==================== block 1
### Signal wires on met1, block 1

(6 px per µm) Supply wires on this layer in gray.
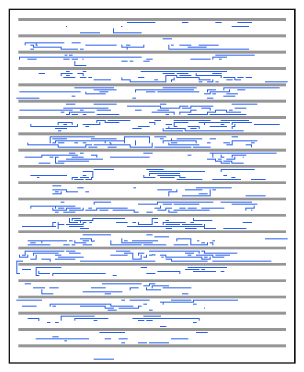
$ cat src/rtl/count_stream_monitor_pkg.sv
// Shared types and default sizing for the count stream monitor.
package count_stream_monitor_pkg;

    // Default geometry, matching the 4-bit enable counter it checks.
    localparam int DEF_WIDTH  = 4;
    localparam int DEF_LOCK_N = 4;
    localparam int DEF_STAT_W = 8;

    // EMPTY: no prior sample. ACQ: counting good steps. LOCKED: reporting.
    typedef enum logic [1:0] {
        EMPTY  = 2'd0,
        ACQ    = 2'd1,
        LOCKED = 2'd2
    } mon_state_t;

    // Width of the good-step counter; at least one bit even for LOCK_N=1.
    function automatic int good_cnt_width(input int lock_n);
        return (lock_n > 1) ? $clog2(lock_n) : 1;
    endfunction

endpackage

$ cat src/rtl/count_stream_monitor_if.sv
// Sample/status bundle between a count source and the monitor.
interface count_stream_monitor_if #(
    parameter int WIDTH  = 4,
    parameter int STAT_W = 8
);
    logic              clear;
    logic [WIDTH-1:0]  count_in;
    logic              en_in;
    logic              locked;
    logic              mismatch;
    logic              wrap_pulse;
    logic [STAT_W-1:0] err_cnt;
    logic [STAT_W-1:0] wrap_cnt;
    logic [WIDTH-1:0]  expected;

    // The side that feeds samples and reads status.
    modport master (
        output clear, count_in, en_in,
        input  locked, mismatch, wrap_pulse, err_cnt, wrap_cnt, expected
    );

    // The monitor itself.
    modport slave (
        input  clear, count_in, en_in,
        output locked, mismatch, wrap_pulse, err_cnt, wrap_cnt, expected
    );
endinterface

$ cat src/rtl/count_stream_monitor_sat_counter.sv
// Saturating event counter with synchronous clear; clear wins over inc.
module sat_counter #(
    parameter int STAT_W = 8
) (
    input  logic              clk,
    input  logic              rst_n,
    input  logic              clear,
    input  logic              inc,
    output logic [STAT_W-1:0] cnt
);
    logic [STAT_W-1:0] cnt_reg;

    // Count up on inc, hold at all-ones, zero on reset or clear.
    always_ff @(posedge clk) begin
        if (!rst_n) begin
            cnt_reg <= '0;
        end else if (clear) begin
            cnt_reg <= '0;
        end else if (inc && (cnt_reg != {STAT_W{1'b1}})) begin
            cnt_reg <= cnt_reg + STAT_W'(1);
        end
    end

    assign cnt = cnt_reg;
endmodule

$ cat src/rtl/count_stream_monitor.sv
// Checks that each sampled count equals previous count + previous enable
// (mod 2^WIDTH); locks after LOCK_N good steps, then reports mismatches
// and wraps as one-cycle pulses plus saturating counters.
module count_stream_monitor
    import count_stream_monitor_pkg::*;
#(
    parameter int WIDTH  = DEF_WIDTH,
    parameter int LOCK_N = DEF_LOCK_N,
    parameter int STAT_W = DEF_STAT_W
) (
    input  logic                   clk,
    input  logic                   rst_n,
    count_stream_monitor_if.slave  mon
);
    localparam int GC_W = good_cnt_width(LOCK_N);
    localparam logic [GC_W-1:0] LAST_GOOD = GC_W'(LOCK_N - 1);

    mon_state_t       state_reg;
    logic [WIDTH-1:0] prev_count_reg;
    logic             prev_en_reg;
    logic [GC_W-1:0]  good_cnt_reg;
    logic             mismatch_reg;
    logic             wrap_pulse_reg;

    logic [WIDTH-1:0] expected_next;
    logic             good;
    logic             wrap_event;
    logic             err_inc;
    logic             wrap_inc;

    // Truncating add, so all-ones plus one predicts zero.
    assign expected_next = prev_count_reg + WIDTH'(prev_en_reg);
    assign good          = (mon.count_in == expected_next);
    assign wrap_event    = good && prev_en_reg && (prev_count_reg == {WIDTH{1'b1}});
    assign err_inc       = (state_reg == LOCKED) && !good;
    assign wrap_inc      = (state_reg == LOCKED) && wrap_event;

    // Lock FSM plus sample history; history always resyncs to the input.
    always_ff @(posedge clk) begin
        if (!rst_n) begin
            state_reg      <= EMPTY;
            prev_count_reg <= '0;
            prev_en_reg    <= 1'b0;
            good_cnt_reg   <= '0;
            mismatch_reg   <= 1'b0;
            wrap_pulse_reg <= 1'b0;
        end else begin
            prev_count_reg <= mon.count_in;
            prev_en_reg    <= mon.en_in;
            mismatch_reg   <= 1'b0;
            wrap_pulse_reg <= 1'b0;
            case (state_reg)
                EMPTY: begin
                    // First sample only seeds the history.
                    state_reg    <= ACQ;
                    good_cnt_reg <= '0;
                end
                ACQ: begin
                    if (!good) begin
                        good_cnt_reg <= '0;
                    end else if (good_cnt_reg == LAST_GOOD) begin
                        state_reg    <= LOCKED;
                        good_cnt_reg <= '0;
                    end else begin
                        good_cnt_reg <= good_cnt_reg + GC_W'(1);
                    end
                end
                LOCKED: begin
                    if (!good) begin
                        mismatch_reg <= 1'b1;
                        state_reg    <= ACQ;
                        good_cnt_reg <= '0;
                    end else if (wrap_event) begin
                        wrap_pulse_reg <= 1'b1;
                    end
                end
                default: begin
                    state_reg    <= EMPTY;
                    good_cnt_reg <= '0;
                end
            endcase
        end
    end

    sat_counter #(.STAT_W(STAT_W)) u_err_cnt (
        .clk   (clk),
        .rst_n (rst_n),
        .clear (mon.clear),
        .inc   (err_inc),
        .cnt   (mon.err_cnt)
    );

    sat_counter #(.STAT_W(STAT_W)) u_wrap_cnt (
        .clk   (clk),
        .rst_n (rst_n),
        .clear (mon.clear),
        .inc   (wrap_inc),
        .cnt   (mon.wrap_cnt)
    );

    assign mon.locked     = (state_reg == LOCKED);
    assign mon.mismatch   = mismatch_reg;
    assign mon.wrap_pulse = wrap_pulse_reg;
    assign mon.expected   = expected_next;
endmodule
$ cat src/flat_wrapper.sv
// flat-port wrapper written by rule: the top's interface ports become plain ports
module count_stream_monitor_flat import count_stream_monitor_pkg::*;
#(
    parameter int WIDTH  = DEF_WIDTH,
    parameter int LOCK_N = DEF_LOCK_N,
    parameter int STAT_W = DEF_STAT_W
)
  (clk, rst_n, mon_clear, mon_count_in, mon_en_in, mon_locked, mon_mismatch, mon_wrap_pulse, mon_err_cnt, mon_wrap_cnt, mon_expected);
  count_stream_monitor_if #(.WIDTH(WIDTH), .STAT_W(STAT_W)) mon_i ();
  input  logic clk;
  input  logic rst_n;
  input wire logic [$bits(mon_i.clear)-1:0] mon_clear;
  input wire logic [$bits(mon_i.count_in)-1:0] mon_count_in;
  input wire logic [$bits(mon_i.en_in)-1:0] mon_en_in;
  output wire logic [$bits(mon_i.locked)-1:0] mon_locked;
  output wire logic [$bits(mon_i.mismatch)-1:0] mon_mismatch;
  output wire logic [$bits(mon_i.wrap_pulse)-1:0] mon_wrap_pulse;
  output wire logic [$bits(mon_i.err_cnt)-1:0] mon_err_cnt;
  output wire logic [$bits(mon_i.wrap_cnt)-1:0] mon_wrap_cnt;
  output wire logic [$bits(mon_i.expected)-1:0] mon_expected;
  assign mon_i.clear = mon_clear;
  assign mon_i.count_in = mon_count_in;
  assign mon_i.en_in = mon_en_in;
  assign mon_locked = mon_i.locked;
  assign mon_mismatch = mon_i.mismatch;
  assign mon_wrap_pulse = mon_i.wrap_pulse;
  assign mon_err_cnt = mon_i.err_cnt;
  assign mon_wrap_cnt = mon_i.wrap_cnt;
  assign mon_expected = mon_i.expected;
  count_stream_monitor #(.WIDTH(WIDTH), .LOCK_N(LOCK_N), .STAT_W(STAT_W)) u_core (.clk(clk), .rst_n(rst_n), .mon(mon_i));
endmodule
$ cat config.mk
export PLATFORM = sky130hd
export DESIGN_NAME = count_stream_monitor_flat
export DESIGN_NICKNAME = d
export VERILOG_FILES = /design/src/rtl/count_stream_monitor_pkg.sv /design/src/rtl/count_stream_monitor_if.sv /design/src/rtl/count_stream_monitor_sat_counter.sv /design/src/rtl/count_stream_monitor.sv /design/src/flat_wrapper.sv
export SDC_FILE = /design/constraint.sdc
export NUM_CORES = 1
export LEC_CHECK = 0
export ABC_AREA = 0
export CAP_MARGIN = 10
export CORE_ASPECT_RATIO = 1.25
export CORE_UTILIZATION = 52
export DETAILED_ROUTE_END_ITERATION = 12
export PLACE_DENSITY = 0.86
export SYNTH_ARGS = -nofsm -noshare
export SYNTH_HDL_FRONTEND = slang
export SYNTH_HIERARCHICAL = 1
export SYNTH_SLANG_ARGS = --single-unit
export TNS_END_PERCENT = 5
$ cat constraint.sdc
create_clock -name clk -period 5.95 [get_ports clk]
set_input_delay 0.595 -clock clk [delete_from_list [all_inputs] [get_ports clk]]
set_output_delay 0.595 -clock clk [all_outputs]
set_load 0.005 [all_outputs]
==> GITHUB_STEP_SUMMARY <==
### Yosys + OpenROAD results

| Metric | Value |
|---|---|
| Slowest-stage cell, CP | `nor4_1` |
| Total power | `around 0.0003 W` |
| Status | `finished, final reports clean` |
| First-pass GRT wire length | `between 4 and 5 mm` |
| Final TNS setup | `0 ps` |
| CTS Hold Buffers Added | `0` |
| Synthesis warning total | `6` |
| Vias | `roughly 1200` |
| Most used cell, CP | `ha_1` |
| Post-synthesis compound-gate area fraction | `between 10% and 20%` |
| Yosys stat cell total | `140` |
| R2R setup slack | `3200 ps` |
| Antenna violations before repair | `0` |
| DRT Pass-1 Iters | `4` |
| Simple-Gate Fraction of Synth Area | `28.7%` |
| Largest area class, layout | `multi-input combinational cells` |
| Cells after synthesis | `140` |
| OpenROAD warning count | `26` |
| PostCTS Resize Cnt | `0` |
| Final setup viols | `0` |
| Xor+xnor area frac | `4.58%` |
| Comb area share | `46.6%` |
| Worst-path maximum fanout | `6` |
| Biggest area cells | `dfxtp_1 40%, and4_1 5.2%, ha_1 4.7%` |
| CP endpoint | `u_core/u_wrap_cnt/cnt[5]` |
| Worst Setup Start Kind | `register` |
| Worst slew margin relative to its limit | `44.6%` |
| Sinks on Clock Net | `27` |
| Buf+Inv Stages, Crit Path | `0` |
| Reg-to-Reg End | `u_core/u_wrap_cnt/cnt[5]` |
| Num ports | `31` |
| Cell chain of the critical path | `ha_1 -> ha_1 -> xnor2_1 -> nand2_1 -> nor4_1 -> nand4_1 -> a211oi_2 -> mux2i_1` |
| Adders+Majority by Area | `4.68%` |
| Post-CTS setup buffer count | `0` |
| Clock group share of total power | `26.9%` |
| Clock buffers | `4` |
| Routability Congestion | `about 0.81` |
| Core ar. | `2430 µm²` |
About 'Signal wires on met1' of block 1:
share of all routed wire = 42%
nets with wire on the layer = 172
longest straight run = 20.2 µm
main direction = horizontal

## routing by layer
layer | track usage (%) | vias up | wire, µm | share of wire [%]
met2 | 40.1 | 32 | 1540 | 53
li1 | - | 603 | - | -
met1 | 24.8 | 572 | 1210 | 42
met4 | 10.6 | 0 | 34 | 1.2
met3 | 3.37 | 4 | 94 | 3.3
met5 | 0 | - | 0 | 0
## tightest hold or removal path, cell delays in order (launching register included)
cell and delay (ps):
dfxtp_1 370, nand2_1 70, mux2i_1 60

==================== block 2
### Signal wires on met1, block 2

(3 px per µm) Supply wires on this layer in gray.
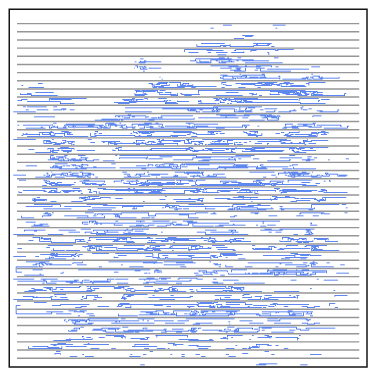
### Signal wires on met2, block 2

(2 px per µm)
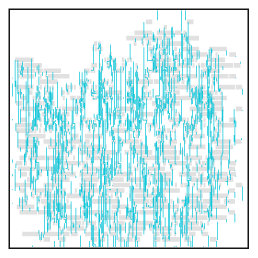
`src/rtl/imem_loader_if.sv`:
```
// Byte-stream input and instruction-memory write port of the program loader.
// The loader connects through the slave modport; the byte source uses master.
interface imem_loader_if #(
  parameter int unsigned ADDR_WIDTH = 10
);
  logic                  s_valid;
  logic [7:0]            s_data;
  logic                  s_ready;
  logic                  imem_we;
  logic [ADDR_WIDTH-1:0] imem_waddr;
  logic [31:0]           imem_wdata;

  modport slave (
    input  s_valid, s_data,
    output s_ready, imem_we, imem_waddr, imem_wdata
  );

  modport master (
    output s_valid, s_data,
    input  s_ready, imem_we, imem_waddr, imem_wdata
  );
endinterface

```
`src/rtl/imem_loader.sv`:
```
// Length-prefixed byte-stream loader for the instruction memory; holds the core until the image is in.
// Optional trailing XOR checksum byte enabled by defining IMEM_LOADER_CHECKSUM_EN.
module imem_loader #(
  parameter int unsigned ADDR_WIDTH = 10
) (
  input  logic         clk,
  input  logic         rst,
  input  logic         start,
  imem_loader_if.slave bus,
  output logic         cpu_hold,
  output logic         busy,
  output logic         done,
  output logic         err
);

  localparam int unsigned CNT_W = 16;
  localparam logic [CNT_W:0] MAX_WORDS = (CNT_W+1)'(1) << ADDR_WIDTH;

  typedef enum logic [2:0] {
    S_IDLE,
    S_LEN_LO,
    S_LEN_HI,
    S_DATA,
    S_FIN,
    S_DONE,
    S_ERR
`ifdef IMEM_LOADER_CHECKSUM_EN
    , S_CSUM
`endif
  } state_t;

  state_t                state_q, state_d;
  logic [7:0]            len_lo_q;
  logic [CNT_W-1:0]      cnt_q;
  logic [CNT_W-1:0]      widx_q;
  logic [1:0]            bidx_q;
  logic [23:0]           asm_q;
  logic                  s_ready_q;
  logic                  we_q;
  logic [ADDR_WIDTH-1:0] waddr_q;
  logic [31:0]           wdata_q;
`ifdef IMEM_LOADER_CHECKSUM_EN
  logic [7:0]            csum_q;
`endif

  logic             acc_c;
  logic             start_acc_c;
  logic [CNT_W-1:0] n_c;
  logic             last_word_c;

  assign bus.s_ready    = s_ready_q;
  assign bus.imem_we    = we_q;
  assign bus.imem_waddr = waddr_q;
  assign bus.imem_wdata = wdata_q;

  // Next-state decode; the outputs below are registered from state_d.
  always_comb begin
    state_d     = state_q;
    acc_c       = bus.s_valid && s_ready_q;
    n_c         = {bus.s_data, len_lo_q};
    last_word_c = (widx_q == (cnt_q - CNT_W'(1)));
    start_acc_c = start && ((state_q == S_IDLE) || (state_q == S_DONE) || (state_q == S_ERR));
    case (state_q)
      S_IDLE, S_DONE, S_ERR: if (start_acc_c) state_d = S_LEN_LO;
      S_LEN_LO: if (acc_c) state_d = S_LEN_HI;
      S_LEN_HI: begin
        if (acc_c) begin
          if ({1'b0, n_c} > MAX_WORDS) begin
            state_d = S_ERR;
          end else if (n_c != '0) begin
            state_d = S_DATA;
          end else begin
`ifdef IMEM_LOADER_CHECKSUM_EN
            state_d = S_CSUM;
`else
            state_d = S_DONE;
`endif
          end
        end
      end
      S_DATA: if (acc_c && (bidx_q == 2'd3) && last_word_c) state_d = S_FIN;
      S_FIN: begin
`ifdef IMEM_LOADER_CHECKSUM_EN
        state_d = S_CSUM;
`else
        state_d = S_DONE;
`endif
      end
`ifdef IMEM_LOADER_CHECKSUM_EN
      S_CSUM: if (acc_c) state_d = (bus.s_data == csum_q) ? S_DONE : S_ERR;
`endif
      default: state_d = S_IDLE;
    endcase
  end

  always_ff @(posedge clk or posedge rst) begin
    if (rst) begin
      state_q   <= S_IDLE;
      len_lo_q  <= '0;
      cnt_q     <= '0;
      widx_q    <= '0;
      bidx_q    <= '0;
      asm_q     <= '0;
      s_ready_q <= 1'b0;
      we_q      <= 1'b0;
      waddr_q   <= '0;
      wdata_q   <= '0;
      cpu_hold  <= 1'b1;
      busy      <= 1'b0;
      done      <= 1'b0;
      err       <= 1'b0;
`ifdef IMEM_LOADER_CHECKSUM_EN
      csum_q    <= '0;
`endif
    end else begin
      state_q   <= state_d;
      s_ready_q <= (state_d == S_LEN_LO) || (state_d == S_LEN_HI) || (state_d == S_DATA)
`ifdef IMEM_LOADER_CHECKSUM_EN
                   || (state_d == S_CSUM)
`endif
                   ;
      busy      <= (state_d == S_LEN_LO) || (state_d == S_LEN_HI) || (state_d == S_DATA)
                   || (state_d == S_FIN)
`ifdef IMEM_LOADER_CHECKSUM_EN
                   || (state_d == S_CSUM)
`endif
                   ;
      done      <= (state_d == S_DONE);
      err       <= (state_d == S_ERR);
      cpu_hold  <= (state_d != S_DONE);
      we_q      <= 1'b0;

      // Every new load restarts at word 0 with a clean partial word.
      if (start_acc_c) begin
        widx_q <= '0;
        bidx_q <= '0;
`ifdef IMEM_LOADER_CHECKSUM_EN
        csum_q <= '0;
`endif
      end

      if (acc_c && (state_q == S_LEN_LO)) len_lo_q <= bus.s_data;
      if (acc_c && (state_q == S_LEN_HI)) cnt_q    <= n_c;

      // Bytes arrive LSB first; the 4th byte completes the word and fires the write.
      if (acc_c && (state_q == S_DATA)) begin
        bidx_q <= bidx_q + 2'd1;
`ifdef IMEM_LOADER_CHECKSUM_EN
        csum_q <= csum_q ^ bus.s_data;
`endif
        if (bidx_q == 2'd3) begin
          we_q    <= 1'b1;
          waddr_q <= ADDR_WIDTH'(widx_q);
          wdata_q <= {bus.s_data, asm_q};
          widx_q  <= widx_q + CNT_W'(1);
        end else begin
          asm_q <= {bus.s_data, asm_q[23:8]};
        end
      end
    end
  end

endmodule
```
`src/flat_wrapper.sv`:
```
// flat-port wrapper written by rule: the top's interface ports become plain ports
module imem_loader_flat 
#(
  parameter int unsigned ADDR_WIDTH = 10
)
  (clk, rst, start, cpu_hold, busy, done, err, bus_s_valid, bus_s_data, bus_s_ready, bus_imem_we, bus_imem_waddr, bus_imem_wdata);
  imem_loader_if #(.ADDR_WIDTH(ADDR_WIDTH)) bus_i ();
  input  logic clk;
  input  logic rst;
  input  logic start;
  output logic cpu_hold;
  output logic busy;
  output logic done;
  output logic err;
  input wire logic [$bits(bus_i.s_valid)-1:0] bus_s_valid;
  input wire logic [$bits(bus_i.s_data)-1:0] bus_s_data;
  output wire logic [$bits(bus_i.s_ready)-1:0] bus_s_ready;
  output wire logic [$bits(bus_i.imem_we)-1:0] bus_imem_we;
  output wire logic [$bits(bus_i.imem_waddr)-1:0] bus_imem_waddr;
  output wire logic [$bits(bus_i.imem_wdata)-1:0] bus_imem_wdata;
  assign bus_i.s_valid = bus_s_valid;
  assign bus_i.s_data = bus_s_data;
  assign bus_s_ready = bus_i.s_ready;
  assign bus_imem_we = bus_i.imem_we;
  assign bus_imem_waddr = bus_i.imem_waddr;
  assign bus_imem_wdata = bus_i.imem_wdata;
  imem_loader #(.ADDR_WIDTH(ADDR_WIDTH)) u_core (.clk(clk), .rst(rst), .start(start), .bus(bus_i), .cpu_hold(cpu_hold), .busy(busy), .done(done), .err(err));
endmodule
```
`config.mk`:
```
export PLATFORM = sky130hd
export DESIGN_NAME = imem_loader_flat
export DESIGN_NICKNAME = d
export VERILOG_FILES = /design/src/rtl/imem_loader_if.sv /design/src/rtl/imem_loader.sv /design/src/flat_wrapper.sv
export SDC_FILE = /design/constraint.sdc
export NUM_CORES = 1
export LEC_CHECK = 0
export ABC_AREA = 1
export ABC_CLOCK_PERIOD_IN_PS = 4500
export CAP_MARGIN = 20
export CELL_PAD_IN_SITES_DETAIL_PLACEMENT = 0
export CELL_PAD_IN_SITES_GLOBAL_PLACEMENT = 1
export CORE_MARGIN = 2
export CORE_UTILIZATION = 42
export DETAILED_ROUTE_END_ITERATION = 10
export PLACE_DENSITY = 0.89
export REMOVE_ABC_BUFFERS = 1
export SYNTH_ARGS = -nofsm -noshare
export SYNTH_HDL_FRONTEND = slang
export SYNTH_SLANG_ARGS = --single-unit
```
`constraint.sdc`:
```
create_clock -name clk -period 4.5 [get_ports clk]
set_input_delay 0.9 -clock clk [delete_from_list [all_inputs] [get_ports clk]]
set_output_delay 0.9 -clock clk [all_outputs]
set_load 0.03 [all_outputs]
```
==> GITHUB_STEP_SUMMARY <==
### Yosys + OpenROAD results

| Metric | Value |
|---|---|
| Final Util | `53.9%` |
| Reg-to-Reg End | `u_core.widx_q[3]` |
| NonClk Buf Share | `9.12%` |
| Top non-seq family | `simple AND/OR/NAND/NOR gates` |
| Clk pwr | `approximately 0.0013 W` |
| Die ar. | `14100 µm²` |
| PortBufs | `59` |
| WHS Path Cells | `2` |
| Die Width | `119 µm` |
| Count of non-filler cells in the finished layout | `between 900 and 1000` |
| Number of global-route vias before repair | `about 4400` |
| Seq/total area | `42.7%` |
| Cells after synthesis | `680` |
| Worst slew margin relative to its limit | `37.6%` |
| Tot GR Track Use | `between 10% and 20%` |
| Global route total overflow | `0` |
| DRT Pass-1 Iters | `5` |
| Worst Setup Start Kind | `primary input` |
| Status | `finished, final reports clean` |
| Top cells by count | `215 x nand2_1, 116 x dfrtp_1, 77 x inv_1, 75 x o21ai_0, 46 x nor2_1` |
| PostCTS Resize Cnt | `0` |
About 'Signal wires on met1' of block 2:
nets with wire on the layer = 689
main direction = horizontal
longest straight run = 35.6 µm

About 'Signal wires on met2' of block 2:
nets with wire on the layer = 603
wire length on this layer = 5810 µm
main direction = vertical

per-layer routing:
| layer | vias to the layer above | global-route usage [%] | routed length [µm] |
|---|---|---|---|
| met1 | 2157 | 26.9 | 6200 |
| li1 | 2263 | - | - |
| met3 | 22 | 4.63 | 474 |
| met2 | 95 | 29.5 | 5810 |
| met5 | - | 0 | 0 |
| met4 | 0 | 8.41 | 254 |
metrics by stage:
step	cell area, µm²	hold slack (ps)	worst slack (ps)
6_report	6860	464	1760
5_1_grt	6860	479	1580
4_1_cts	6860	467	1760
3_5_place_dp	6290	455	1340
3_3_place_gp	6290	450	1380
2_1_floorplan	5440	442	501

==================== block 3
### Signal wires on met1, block 3

(3 px per µm) Supply wires on this layer in gray.
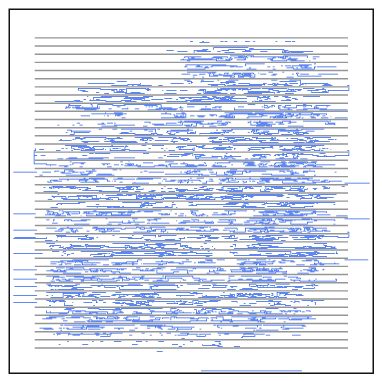
--- config.mk ---
export PLATFORM = sky130hd
export DESIGN_NAME = dadda_seq_mul_flat
export DESIGN_NICKNAME = d
export VERILOG_FILES = /design/src/rtl/dadda_seq_mul_if.sv /design/src/rtl/dadda_seq_mul.sv /design/src/flat_wrapper.sv
export SDC_FILE = /design/constraint.sdc
export NUM_CORES = 1
export LEC_CHECK = 0
export CAP_MARGIN = 0
export CORE_MARGIN = 8
export CORE_UTILIZATION = 58
export CTS_CLUSTER_DIAMETER = 50
export DETAILED_ROUTE_END_ITERATION = 10
export GPL_TIMING_DRIVEN = 0
export PLACE_DENSITY = 0.83
export REMOVE_ABC_BUFFERS = 1
export SYNTH_ARGS = -nofsm -noshare
export SYNTH_HDL_FRONTEND = slang
export SYNTH_SLANG_ARGS = --single-unit
--- constraint.sdc ---
create_clock -name clk -period 9.5 [get_ports clk]
set_input_delay 2.375 -clock clk [delete_from_list [all_inputs] [get_ports clk]]
set_output_delay 2.375 -clock clk [all_outputs]
set_load 0.1 [all_outputs]
--- src/rtl/dadda_seq_mul_if.sv ---
// ---------------------------------------------------------------------------
// dadda_seq_mul_if
//   Operand/result handshake bundle for dadda_seq_mul.
//   W = 8*LIMBS.
//   in_valid  / in_ready  : operand pair handshake (in_a, in_b, each W bits)
//   out_valid / out_ready : result handshake (out_prod, 2W bits)
//   busy                  : multiplier is in MUL or DONE
//   master : operand source / result sink side
//   slave  : multiplier side
// ---------------------------------------------------------------------------
interface dadda_seq_mul_if #(
  parameter int LIMBS = 2
);
  localparam int W = 8 * LIMBS;

  logic           in_valid;
  logic           in_ready;
  logic [W-1:0]   in_a;
  logic [W-1:0]   in_b;
  logic           out_valid;
  logic           out_ready;
  logic [2*W-1:0] out_prod;
  logic           busy;

  modport master (
    output in_valid, in_a, in_b, out_ready,
    input  in_ready, out_valid, out_prod, busy
  );

  modport slave (
    input  in_valid, in_a, in_b, out_ready,
    output in_ready, out_valid, out_prod, busy
  );
endinterface

--- src/rtl/dadda_seq_mul.sv ---
// ---------------------------------------------------------------------------
// dadda_seq_mul
//   Multi-cycle unsigned WxW multiplier, W = 8*LIMBS. One 8x8->16 Dadda
//   limb multiplier is time-shared over all LIMBS*LIMBS limb pairs; the
//   shifted partial products are accumulated into a 2W-bit result.
//   Ports:
//     clk  : clock, all state on the rising edge
//     rst  : synchronous, active-high reset
//     bus  : dadda_seq_mul_if.slave (operand handshake, result handshake,
//            busy status)
//   Flow: IDLE -(accept)-> MUL (LIMBS*LIMBS cycles) -> DONE -(handshake)->
//   IDLE. A zero operand skips MUL and goes straight to DONE with 0.
// ---------------------------------------------------------------------------
module dadda_seq_mul #(
  parameter int LIMBS = 2
) (
  input  logic            clk,
  input  logic            rst,
  dadda_seq_mul_if.slave  bus
);

  localparam int W     = 8 * LIMBS;
  localparam int ACC_W = 2 * W;
  localparam int IW    = (LIMBS > 1) ? $clog2(LIMBS) : 1;
  localparam logic [IW-1:0] LAST = IW'(LIMBS - 1);

  typedef enum logic [1:0] {
    S_IDLE = 2'd0,
    S_MUL  = 2'd1,
    S_DONE = 2'd2
  } state_e;

  // -------------------------------------------------------------------------
  // 8x8 unsigned Dadda multiplier. Partial-product bits are held per column;
  // each stage reduces every column to the Dadda target height (6,4,3,2)
  // with half/full adders, counting carries already received from the
  // column to the right. The final two rows are added by a carry-propagate
  // adder. All loop bounds are constant, so this unrolls to a fixed tree.
  // -------------------------------------------------------------------------
  function automatic logic [15:0] dadda_8x8(input logic [7:0] x,
                                            input logic [7:0] y);
    logic        col [17][16];
    logic        nxt [17][16];
    int          h   [17];
    int          nh  [17];
    int          tgt [4];
    int          p;
    int          tot;
    logic        fa_a, fa_b, fa_c;
    logic [15:0] r0;
    logic [15:0] r1;

    tgt = '{6, 4, 3, 2};
    for (int c = 0; c < 17; c++) begin
      h[c]  = 0;
      nh[c] = 0;
      for (int k = 0; k < 16; k++) begin
        col[c][k] = 1'b0;
        nxt[c][k] = 1'b0;
      end
    end

    for (int i = 0; i < 8; i++) begin
      for (int j = 0; j < 8; j++) begin
        col[i+j][h[i+j]] = x[i] & y[j];
        h[i+j]++;
      end
    end

    for (int s = 0; s < 4; s++) begin
      for (int c = 0; c < 17; c++) begin
        nh[c] = 0;
        for (int k = 0; k < 16; k++) nxt[c][k] = 1'b0;
      end
      for (int c = 0; c < 16; c++) begin
        p   = 0;
        tot = h[c] + nh[c];  // nh[c] already holds carries from column c-1
        for (int k = 0; k < 4; k++) begin
          if (tot > tgt[s]) begin
            if (tot == tgt[s] + 1) begin
              fa_a = col[c][p];
              fa_b = col[c][p+1];
              nxt[c][nh[c]]     = fa_a ^ fa_b;
              nxt[c+1][nh[c+1]] = fa_a & fa_b;
              nh[c]++;
              nh[c+1]++;
              p   += 2;
              tot -= 1;
            end else begin
              fa_a = col[c][p];
              fa_b = col[c][p+1];
              fa_c = col[c][p+2];
              nxt[c][nh[c]]     = fa_a ^ fa_b ^ fa_c;
              nxt[c+1][nh[c+1]] = (fa_a & fa_b) | (fa_c & (fa_a ^ fa_b));
              nh[c]++;
              nh[c+1]++;
              p   += 3;
              tot -= 2;
            end
          end
        end
        for (int k = 0; k < 16; k++) begin
          if (k >= p && k < h[c]) begin
            nxt[c][nh[c]] = col[c][k];
            nh[c]++;
          end
        end
      end
      col = nxt;
      h   = nh;
    end

    for (int c = 0; c < 16; c++) begin
      r0[c] = col[c][0];
      r1[c] = col[c][1];
    end
    return r0 + r1;
  endfunction

  state_e             state_q, state_d;
  logic [W-1:0]       a_q, a_d;
  logic [W-1:0]       b_q, b_d;
  logic [ACC_W-1:0]   acc_q, acc_d;
  logic [IW-1:0]      i_q, i_d;
  logic [IW-1:0]      j_q, j_d;
  logic [15:0]        limb_prod;

  assign limb_prod = dadda_8x8(a_q[8*i_q +: 8], b_q[8*j_q +: 8]);

  always_comb begin
    // NOTE: every next-state signal defaults to its current value first, so
    // no path through the case below can leave one unassigned (no latches).
    state_d = state_q;
    a_d     = a_q;
    b_d     = b_q;
    acc_d   = acc_q;
    i_d     = i_q;
    j_d     = j_q;

    unique case (state_q)
      S_IDLE: begin
        if (bus.in_valid) begin
          a_d     = bus.in_a;
          b_d     = bus.in_b;
          acc_d   = '0;
          i_d     = '0;
          j_d     = '0;
          // A zero operand makes the product 0; skip the MUL sweep.
          state_d = (bus.in_a == '0 || bus.in_b == '0) ? S_DONE : S_MUL;
        end
      end

      S_MUL: begin
        acc_d = acc_q + (ACC_W'(limb_prod) << (8 * (int'(i_q) + int'(j_q))));
        // j is the inner index, i the outer.
        if (j_q == LAST) begin
          j_d = '0;
          if (i_q == LAST) state_d = S_DONE;
          else             i_d     = i_q + 1'b1;
        end else begin
          j_d = j_q + 1'b1;
        end
      end

      S_DONE: begin
        if (bus.out_ready) state_d = S_IDLE;
      end

      default: state_d = S_IDLE;
    endcase
  end

  always_ff @(posedge clk) begin
    // NOTE: state registers use non-blocking assignments so every flop
    // samples the pre-edge value of every other flop.
    if (rst) begin
      state_q <= S_IDLE;
      a_q     <= '0;
      b_q     <= '0;
      acc_q   <= '0;
      i_q     <= '0;
      j_q     <= '0;
    end else begin
      state_q <= state_d;
      a_q     <= a_d;
      b_q     <= b_d;
      acc_q   <= acc_d;
      i_q     <= i_d;
      j_q     <= j_d;
    end
  end

  assign bus.in_ready  = (state_q == S_IDLE);
  assign bus.busy      = (state_q != S_IDLE);
  assign bus.out_valid = (state_q == S_DONE);
  assign bus.out_prod  = acc_q;

endmodule

--- src/flat_wrapper.sv ---
// flat-port wrapper written by rule: the top's interface ports become plain ports
module dadda_seq_mul_flat 
#(
  parameter int LIMBS = 2
)
  (clk, rst, bus_in_valid, bus_in_a, bus_in_b, bus_out_ready, bus_in_ready, bus_out_valid, bus_out_prod, bus_busy);
  dadda_seq_mul_if #(.LIMBS(LIMBS)) bus_i ();
  input  logic clk;
  input  logic rst;
  input wire logic [$bits(bus_i.in_valid)-1:0] bus_in_valid;
  input wire logic [$bits(bus_i.in_a)-1:0] bus_in_a;
  input wire logic [$bits(bus_i.in_b)-1:0] bus_in_b;
  input wire logic [$bits(bus_i.out_ready)-1:0] bus_out_ready;
  output wire logic [$bits(bus_i.in_ready)-1:0] bus_in_ready;
  output wire logic [$bits(bus_i.out_valid)-1:0] bus_out_valid;
  output wire logic [$bits(bus_i.out_prod)-1:0] bus_out_prod;
  output wire logic [$bits(bus_i.busy)-1:0] bus_busy;
  assign bus_i.in_valid = bus_in_valid;
  assign bus_i.in_a = bus_in_a;
  assign bus_i.in_b = bus_in_b;
  assign bus_i.out_ready = bus_out_ready;
  assign bus_in_ready = bus_i.in_ready;
  assign bus_out_valid = bus_i.out_valid;
  assign bus_out_prod = bus_i.out_prod;
  assign bus_busy = bus_i.busy;
  dadda_seq_mul #(.LIMBS(LIMBS)) u_core (.clk(clk), .rst(rst), .bus(bus_i));
endmodule
==> GITHUB_STEP_SUMMARY <==
### Yosys + OpenROAD results

| Metric | Value |
|---|---|
| H-tree levels | `3` |
| NetSw | `0.000237 W` |
| Yosys stat cell total | `827` |
| Status | `finished, final reports clean` |
| Routed WL | `roughly 16 mm` |
| Syn Std Cell Area | `about 6400 µm²` |
| Yosys stat area | `6370 µm²` |
| Worst Path Arrival | `8570 ps` |
| Unique cell types | `59` |
| Clk cell area share | `3.25%` |
| GRT Max-Usage Layer | `met2` |
| Placed cell area | `7110 µm²` |
| Hpwl dp | `12.1 mm` |
| Syn-to-layout area delta | `15.4%` |
| DR WL/cell | `15.2 µm` |
| Worst IR Drop VDD | `0.0000941 V` |
| OpenROAD warning count | `25` |
| Post-layout period usage | `87.3%` |
| Gate family responsible for the most delay along the worst path | `adder cells` |
About 'Signal wires on met1' of block 3:
nets with wire on the layer = 923
wire length on this layer = 6690 µm
share of all routed wire = 43%
longest straight run = 33.6 µm

-- cell families after synthesis --
group | synth area share (%)
simple gates | 20.8
compound gates | 18.3
buf+inv | 6.89
fa+ha+maj | 22.0
flops | 21.4
xor+xnor | 4.95
mux | 5.67
-- worst register-to-register path, delay by kind of cell, from the launching register on --
kind | cells | cell delay (ps)
and+or+nand+nor | 7 | 1240
AOI/OAI and AO/OA | 10 | 2230
adders and majority gates | 6 | 2480
muxes | 2 | 950
buffers and inverters | 4 | 280
DFF | 1 | 810
xor gates and xnor gates | 1 | 220

==================== block 4
### Signal wires on met1, block 4

(2 px per µm) Supply wires on this layer in gray.
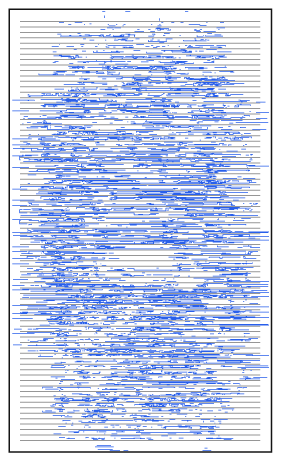
### Signal wires on met2, block 4

(1.5 px per µm)
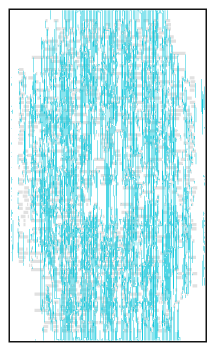
[src/rtl/uart_regif_v2_pkg.sv]
// Shared register map, FSM state type and byte-lane merge helper for the UART register interface.
package apb_uart_pkg;

  localparam int unsigned REG_CTRL_ADDR          = 'h00;
  localparam int unsigned REG_CLK_DIV_ADDR       = 'h04;
  localparam int unsigned REG_CFG_ADDR           = 'h08;
  localparam int unsigned REG_TX_FIFO_COUNT_ADDR = 'h0C;
  localparam int unsigned REG_RX_FIFO_COUNT_ADDR = 'h10;
  localparam int unsigned REG_TX_DATA_ADDR       = 'h14;
  localparam int unsigned REG_RX_DATA_ADDR       = 'h18;
  localparam int unsigned REG_INTR_EN_ADDR       = 'h1C;
  localparam int unsigned REG_INTR_STAT_ADDR     = 'h20;

  // Widest bus the merge helper supports; callers cast in and out of this width.
  localparam int unsigned MERGE_MAX_W    = 256;
  localparam int unsigned MERGE_MAX_STRB = MERGE_MAX_W / 8;

  typedef enum logic {IDLE, WAIT} regif_state_e;

  function automatic logic [MERGE_MAX_W-1:0] strb_merge(
    input logic [MERGE_MAX_W-1:0]    old_val,
    input logic [MERGE_MAX_W-1:0]    new_val,
    input logic [MERGE_MAX_STRB-1:0] strb
  );
    logic [MERGE_MAX_W-1:0] res;
    res = old_val;
    for (int i = 0; i < int'(MERGE_MAX_STRB); i++) begin
      if (strb[i]) res[i*8 +: 8] = new_val[i*8 +: 8];
    end
    return res;
  endfunction

endpackage

[src/rtl/uart_regif_v2_if.sv]
// Memory-interface bus between the APB bridge (master) and the UART register block (slave).
interface uart_regif_v2_if #(
  parameter int unsigned ADDR_WIDTH = 6,
  parameter int unsigned DATA_WIDTH = 32
);
  logic                    mreq_i;
  logic [ADDR_WIDTH-1:0]   maddr_i;
  logic                    mwe_i;
  logic [DATA_WIDTH-1:0]   mwdata_i;
  logic [DATA_WIDTH/8-1:0] mstrb_i;
  logic                    mack_o;
  logic [DATA_WIDTH-1:0]   mrdata_o;
  logic                    mresp_o;

  modport master (
    output mreq_i, maddr_i, mwe_i, mwdata_i, mstrb_i,
    input  mack_o, mrdata_o, mresp_o
  );

  modport slave (
    input  mreq_i, maddr_i, mwe_i, mwdata_i, mstrb_i,
    output mack_o, mrdata_o, mresp_o
  );
endinterface

[src/rtl/uart_regif_v2_intr.sv]
// Interrupt enable/status bank: sticky status bits set by event pulses, write-1-to-clear, set wins.
module uart_intr_bank
  import apb_uart_pkg::*;
#(
  parameter int unsigned DATA_WIDTH = 32,
  parameter int unsigned NUM_INTR   = 8
) (
  input  logic                    clk,
  input  logic                    rst_n,
  input  logic [NUM_INTR-1:0]     intr_event,
  input  logic                    en_we,
  input  logic                    stat_we,
  input  logic [DATA_WIDTH-1:0]   wdata,
  input  logic [DATA_WIDTH/8-1:0] strb,
  output logic [NUM_INTR-1:0]     intr_en,
  output logic [NUM_INTR-1:0]     intr_stat,
  output logic                    intr
);

  logic [NUM_INTR-1:0] clear_mask;

  // Only ones on strobed lanes clear a bit.
  assign clear_mask = stat_we
    ? NUM_INTR'(strb_merge('0, MERGE_MAX_W'(wdata), MERGE_MAX_STRB'(strb)))
    : '0;

  always_ff @(posedge clk or negedge rst_n) begin
    if (!rst_n) begin
      intr_en   <= '0;
      intr_stat <= '0;
    end else begin
      if (en_we) begin
        intr_en <= NUM_INTR'(strb_merge(MERGE_MAX_W'(intr_en), MERGE_MAX_W'(wdata),
                                        MERGE_MAX_STRB'(strb)));
      end
      intr_stat <= (intr_stat & ~clear_mask) | intr_event;
    end
  end

  assign intr = |(intr_stat & intr_en);

endmodule

[src/rtl/uart_regif_v2.sv]
// UART register interface with byte-strobed writes and bounded wait states on TX_DATA/RX_DATA.
// Wait states are built only when UART_REGIF_STALL_EN is defined; otherwise stalls error at once.
module uart_regif_v2
  import apb_uart_pkg::*;
#(
  parameter int unsigned          ADDR_WIDTH   = 6,
  parameter int unsigned          DATA_WIDTH   = 32,
  parameter int unsigned          NUM_INTR     = 8,
  parameter int unsigned          WAIT_TIMEOUT = 16,
  parameter logic [DATA_WIDTH-1:0] CLK_DIV_RST = 'h2580
) (
  input  logic                  clk_i,
  input  logic                  arst_ni,
  uart_regif_v2_if.slave        bus,
  output logic [DATA_WIDTH-1:0] ctrl_o,
  output logic [DATA_WIDTH-1:0] clk_div_o,
  output logic [DATA_WIDTH-1:0] cfg_o,
  input  logic [DATA_WIDTH-1:0] tx_fifo_count_i,
  input  logic [DATA_WIDTH-1:0] rx_fifo_count_i,
  output logic [DATA_WIDTH-1:0] tx_data_o,
  output logic                  tx_data_valid_o,
  input  logic                  tx_data_ready_i,
  input  logic [DATA_WIDTH-1:0] rx_data_i,
  input  logic                  rx_data_valid_i,
  output logic                  rx_data_ready_o,
  input  logic [NUM_INTR-1:0]   intr_event_i,
  output logic [NUM_INTR-1:0]   intr_en_o,
  output logic                  intr_o
);

`ifdef UART_REGIF_STALL_EN
  localparam bit STALL_EN = 1'b1;
`else
  localparam bit STALL_EN = 1'b0;
`endif
  localparam int unsigned CNT_W = (WAIT_TIMEOUT > 1) ? $clog2(WAIT_TIMEOUT) : 1;

  regif_state_e          state, next_state;
  logic [CNT_W-1:0]      cnt, next_cnt;
  logic                  sel_ctrl, sel_clk_div, sel_cfg, sel_tx_cnt, sel_rx_cnt;
  logic                  sel_tx_data, sel_rx_data, sel_intr_en, sel_intr_stat;
  logic                  mapped, dir_err, strb_err, busy_err, req_err;
  logic                  is_tx_wr, is_rx_rd, stream_ok;
  logic                  ack, resp, push, pop, reg_we;
  logic [DATA_WIDTH-1:0] ctrl_q, clk_div_q, cfg_q, rd_mux;
  logic [NUM_INTR-1:0]   intr_stat;

  always_comb begin
    sel_ctrl      = bus.maddr_i == ADDR_WIDTH'(REG_CTRL_ADDR);
    sel_clk_div   = bus.maddr_i == ADDR_WIDTH'(REG_CLK_DIV_ADDR);
    sel_cfg       = bus.maddr_i == ADDR_WIDTH'(REG_CFG_ADDR);
    sel_tx_cnt    = bus.maddr_i == ADDR_WIDTH'(REG_TX_FIFO_COUNT_ADDR);
    sel_rx_cnt    = bus.maddr_i == ADDR_WIDTH'(REG_RX_FIFO_COUNT_ADDR);
    sel_tx_data   = bus.maddr_i == ADDR_WIDTH'(REG_TX_DATA_ADDR);
    sel_rx_data   = bus.maddr_i == ADDR_WIDTH'(REG_RX_DATA_ADDR);
    sel_intr_en   = bus.maddr_i == ADDR_WIDTH'(REG_INTR_EN_ADDR);
    sel_intr_stat = bus.maddr_i == ADDR_WIDTH'(REG_INTR_STAT_ADDR);
    mapped   = sel_ctrl | sel_clk_div | sel_cfg | sel_tx_cnt | sel_rx_cnt |
               sel_tx_data | sel_rx_data | sel_intr_en | sel_intr_stat;
    dir_err  = bus.mwe_i ? (sel_tx_cnt | sel_rx_cnt | sel_rx_data) : sel_tx_data;
    strb_err = bus.mwe_i && (bus.mstrb_i == '0);
    // Baud/frame settings may only change while both FIFOs are drained.
    busy_err = bus.mwe_i && (sel_clk_div || sel_cfg) &&
               ((tx_fifo_count_i != '0) || (rx_fifo_count_i != '0));
    req_err   = !mapped || dir_err || strb_err || busy_err;
    is_tx_wr  = sel_tx_data && bus.mwe_i;
    is_rx_rd  = sel_rx_data && !bus.mwe_i;
    stream_ok = is_tx_wr ? tx_data_ready_i : rx_data_valid_i;
  end

  always_ff @(posedge clk_i or negedge arst_ni) begin
    if (!arst_ni) begin
      state <= IDLE;
      cnt   <= '0;
    end else begin
      state <= next_state;
      cnt   <= next_cnt;
    end
  end

  always_comb begin
    next_state = state;
    next_cnt   = cnt;
    ack        = 1'b0;
    resp       = 1'b0;
    push       = 1'b0;
    pop        = 1'b0;
    reg_we     = 1'b0;
    case (state)
      IDLE: begin
        if (bus.mreq_i) begin
          if (req_err) begin
            ack  = 1'b1;
            resp = 1'b1;
          end else if ((is_tx_wr || is_rx_rd) && !stream_ok) begin
            if (STALL_EN) begin
              next_state = WAIT;
              next_cnt   = '0;
            end else begin
              ack  = 1'b1;
              resp = 1'b1;
            end
          end else begin
            ack    = 1'b1;
            reg_we = bus.mwe_i && !is_tx_wr;
            push   = is_tx_wr;
            pop    = is_rx_rd;
          end
        end
      end
      WAIT: begin
        if (!bus.mreq_i) begin
          next_state = IDLE;
        end else if (stream_ok) begin
          ack        = 1'b1;
          push       = is_tx_wr;
          pop        = is_rx_rd;
          next_state = IDLE;
        end else if (cnt == CNT_W'(WAIT_TIMEOUT - 1)) begin
          ack        = 1'b1;
          resp       = 1'b1;
          next_state = IDLE;
        end else begin
          next_cnt = cnt + 1'b1;
        end
      end
      default: next_state = IDLE;
    endcase
  end

  always_ff @(posedge clk_i or negedge arst_ni) begin
    if (!arst_ni) begin
      ctrl_q    <= '0;
      clk_div_q <= CLK_DIV_RST;
      cfg_q     <= '0;
    end else if (reg_we) begin
      if (sel_ctrl)
        ctrl_q <= DATA_WIDTH'(strb_merge(MERGE_MAX_W'(ctrl_q), MERGE_MAX_W'(bus.mwdata_i),
                                         MERGE_MAX_STRB'(bus.mstrb_i)));
      if (sel_clk_div)
        clk_div_q <= DATA_WIDTH'(strb_merge(MERGE_MAX_W'(clk_div_q), MERGE_MAX_W'(bus.mwdata_i),
                                            MERGE_MAX_STRB'(bus.mstrb_i)));
      if (sel_cfg)
        cfg_q <= DATA_WIDTH'(strb_merge(MERGE_MAX_W'(cfg_q), MERGE_MAX_W'(bus.mwdata_i),
                                        MERGE_MAX_STRB'(bus.mstrb_i)));
    end
  end

  uart_intr_bank #(
    .DATA_WIDTH (DATA_WIDTH),
    .NUM_INTR   (NUM_INTR)
  ) u_intr_bank (
    .clk        (clk_i),
    .rst_n      (arst_ni),
    .intr_event (intr_event_i),
    .en_we      (reg_we && sel_intr_en),
    .stat_we    (reg_we && sel_intr_stat),
    .wdata      (bus.mwdata_i),
    .strb       (bus.mstrb_i),
    .intr_en    (intr_en_o),
    .intr_stat  (intr_stat),
    .intr       (intr_o)
  );

  always_comb begin
    rd_mux = '0;
    if (sel_ctrl)           rd_mux = ctrl_q;
    else if (sel_clk_div)   rd_mux = clk_div_q;
    else if (sel_cfg)       rd_mux = cfg_q;
    else if (sel_tx_cnt)    rd_mux = tx_fifo_count_i;
    else if (sel_rx_cnt)    rd_mux = rx_fifo_count_i;
    else if (sel_rx_data)   rd_mux = rx_data_i;
    else if (sel_intr_en)   rd_mux = DATA_WIDTH'(intr_en_o);
    else if (sel_intr_stat) rd_mux = DATA_WIDTH'(intr_stat);
  end

  assign bus.mack_o      = ack;
  assign bus.mresp_o     = resp;
  assign bus.mrdata_o    = (ack && !resp && !bus.mwe_i) ? rd_mux : '0;
  assign ctrl_o          = ctrl_q;
  assign clk_div_o       = clk_div_q;
  assign cfg_o           = cfg_q;
  assign tx_data_o       = push ? bus.mwdata_i : '0;
  assign tx_data_valid_o = push;
  assign rx_data_ready_o = pop;

endmodule
[src/flat_wrapper.sv]
// flat-port wrapper written by rule: the top's interface ports become plain ports
module uart_regif_v2_flat import apb_uart_pkg::*;
#(
  parameter int unsigned          ADDR_WIDTH   = 6,
  parameter int unsigned          DATA_WIDTH   = 32,
  parameter int unsigned          NUM_INTR     = 8,
  parameter int unsigned          WAIT_TIMEOUT = 16,
  parameter logic [DATA_WIDTH-1:0] CLK_DIV_RST = 'h2580
)
  (clk_i, arst_ni, ctrl_o, clk_div_o, cfg_o, tx_fifo_count_i, rx_fifo_count_i, tx_data_o, tx_data_valid_o, tx_data_ready_i, rx_data_i, rx_data_valid_i, rx_data_ready_o, intr_event_i, intr_en_o, intr_o, bus_mreq_i, bus_maddr_i, bus_mwe_i, bus_mwdata_i, bus_mstrb_i, bus_mack_o, bus_mrdata_o, bus_mresp_o);
  uart_regif_v2_if #(.ADDR_WIDTH(ADDR_WIDTH), .DATA_WIDTH(DATA_WIDTH)) bus_i ();
  input  logic clk_i;
  input  logic arst_ni;
  output logic [DATA_WIDTH-1:0] ctrl_o;
  output logic [DATA_WIDTH-1:0] clk_div_o;
  output logic [DATA_WIDTH-1:0] cfg_o;
  input  logic [DATA_WIDTH-1:0] tx_fifo_count_i;
  input  logic [DATA_WIDTH-1:0] rx_fifo_count_i;
  output logic [DATA_WIDTH-1:0] tx_data_o;
  output logic tx_data_valid_o;
  input  logic tx_data_ready_i;
  input  logic [DATA_WIDTH-1:0] rx_data_i;
  input  logic rx_data_valid_i;
  output logic rx_data_ready_o;
  input  logic [NUM_INTR-1:0] intr_event_i;
  output logic [NUM_INTR-1:0] intr_en_o;
  output logic intr_o;
  input wire logic [$bits(bus_i.mreq_i)-1:0] bus_mreq_i;
  input wire logic [$bits(bus_i.maddr_i)-1:0] bus_maddr_i;
  input wire logic [$bits(bus_i.mwe_i)-1:0] bus_mwe_i;
  input wire logic [$bits(bus_i.mwdata_i)-1:0] bus_mwdata_i;
  input wire logic [$bits(bus_i.mstrb_i)-1:0] bus_mstrb_i;
  output wire logic [$bits(bus_i.mack_o)-1:0] bus_mack_o;
  output wire logic [$bits(bus_i.mrdata_o)-1:0] bus_mrdata_o;
  output wire logic [$bits(bus_i.mresp_o)-1:0] bus_mresp_o;
  assign bus_i.mreq_i = bus_mreq_i;
  assign bus_i.maddr_i = bus_maddr_i;
  assign bus_i.mwe_i = bus_mwe_i;
  assign bus_i.mwdata_i = bus_mwdata_i;
  assign bus_i.mstrb_i = bus_mstrb_i;
  assign bus_mack_o = bus_i.mack_o;
  assign bus_mrdata_o = bus_i.mrdata_o;
  assign bus_mresp_o = bus_i.mresp_o;
  uart_regif_v2 #(.ADDR_WIDTH(ADDR_WIDTH), .DATA_WIDTH(DATA_WIDTH), .NUM_INTR(NUM_INTR), .WAIT_TIMEOUT(WAIT_TIMEOUT), .CLK_DIV_RST(CLK_DIV_RST)) u_core (.clk_i(clk_i), .arst_ni(arst_ni), .bus(bus_i), .ctrl_o(ctrl_o), .clk_div_o(clk_div_o), .cfg_o(cfg_o), .tx_fifo_count_i(tx_fifo_count_i), .rx_fifo_count_i(rx_fifo_count_i), .tx_data_o(tx_data_o), .tx_data_valid_o(tx_data_valid_o), .tx_data_ready_i(tx_data_ready_i), .rx_data_i(rx_data_i), .rx_data_valid_i(rx_data_valid_i), .rx_data_ready_o(rx_data_ready_o), .intr_event_i(intr_event_i), .intr_en_o(intr_en_o), .intr_o(intr_o));
endmodule
[config.mk]
export PLATFORM = sky130hd
export DESIGN_NAME = uart_regif_v2_flat
export DESIGN_NICKNAME = d
export VERILOG_FILES = /design/src/rtl/uart_regif_v2_pkg.sv /design/src/rtl/uart_regif_v2_if.sv /design/src/rtl/uart_regif_v2_intr.sv /design/src/rtl/uart_regif_v2.sv /design/src/flat_wrapper.sv
export SDC_FILE = /design/constraint.sdc
export NUM_CORES = 1
export LEC_CHECK = 0
export ABC_AREA = 1
export CAP_MARGIN = 20
export CORE_ASPECT_RATIO = 1.75
export CORE_MARGIN = 5
export CORE_UTILIZATION = 30
export DETAILED_ROUTE_END_ITERATION = 10
export GPL_TIMING_DRIVEN = 0
export PLACE_DENSITY = 0.57
export SYNTH_ARGS = -nofsm -noshare
export SYNTH_HDL_FRONTEND = slang
export SYNTH_SLANG_ARGS = --single-unit
[constraint.sdc]
create_clock -name clk_i -period 2.2 [get_ports clk_i]
set_clock_uncertainty 0.05 [all_clocks]
set_input_delay 0.33 -clock clk_i [delete_from_list [all_inputs] [get_ports clk_i]]
set_output_delay 0.33 -clock clk_i [all_outputs]
set_load 0.01 [all_outputs]
==> GITHUB_STEP_SUMMARY <==
### Yosys + OpenROAD results

| Metric | Value |
|---|---|
| First-pass GRT wire length | `63.2 mm` |
| Failing checks | `setup timing` |
| Mux share | `0%` |
| Slowest-stage cell, CP | `clkdlybuf4s15_1` |
| Top cells excl fill/tap | `350 x nand2_1, 179 x clkdlybuf4s50_1, 119 x nand4_1` |
| M2 GR Usage | `55.0%` |
| Largest area class, layout | `multi-input combinational cells` |
| Metal-1 WL | `15.0 mm` |
| Met1 GRT Util | `roughly 32%` |
| Nonclk buf count | `463` |
| Worst-path maximum fanout | `6` |
| Met2 wire length | `23.6 mm` |
| Most used cell, CP | `nand2_2` |
| RSZ-0062 raised after global routing | `yes` |
| Status | `complete, but fails checks` |
| Final setup viols | `178` |
| Post-synth EDFFs | `0` |
| Flop count | `117` |
| Fin worst setup slack | `-359 ps` |
| Adders+Majority by Area | `0.165%` |
## Picture notes: 'Signal wires on met1' of block 4
main direction = horizontal
wire length on this layer = 15000 µm
longest straight run = 60.7 µm
nets with wire on the layer = 1470

## Picture notes: 'Signal wires on met2' of block 4
longest straight run = 85.3 µm
wire length on this layer = 23.6 mm
nets with wire on the layer = 1404
main direction = vertical
share of all routed wire = 53%

[power groups by stage]
stage,sequential [W],clock (W),combinational [W]
global placement,0.00223,0,0.000777
CTS,0.00219,0.00311,0.000868
finish,0.00219,0.00308,0.000901
global route,0.00219,0.00318,0.000953
floorplan,0.00223,0,0.000233
detailed placement,0.00223,0,0.000783
[tightest hold or removal path: cells and delay by family]
kind / cells / cell delay, ps
buf+inv: 1 / 210
simple gates: 2 / 180
[what timing repair did]
item                       CTS  global route
buffers inserted            60            13
pin swaps                   77           142
hold buffers                 1             0
resized                    712           182
hold endpoints to repair    50             0
cloned                       7             2
setup endpoints to repair  181           180

==================== block 5
### Signal wires on met1, block 5

(8 px per µm) Supply wires on this layer in gray.
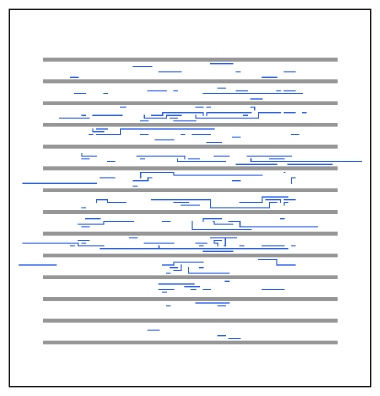
File: config.mk
export PLATFORM = sky130hd
export DESIGN_NAME = uart_tx_arbiter
export DESIGN_NICKNAME = d
export VERILOG_FILES = /design/src/rtl/uart_tx_arbiter.sv
export SDC_FILE = /design/constraint.sdc
export NUM_CORES = 1
export LEC_CHECK = 0
export CORE_AREA = 4 4 41 43
export CTS_BUF_LIST = sky130_fd_sc_hd__clkbuf_8
export DETAILED_ROUTE_END_ITERATION = 12
export DIE_AREA = 0 0 45 47
export GPL_TIMING_DRIVEN = 1
export PLACE_DENSITY = 0.75
export SLEW_MARGIN = 30
export SYNTH_ARGS = -nofsm -noshare
export SYNTH_HDL_FRONTEND = slang
export SYNTH_SLANG_ARGS = --single-unit
export TNS_END_PERCENT = 50
File: constraint.sdc
create_clock -name clk_i -period 1.7 [get_ports clk_i]
set_clock_uncertainty 0.1 [all_clocks]
set_input_delay 0.255 -clock clk_i [delete_from_list [all_inputs] [get_ports clk_i]]
set_output_delay 0.255 -clock clk_i [all_outputs]
set_load 0.01 [all_outputs]
File: src/rtl/uart_tx_arbiter.sv
// uart_tx_arbiter: packet-granular round-robin arbiter in front of the UART TX FIFO.
// A grant is held from the first beat through the beat flagged last, so packets
// never interleave. Data path is a zero-latency pass-through of the granted source.
// Optional stall timeout (forced release of a silent source) is enabled by
// defining the macro UART_TX_ARB_TIMEOUT_EN; without it the grant is held indefinitely.
module uart_tx_arbiter #(
  parameter int NUM_REQ_P    = 2,
  parameter int DATA_WIDTH_P = 8,
  parameter int TIMEOUT_P    = 255
) (
  input  logic                              clk_i,
  input  logic                              rst_ni,
  input  logic [NUM_REQ_P-1:0]              req_valid_i,
  input  logic [NUM_REQ_P*DATA_WIDTH_P-1:0] req_data_i,
  input  logic [NUM_REQ_P-1:0]              req_last_i,
  output logic [NUM_REQ_P-1:0]              req_ready_o,
  output logic [DATA_WIDTH_P-1:0]           tx_data_o,
  output logic                              tx_valid_o,
  input  logic                              tx_ready_i,
  output logic [NUM_REQ_P-1:0]              grant_o,
  output logic                              busy_o,
  output logic                              timeout_o
);

  localparam int PTR_W = (NUM_REQ_P > 1) ? $clog2(NUM_REQ_P) : 1;

  typedef enum logic [0:0] {
    ST_IDLE  = 1'b0,
    ST_GRANT = 1'b1
  } state_e;

  state_e             state_q, state_d;
  logic [PTR_W-1:0]   rr_ptr_q, rr_ptr_d;
  logic [PTR_W-1:0]   gidx_q, gidx_d;
  logic               timeout_q, timeout_d;

  logic               sel_found_s;
  logic [PTR_W-1:0]   sel_idx_s;
  logic [PTR_W-1:0]   next_ptr_s;
  logic               valid_g_s;
  logic               last_g_s;
  logic               xfer_s;
  logic [DATA_WIDTH_P-1:0] data_g_s;

`ifdef UART_TX_ARB_TIMEOUT_EN
  localparam int CNT_W = $clog2(TIMEOUT_P + 1);
  logic [CNT_W-1:0]   stall_q, stall_d;
`endif

  // Round-robin pick: first valid requester scanning from the pointer upward, wrapping.
  always_comb begin
    int cand;
    sel_found_s = 1'b0;
    sel_idx_s   = '0;
    for (int i = 0; i < NUM_REQ_P; i++) begin
      cand = int'(rr_ptr_q) + i;
      cand = (cand >= NUM_REQ_P) ? (cand - NUM_REQ_P) : cand;
      if (!sel_found_s && req_valid_i[PTR_W'(cand)]) begin
        sel_found_s = 1'b1;
        sel_idx_s   = PTR_W'(cand);
      end else begin
        sel_found_s = sel_found_s;
      end
    end
  end

  // Granted-source views and the pointer value used after a release.
  always_comb begin
    valid_g_s  = req_valid_i[gidx_q];
    last_g_s   = req_last_i[gidx_q];
    data_g_s   = req_data_i[int'(gidx_q)*DATA_WIDTH_P +: DATA_WIDTH_P];
    xfer_s     = (state_q == ST_GRANT) && valid_g_s && tx_ready_i;
    next_ptr_s = (int'(gidx_q) == NUM_REQ_P - 1) ? '0 : (gidx_q + {{(PTR_W-1){1'b0}}, 1'b1});
  end

  // Next-state logic: arbitrate in IDLE, hold the grant until the last beat (or a stall timeout).
  always_comb begin
    state_d   = state_q;
    rr_ptr_d  = rr_ptr_q;
    gidx_d    = gidx_q;
    timeout_d = 1'b0;
`ifdef UART_TX_ARB_TIMEOUT_EN
    stall_d   = stall_q;
`endif
    case (state_q)
      ST_IDLE: begin
        if (sel_found_s) begin
          state_d = ST_GRANT;
          gidx_d  = sel_idx_s;
`ifdef UART_TX_ARB_TIMEOUT_EN
          stall_d = '0;
`endif
        end else begin
          state_d = ST_IDLE;
        end
      end
      ST_GRANT: begin
        if (xfer_s && last_g_s) begin
          state_d  = ST_IDLE;
          rr_ptr_d = next_ptr_s;
`ifdef UART_TX_ARB_TIMEOUT_EN
          stall_d  = '0;
        end else if (!valid_g_s) begin
          // Only a silent source counts; downstream back-pressure never does.
          if (stall_q == CNT_W'(TIMEOUT_P - 1)) begin
            state_d   = ST_IDLE;
            rr_ptr_d  = next_ptr_s;
            timeout_d = 1'b1;
            stall_d   = '0;
          end else begin
            stall_d   = stall_q + {{(CNT_W-1){1'b0}}, 1'b1};
          end
        end else begin
          stall_d = '0;
`else
        end else begin
          state_d = ST_GRANT;
`endif
        end
      end
      default: begin
        state_d = ST_IDLE;
      end
    endcase
  end

  // State, pointer, grant index and timeout pulse registers.
  always_ff @(posedge clk_i or negedge rst_ni) begin
    if (!rst_ni) begin
      state_q   <= ST_IDLE;
      rr_ptr_q  <= '0;
      gidx_q    <= '0;
      timeout_q <= 1'b0;
`ifdef UART_TX_ARB_TIMEOUT_EN
      stall_q   <= '0;
`endif
    end else begin
      state_q   <= state_d;
      rr_ptr_q  <= rr_ptr_d;
      gidx_q    <= gidx_d;
      timeout_q <= timeout_d;
`ifdef UART_TX_ARB_TIMEOUT_EN
      stall_q   <= stall_d;
`endif
    end
  end

  // Zero-latency pass-through of the granted source; data forced to 0 when not valid.
  always_comb begin
    busy_o      = (state_q == ST_GRANT);
    grant_o     = '0;
    req_ready_o = '0;
    tx_valid_o  = busy_o && valid_g_s;
    tx_data_o   = tx_valid_o ? data_g_s : '0;
    if (busy_o) begin
      grant_o[gidx_q]     = 1'b1;
      req_ready_o[gidx_q] = tx_ready_i;
    end else begin
      grant_o     = '0;
      req_ready_o = '0;
    end
  end

`ifdef UART_TX_ARB_TIMEOUT_EN
  assign timeout_o = timeout_q;
`else
  assign timeout_o = 1'b0;
`endif

endmodule

==> GITHUB_STEP_SUMMARY <==
### Yosys + OpenROAD results

| Metric | Value |
|---|---|
| Status | `finished, final reports clean` |
| Fin worst setup slack | `96.6 ps` |
| Reg power frac | `12.7%` |
| Final ANT Viol Nets | `0` |
| GRT Max-Usage Layer | `met2` |
| PortBufs | `36` |
| Pwr top | `combinational cells` |
| Final #Nets | `112` |
| Vias | `437` |
| Global route total overflow | `0` |
| Floorplan Nets | `between 60 and 70` |
| MaxCap Viol Count | `0` |
| Mux share | `36.1%` |
| Number of global-route vias before repair | `418` |
| Async set-or-reset flop fraction in the synthesized netlist | `100%` |
| Final Hold Viols | `0` |
| OpenROAD warning count | `26` |
| Biggest area cells | `mux2i_1 27%, dfrtp_1 23%, nor2_1 10%` |
| CP Class | `register to primary output` |
| DR WL/cell | `10.4 µm` |
| Cell Int Power | `0.000704 W` |
| Final Util | `61.1%` |
| RSZ-0062 raised after global routing | `no` |
| Cells after synthesis | `40` |
| Top non-seq family | `multiplexers` |
| Post-synthesis compound-gate area fraction | `under 10%` |
| Worst Setup Start Kind | `register` |
| P_seq | `~0.00014 W` |
| Worst r2r src | `gidx_q` |
| Yosys stat cell total | `40` |
| Total power | `0.00110 W` |
| Pre-CTS setup slack | `-355 ps` |
| Fmax | `624 MHz` |
| NetSw | `0.000393 W` |
| CTS root buf | `clkbuf_8` |
| Routed WL | `1.07 mm` |
| Reg-to-Reg End | `rr_ptr_q` |
| Combinational share of power | `between 60% and 70%` |
| Top cells by count | `9 x mux2i_1, 9 x nor2_1, 3 x dfrtp_1` |
| Crit path DRT | `1340 ps` |
## Picture notes: 'Signal wires on met1' of block 5
longest straight run = 23.5 µm
share of all routed wire = 35%
main direction = horizontal
nets with wire on the layer = 86

[layer usage]
layer	vias to the layer above	wire length, µm
met5	-	0
met4	0	42
met3	4	136
met2	27	516
met1	181	373
li1	225	-
[worst max-delay path, cell delays in order, from the launching register on]
cell,delay [ps]
dfrtp_1,390
buf_6,150
buf_4,130
and3_1,150
clkdlybuf4s15_1,220
[final cells by class]
class | instances | area, µm²
sequential | 3 | 76.3
fill | 125 | 507
inverter | 2 | 7.51
clock buffer | 3 | 41.3
tap | 15 | 18.8
timing repair buffer | 47 | 409
multi-input combinational | 32 | 238
clock inverter | 1 | 3.75

==================== block 6
--- config.mk ---
export PLATFORM = sky130hd
export DESIGN_NAME = fmul_arbiter_flat
export DESIGN_NICKNAME = d
export VERILOG_FILES = /design/src/rtl/fmul_pkg.sv /design/src/rtl/fmul_arbiter_if.sv /design/src/rtl/fmul_core.sv /design/src/rtl/fmul_arbiter.sv /design/src/flat_wrapper.sv
export SDC_FILE = /design/constraint.sdc
export NUM_CORES = 1
export LEC_CHECK = 0
export CORE_ASPECT_RATIO = 1.25
export CORE_MARGIN = 1
export CORE_UTILIZATION = 41
export CTS_CLUSTER_SIZE = 16
export DETAILED_ROUTE_END_ITERATION = 12
export PLACE_DENSITY = 0.71
export RECOVER_POWER = 25
export SYNTH_ARGS = -nofsm -noshare
export SYNTH_HDL_FRONTEND = slang
export SYNTH_HIERARCHICAL = 1
export SYNTH_SLANG_ARGS = --single-unit
--- constraint.sdc ---
create_clock -name i_clk -period 5.9 [get_ports i_clk]
set_input_delay 1.18 -clock i_clk [delete_from_list [all_inputs] [get_ports i_clk]]
set_output_delay 1.18 -clock i_clk [all_outputs]
set_load 0.05 [all_outputs]
--- src/rtl/fmul_pkg.sv ---
// Shared definitions for the fractional-multiply arbiter: operand modes,
// FSM states, requester-count bounds and a small index-wrap helper.
package fmul_pkg;

   localparam int N_REQ_MIN = 2;
   localparam int N_REQ_MAX = 4;

   typedef enum logic [1:0] {
      MODE_FMUL     = 2'b00,
      MODE_FMULS    = 2'b01,
      MODE_FMULSU   = 2'b10,
      MODE_FMUL_ALT = 2'b11
   } fmul_mode_e;

   typedef enum logic [1:0] {
      ST_IDLE = 2'd0,
      ST_CALC = 2'd1,
      ST_RESP = 2'd2
   } fmul_state_e;

   // Reduces a small sum (always below 2*n) modulo n.
   function automatic logic [1:0] wrap_idx(input logic [2:0] v, input int n);
      return 2'((int'(v) >= n) ? int'(v) - n : int'(v));
   endfunction

endpackage

--- src/rtl/fmul_arbiter_if.sv ---
// Request/response bundle between the requesters, the consumer and the
// fractional-multiply arbiter; the arbiter uses the slave modport.
interface fmul_arbiter_if
   import fmul_pkg::*;
#(
   parameter int N_REQ = 2
);
   logic [N_REQ-1:0]   i_req_valid;
   logic [N_REQ-1:0]   o_req_ready;
   logic [8*N_REQ-1:0] i_rd;
   logic [8*N_REQ-1:0] i_rr;
   logic [2*N_REQ-1:0] i_mode;
   logic               o_rsp_valid;
   logic               i_rsp_ready;
   logic [1:0]         o_rsp_id;
   logic [7:0]         o_r1;
   logic [7:0]         o_r0;
   logic               o_c;
   logic               o_z;

   modport master (
      output i_req_valid, i_rd, i_rr, i_mode, i_rsp_ready,
      input  o_req_ready, o_rsp_valid, o_rsp_id, o_r1, o_r0, o_c, o_z
   );

   modport slave (
      input  i_req_valid, i_rd, i_rr, i_mode, i_rsp_ready,
      output o_req_ready, o_rsp_valid, o_rsp_id, o_r1, o_r0, o_c, o_z
   );
endinterface

--- src/rtl/fmul_core.sv ---
// Combinational 8x8 fractional multiply: the product is shifted left by one,
// carry takes the bit shifted out and zero looks at the shifted result.
module fmul_core
   import fmul_pkg::*;
(
   input  logic [7:0] rd,
   input  logic [7:0] rr,
   input  fmul_mode_e mode,
   output logic [7:0] r1,
   output logic [7:0] r0,
   output logic       c,
   output logic       z
);

   logic        rd_signed;
   logic        rr_signed;
   logic [15:0] a;
   logic [15:0] b;
   logic [15:0] p;

   // Sign-extend to 16 bits so the low half of an unsigned multiply is exact.
   always_comb begin
      rd_signed = (mode == MODE_FMULS) || (mode == MODE_FMULSU);
      rr_signed = (mode == MODE_FMULS);
      a         = {{8{rd_signed & rd[7]}}, rd};
      b         = {{8{rr_signed & rr[7]}}, rr};
      p         = a * b;
      r1        = p[14:7];
      r0        = {p[6:0], 1'b0};
      c         = p[15];
      z         = (p[14:0] == 15'd0);
   end

endmodule

--- src/rtl/fmul_arbiter.sv ---
// Arbitrates N_REQ requesters onto one fractional multiplier (IDLE/CALC/RESP).
// Define FMUL_ARB_RR_EN for round-robin grant; otherwise lowest index wins.
module fmul_arbiter
   import fmul_pkg::*;
#(
   parameter int N_REQ = 2
) (
   input logic           i_clk,
   input logic           i_rst_n,
   fmul_arbiter_if.slave bus
);

   fmul_state_e state_q;
   fmul_state_e state_d;
   logic        grant_any;
   logic [1:0]  grant_idx;
   logic        accept;
   logic [7:0]  sel_rd;
   logic [7:0]  sel_rr;
   fmul_mode_e  sel_mode;
   logic [7:0]  rd_q;
   logic [7:0]  rr_q;
   fmul_mode_e  mode_q;
   logic [1:0]  id_q;
   logic [7:0]  r1_q;
   logic [7:0]  r0_q;
   logic        c_q;
   logic        z_q;
   logic [7:0]  core_r1;
   logic [7:0]  core_r0;
   logic        core_c;
   logic        core_z;

`ifdef FMUL_ARB_RR_EN
   logic [1:0]  rr_ptr;

   // The pointer holds the first index to search, so it moves past each winner.
   always_ff @(posedge i_clk or negedge i_rst_n) begin
      if (!i_rst_n) begin
         rr_ptr <= '0;
      end else if (accept) begin
         rr_ptr <= wrap_idx({1'b0, grant_idx} + 3'd1, N_REQ);
      end
   end
`endif

   always_comb begin
      grant_any = 1'b0;
      grant_idx = '0;
`ifdef FMUL_ARB_RR_EN
      for (int i = 0; i < N_REQ; i++) begin
         for (int j = 0; j < N_REQ; j++) begin
            if (!grant_any && bus.i_req_valid[j] &&
                (wrap_idx({1'b0, rr_ptr} + 3'(i), N_REQ) == 2'(j))) begin
               grant_any = 1'b1;
               grant_idx = 2'(j);
            end
         end
      end
`else
      for (int i = 0; i < N_REQ; i++) begin
         if (!grant_any && bus.i_req_valid[i]) begin
            grant_any = 1'b1;
            grant_idx = 2'(i);
         end
      end
`endif
   end

   always_comb begin
      sel_rd   = '0;
      sel_rr   = '0;
      sel_mode = MODE_FMUL;
      for (int j = 0; j < N_REQ; j++) begin
         if (grant_idx == 2'(j)) begin
            sel_rd   = bus.i_rd[8*j +: 8];
            sel_rr   = bus.i_rr[8*j +: 8];
            sel_mode = fmul_mode_e'(bus.i_mode[2*j +: 2]);
         end
      end
   end

   always_comb begin
      state_d = state_q;
      accept  = 1'b0;
      case (state_q)
         ST_IDLE: begin
            if (grant_any) begin
               accept  = 1'b1;
               state_d = ST_CALC;
            end
         end
         ST_CALC: state_d = ST_RESP;
         ST_RESP: begin
            if (bus.i_rsp_ready) begin
               state_d = ST_IDLE;
            end
         end
         default: state_d = ST_IDLE;
      endcase
   end

   // Ready depends only on state and request valids, never on the consumer.
   always_comb begin
      bus.o_req_ready = '0;
      for (int j = 0; j < N_REQ; j++) begin
         bus.o_req_ready[j] = i_rst_n && (state_q == ST_IDLE) && grant_any &&
                              (grant_idx == 2'(j));
      end
   end

   always_ff @(posedge i_clk or negedge i_rst_n) begin
      if (!i_rst_n) begin
         state_q <= ST_IDLE;
      end else begin
         state_q <= state_d;
      end
   end

   // Operands are captured at accept so requesters may move on immediately.
   always_ff @(posedge i_clk or negedge i_rst_n) begin
      if (!i_rst_n) begin
         rd_q   <= '0;
         rr_q   <= '0;
         mode_q <= MODE_FMUL;
         id_q   <= '0;
         r1_q   <= '0;
         r0_q   <= '0;
         c_q    <= 1'b0;
         z_q    <= 1'b0;
      end else begin
         if (accept) begin
            rd_q   <= sel_rd;
            rr_q   <= sel_rr;
            mode_q <= sel_mode;
            id_q   <= grant_idx;
         end
         if (state_q == ST_CALC) begin
            r1_q <= core_r1;
            r0_q <= core_r0;
            c_q  <= core_c;
            z_q  <= core_z;
         end
      end
   end

   fmul_core u_core (
      .rd   (rd_q),
      .rr   (rr_q),
      .mode (mode_q),
      .r1   (core_r1),
      .r0   (core_r0),
      .c    (core_c),
      .z    (core_z)
   );

   assign bus.o_rsp_valid = (state_q == ST_RESP);
   assign bus.o_rsp_id    = id_q;
   assign bus.o_r1        = r1_q;
   assign bus.o_r0        = r0_q;
   assign bus.o_c         = c_q;
   assign bus.o_z         = z_q;

endmodule

--- src/flat_wrapper.sv ---
// flat-port wrapper written by rule: the top's interface ports become plain ports
module fmul_arbiter_flat import fmul_pkg::*;
#(
   parameter int N_REQ = 2
)
  (i_clk, i_rst_n, bus_i_req_valid, bus_i_rd, bus_i_rr, bus_i_mode, bus_i_rsp_ready, bus_o_req_ready, bus_o_rsp_valid, bus_o_rsp_id, bus_o_r1, bus_o_r0, bus_o_c, bus_o_z);
  fmul_arbiter_if #(.N_REQ(N_REQ)) bus_i ();
  input logic i_clk;
  input logic i_rst_n;
  input wire logic [$bits(bus_i.i_req_valid)-1:0] bus_i_req_valid;
  input wire logic [$bits(bus_i.i_rd)-1:0] bus_i_rd;
  input wire logic [$bits(bus_i.i_rr)-1:0] bus_i_rr;
  input wire logic [$bits(bus_i.i_mode)-1:0] bus_i_mode;
  input wire logic [$bits(bus_i.i_rsp_ready)-1:0] bus_i_rsp_ready;
  output wire logic [$bits(bus_i.o_req_ready)-1:0] bus_o_req_ready;
  output wire logic [$bits(bus_i.o_rsp_valid)-1:0] bus_o_rsp_valid;
  output wire logic [$bits(bus_i.o_rsp_id)-1:0] bus_o_rsp_id;
  output wire logic [$bits(bus_i.o_r1)-1:0] bus_o_r1;
  output wire logic [$bits(bus_i.o_r0)-1:0] bus_o_r0;
  output wire logic [$bits(bus_i.o_c)-1:0] bus_o_c;
  output wire logic [$bits(bus_i.o_z)-1:0] bus_o_z;
  assign bus_i.i_req_valid = bus_i_req_valid;
  assign bus_i.i_rd = bus_i_rd;
  assign bus_i.i_rr = bus_i_rr;
  assign bus_i.i_mode = bus_i_mode;
  assign bus_i.i_rsp_ready = bus_i_rsp_ready;
  assign bus_o_req_ready = bus_i.o_req_ready;
  assign bus_o_rsp_valid = bus_i.o_rsp_valid;
  assign bus_o_rsp_id = bus_i.o_rsp_id;
  assign bus_o_r1 = bus_i.o_r1;
  assign bus_o_r0 = bus_i.o_r0;
  assign bus_o_c = bus_i.o_c;
  assign bus_o_z = bus_i.o_z;
  fmul_arbiter #(.N_REQ(N_REQ)) u_core (.i_clk(i_clk), .i_rst_n(i_rst_n), .bus(bus_i));
endmodule
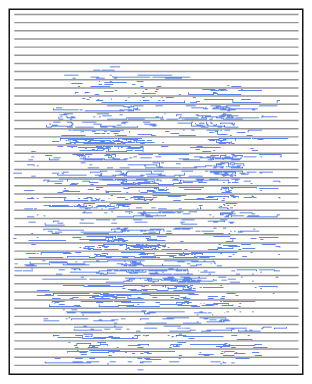
*Signal wires on met1, block 6*
(3 px per µm) Supply wires on this layer in gray.
nets with wire on the layer = 568
wire length on this layer = 3700 µm
main direction = horizontal

==> GITHUB_STEP_SUMMARY <==
### Yosys + OpenROAD results

| Metric | Value |
|---|---|
| Status | `complete, but fails checks` |
| Failing checks | `capacitance limit, slew limit` |
| Final-layout fill cell count | `1007` |
| NonClk Buf Share | `11.6%` |
| Final Hold Viols | `0` |
| Top_reg_cell synth | `dfrtp_1` |
| Clk cell area share | `3.21%` |
| Top non-seq family | `adder cells` |
| Xor+xnor area frac | `~2.4%` |
| Vias per cell | `5.01` |
| Syn Area/Cell | `10.6 µm²` |
| OpenROAD warning count | `26` |
| DRC violations left | `0` |
| Max-slew violation count | `between 40 and 50` |
| Tapcells | `135` |
| H-tree levels | `2` |
| R2R setup slack | `410 ps` |
| FP Core Util | `42.0%` |
| Final min period | `5490 ps` |
| Commonest Layout Cell | `inv_1` |
| CP endpoint | `u_core/bus.o_z` |
| Worst-path clk slew | `60 ps` |
| MaxCap Viol Count | `1` |
| Final TNS setup | `0 ps` |
| Worst Setup Start Kind | `register` |
| Reg2Reg Depth | `18` |
| Yosys stat cell total | `between 400 and 500` |
| Global route total overflow | `0` |
| Final setup viols | `0` |
==> worst max-delay path, delay by kind of cell (launching register included) <==
kind	cells	cell delay (ps)
AOI/OAI and AO/OA	5	1250
adders and majority gates	7	3160
buffers and inverters	3	140
DFF	1	380
muxes	1	190
and+or+nand+nor	2	300
==> per-stage QoR <==
stage                     instance area [µm²]  util [%]  hold slack (ps)
final                                    5530      49.9              504
after CTS                                5540      50.0              511
after global placement                   5360      48.4              488
after detailed placement                 5360      48.4              497
after global routing                     5530      49.9              521
after floorplan                          4660         -              479

==================== block 7
### Signal wires on met1, block 7

(1 px per µm) Supply wires on this layer in gray.
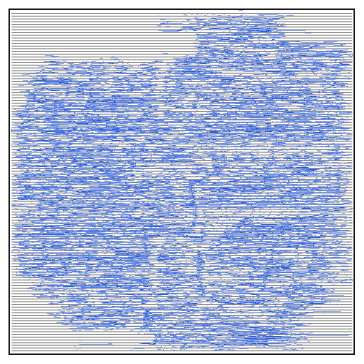
### Signal wires on met2, block 7

(1 px per µm)
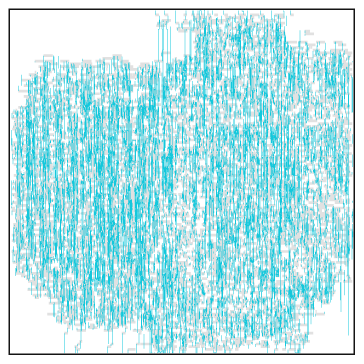
`config.mk`:
```
export PLATFORM = sky130hd
export DESIGN_NAME = conv2d_stream_engine
export DESIGN_NICKNAME = d
export VERILOG_FILES = /design/src/rtl/conv2d_stream_engine.sv
export SDC_FILE = /design/constraint.sdc
export NUM_CORES = 2
export LEC_CHECK = 0
export CORE_UTILIZATION = 50
export CTS_CLUSTER_SIZE = 8
export DETAILED_ROUTE_END_ITERATION = 16
export PLACE_DENSITY_LB_ADDON = 0.2
export SLEW_MARGIN = 20
export SYNTH_ARGS = -nofsm -noshare
export SYNTH_HDL_FRONTEND = slang
export SYNTH_SLANG_ARGS = --single-unit
```
`constraint.sdc`:
```
create_clock -name clk -period 49.4 [get_ports clk]
set_input_delay 9.88 -clock clk [delete_from_list [all_inputs] [get_ports clk]]
set_output_delay 9.88 -clock clk [all_outputs]
set_load 0.01 [all_outputs]
```
`src/rtl/conv2d_stream_engine.sv`:
```
// conv2d_stream_engine: streaming KxK convolution over a raster pixel stream.
// K-1 line buffers feed a KxK sliding window. The window is multiplied by a
// loadable signed kernel through a 3-stage pipeline: products, adder tree, output.
// Optional build macro: CONV2D_RELU_EN (clamps negative results to 0 in the output stage).
//
// Handshake: a transfer happens on a rising edge where valid & ready are both high.
// A producer holds valid and data stable until that edge.
// out_valid/out_data/out_last are held while out_ready is low (stall).
// pix_ready is low in that case, so the whole pipeline freezes together.
module conv2d_stream_engine #(
    parameter int IMG_W = 32,
    parameter int IMG_H = 32,
    parameter int K     = 3,
    parameter int DW    = 8,
    parameter int CW    = 8,
    parameter int ACC_W = 20
) (
    input  logic                  clk,
    input  logic                  reset,
    input  logic                  coef_load,
    input  logic [CW*K*K-1:0]     coef_data,
    input  logic                  start,
    input  logic                  pix_valid,
    output logic                  pix_ready,
    input  logic [DW-1:0]         pix_data,
    output logic                  out_valid,
    input  logic                  out_ready,
    output logic [ACC_W-1:0]      out_data,
    output logic                  out_last,
    output logic                  busy,
    output logic                  frame_done,
    output logic [1:0]            dbg_state
);

    localparam int NT       = K * K;
    localparam int SW       = DW + CW + $clog2(NT);
    localparam int COL_BITS = $clog2(IMG_W);
    localparam int ROW_BITS = $clog2(IMG_H);

    generate
        if (ACC_W < SW) begin : g_acc_w_check
            $error("conv2d_stream_engine: ACC_W too narrow for exact sum");
        end
    endgenerate

    typedef enum logic [1:0] {
        ST_IDLE  = 2'd0,
        ST_RUN   = 2'd1,
        ST_DRAIN = 2'd2,
        ST_DONE  = 2'd3
    } state_t;

    state_t                state_q, state_d;
    logic [COL_BITS-1:0]   col_q;
    logic [ROW_BITS-1:0]   row_q;
    logic signed [CW-1:0]  coef_q [NT];
    logic [DW-1:0]         lb_q   [K-1][IMG_W];
    logic [DW-1:0]         win_q  [K][K];
    logic [DW-1:0]         win_d  [K][K];
    logic [DW-1:0]         col_vec[K];
    logic signed [SW-1:0]  prod_d [NT];
    logic signed [SW-1:0]  prod_q [NT];
    logic signed [SW-1:0]  sum_d, sum_q;
    logic [ACC_W-1:0]      res_d;
    logic                  s1_v_q, s1_last_q, s2_v_q, s2_last_q;
    logic                  out_valid_q, out_last_q;
    logic [ACC_W-1:0]      out_data_q;
    logic                  stall, accept, last_pix, win_ok;

    assign stall     = out_valid_q & ~out_ready;
    assign pix_ready = (state_q == ST_RUN) & ~stall;
    assign accept    = pix_valid & pix_ready;
    assign last_pix  = (row_q == ROW_BITS'(IMG_H - 1)) && (col_q == COL_BITS'(IMG_W - 1));
    // Row/column gating alone keeps windows from straddling a row wrap.
    assign win_ok    = (row_q >= ROW_BITS'(K - 1)) && (col_q >= COL_BITS'(K - 1));

    // FSM state register
    always_ff @(posedge clk or posedge reset) begin
        if (reset) state_q <= ST_IDLE;
        else       state_q <= state_d;
    end

    // FSM next-state: drain ends when the last result leaves an otherwise empty pipe
    always_comb begin
        state_d = state_q;
        case (state_q)
            ST_IDLE:  if (start) state_d = ST_RUN;
            ST_RUN:   if (accept && last_pix) state_d = ST_DRAIN;
            ST_DRAIN: if (!s1_v_q && !s2_v_q && out_valid_q && out_ready && out_last_q)
                          state_d = ST_DONE;
            ST_DONE:  state_d = ST_IDLE;
            default:  state_d = ST_IDLE;
        endcase
    end

    // Kernel register: writable only while idle
    always_ff @(posedge clk or posedge reset) begin
        if (reset) begin
            for (int t = 0; t < NT; t++) coef_q[t] <= '0;
        end else if (coef_load && state_q == ST_IDLE) begin
            for (int t = 0; t < NT; t++) coef_q[t] <= coef_data[t*CW +: CW];
        end
    end

    // Raster position of the next pixel to be accepted
    always_ff @(posedge clk or posedge reset) begin
        if (reset) begin
            col_q <= '0;
            row_q <= '0;
        end else if (state_q == ST_IDLE && start) begin
            col_q <= '0;
            row_q <= '0;
        end else if (accept) begin
            if (col_q == COL_BITS'(IMG_W - 1)) begin
                col_q <= '0;
                row_q <= (row_q == ROW_BITS'(IMG_H - 1)) ? '0 : row_q + 1'b1;
            end else begin
                col_q <= col_q + 1'b1;
            end
        end
    end

    // Column entering the window: line buffers (oldest row on top) plus the new pixel
    always_comb begin
        for (int i = 0; i < K; i++) col_vec[i] = '0;
        col_vec[K-1] = pix_data;
        for (int m = 0; m < K - 1; m++) col_vec[K-2-m] = lb_q[m][col_q];
    end

    // Window after this pixel: shift left by one column, append col_vec on the right
    always_comb begin
        for (int i = 0; i < K; i++) begin
            for (int j = 0; j < K - 1; j++) win_d[i][j] = win_q[i][j+1];
            win_d[i][K-1] = col_vec[i];
        end
    end

    // Products of signed coefficient and zero-extended pixel, from the updated window
    always_comb begin
        for (int i = 0; i < K; i++) begin
            for (int j = 0; j < K; j++) begin
                prod_d[i*K+j] = SW'(coef_q[i*K+j]) * $signed(SW'({1'b0, win_d[i][j]}));
            end
        end
    end

    // Line buffers and window advance only on an accepted pixel
    always_ff @(posedge clk or posedge reset) begin
        if (reset) begin
            for (int m = 0; m < K - 1; m++)
                for (int c = 0; c < IMG_W; c++) lb_q[m][c] <= '0;
            for (int i = 0; i < K; i++)
                for (int j = 0; j < K; j++) win_q[i][j] <= '0;
        end else if (accept) begin
            lb_q[0][col_q] <= pix_data;
            for (int m = 1; m < K - 1; m++) lb_q[m][col_q] <= lb_q[m-1][col_q];
            win_q <= win_d;
        end
    end

    // Adder tree over the registered products
    always_comb begin
        sum_d = '0;
        for (int t = 0; t < NT; t++) sum_d = sum_d + prod_q[t];
    end

    // Output formatting: sign-extend, optionally clamp negatives
    always_comb begin
        res_d = ACC_W'(sum_q);
`ifdef CONV2D_RELU_EN
        if (sum_q[SW-1]) res_d = '0;
`else
`endif
    end

    // Three pipeline stages; a stall freezes all of them at once
    always_ff @(posedge clk or posedge reset) begin
        if (reset) begin
            for (int t = 0; t < NT; t++) prod_q[t] <= '0;
            s1_v_q      <= 1'b0;
            s1_last_q   <= 1'b0;
            sum_q       <= '0;
            s2_v_q      <= 1'b0;
            s2_last_q   <= 1'b0;
            out_valid_q <= 1'b0;
            out_last_q  <= 1'b0;
            out_data_q  <= '0;
        end else if (!stall) begin
            if (accept) prod_q <= prod_d;
            s1_v_q      <= accept & win_ok;
            s1_last_q   <= accept & last_pix;
            if (s1_v_q) sum_q <= sum_d;
            s2_v_q      <= s1_v_q;
            s2_last_q   <= s1_v_q & s1_last_q;
            if (s2_v_q) out_data_q <= res_d;
            out_valid_q <= s2_v_q;
            out_last_q  <= s2_v_q & s2_last_q;
        end
    end

    assign out_valid  = out_valid_q;
    assign out_data   = out_data_q;
    assign out_last   = out_last_q;
    assign busy       = (state_q == ST_RUN) || (state_q == ST_DRAIN);
    assign frame_done = (state_q == ST_DONE);
    assign dbg_state  = state_q;

endmodule

```
==> GITHUB_STEP_SUMMARY <==
### Yosys + OpenROAD results

| Metric | Value |
|---|---|
| Final-layout fill cell count | `between 9000 and 10000` |
| Comb area share | `around 53%` |
| Storage element area | `21100 µm²` |
| Antenna violations before repair | `4` |
| Xor+xnor area frac | `1.49%` |
| DRT Pass-1 Iters | `5` |
| Comb gates | `3692` |
| Final min period | `21310 ps` |
| Fin worst setup slack | `28090 ps` |
| DR WL/cell | `19.6 µm` |
| FP Core Util | `50.7%` |
| Layout cells sized above 1 | `13.3%` |
| CTS tree | `yes` |
| Seq/total area | `between 30% and 40%` |
| Largest net degree at the start of global routing | `228` |
| Die ar. | `between 100000 and 150000 µm²` |
| Metal-1 WL | `60.8 mm` |
| Top_reg_cell synth | `dfrtp_1` |
| Syn Area/Cell | `10.7 µm²` |
| Fin area | `64000 µm²` |
| Syn Std Cell Area | `58300 µm²` |
| Hold Crit Start | `res_d[15]` |
| Crit path DRT | `39520 ps` |
| Worst Path Arrival | `approximately 11000 ps` |
| Floorplan Nets | `6399` |
| Yosys stat cell total | `~5400` |
| Status | `finished, final reports clean` |
| Vias per cell | `5.50` |
| Clk cell area share | `5.03%` |
| Routed WL | `137 mm` |
| Buffer levels on the longest clock path | `3` |
| Fmax | `approximately 47 MHz` |
| Final Hold Viols | `0` |
| OpenROAD warning count | `40` |
Notes on 'Signal wires on met1' of block 7 above:
main direction = horizontal
nets with wire on the layer = 5949
share of all routed wire = 44%

Notes on 'Signal wires on met2' of block 7 above:
longest straight run = 141 µm
nets with wire on the layer = 5361
share of all routed wire = 48%

==> logic make-up (layout without fill, tap and decap cells) <==
family / Yosys count / count (layout)
AND/OR/NAND/NOR: 1504 / 1504
buffers and inverters: 904 / 934
adder cells (fa/ha/maj): 874 / 874
flip-flops: 843 / 843
AND-OR/OR-AND: 731 / 731
multiplexers: 484 / 484
XOR/XNOR: 99 / 99
==> how the worst min path moves through the flow <==
stage	slack, ps	end
detailed placement	460	s2_last_q
global route	490	s1_last_q
finish	470	res_d[15]
CTS	480	s2_last_q
floorplan	440	s2_last_q
global placement	460	s2_last_q


==> gallery <==
M3 wires.
Plate I
(8 px per µm)
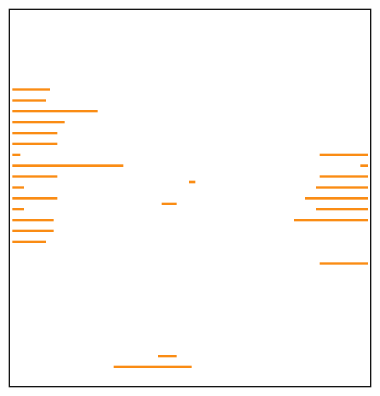
Plate II
(1 px per µm)
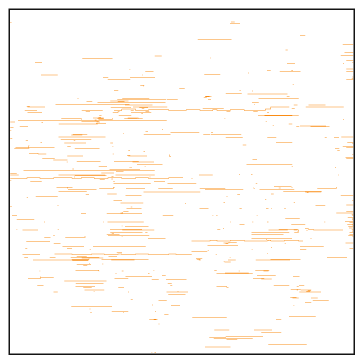
Plate III
(3 px per µm)
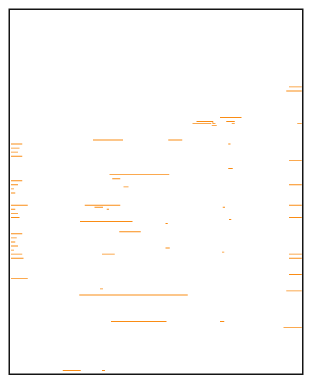
Plate IV
(6 px per µm)
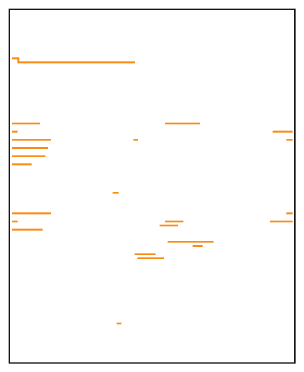
Plate V
(2 px per µm)
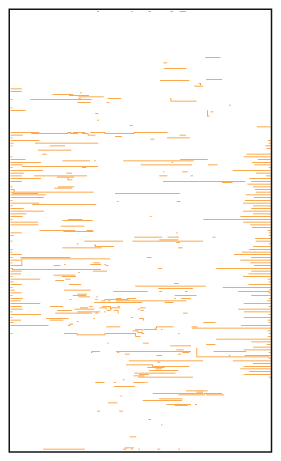
Plate VI
(3 px per µm)
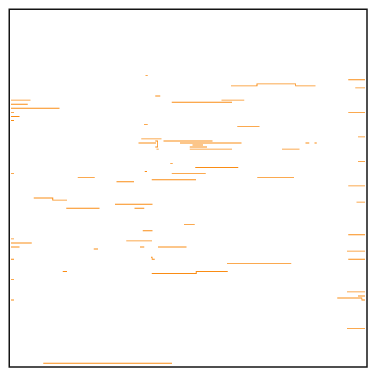
block 2 -> Plate VI
block 7 -> Plate II
block 6 -> Plate III
block 5 -> Plate I
block 4 -> Plate V
block 1 -> Plate IV
Of these, largest die: Plate II
Of these, smallest die: Plate I


==> gallery <==
Metal 4.
image #1
(1 px per µm) Supply wires on this layer in gray.
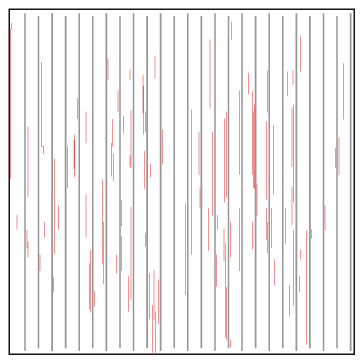
image #2
(3 px per µm) Supply wires on this layer in gray.
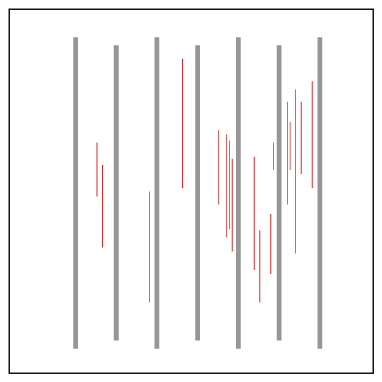
image #3
(2 px per µm) Supply wires on this layer in gray.
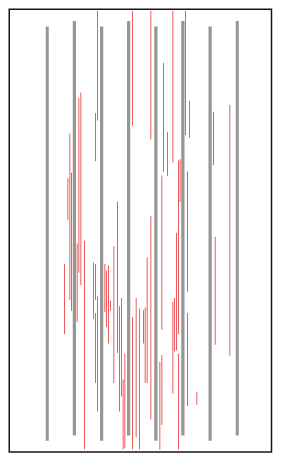
image #4
(3 px per µm) Supply wires on this layer in gray.
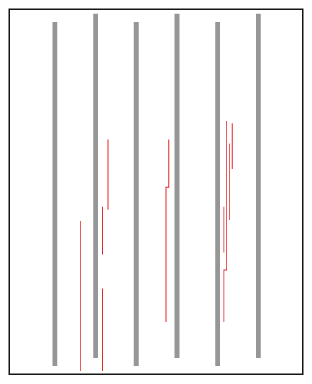
image #5
(3 px per µm) Supply wires on this layer in gray.
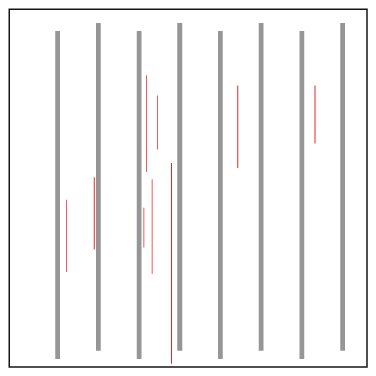
For block 6, see image #4.
For block 3, see image #2.
For block 4, see image #3.
For block 7, see image #1.
For block 2, see image #5.
The one with the smallest die is image #4.
The one with the largest die is image #1.

No activity file was given, so power comes from the tool's default toggle rates.
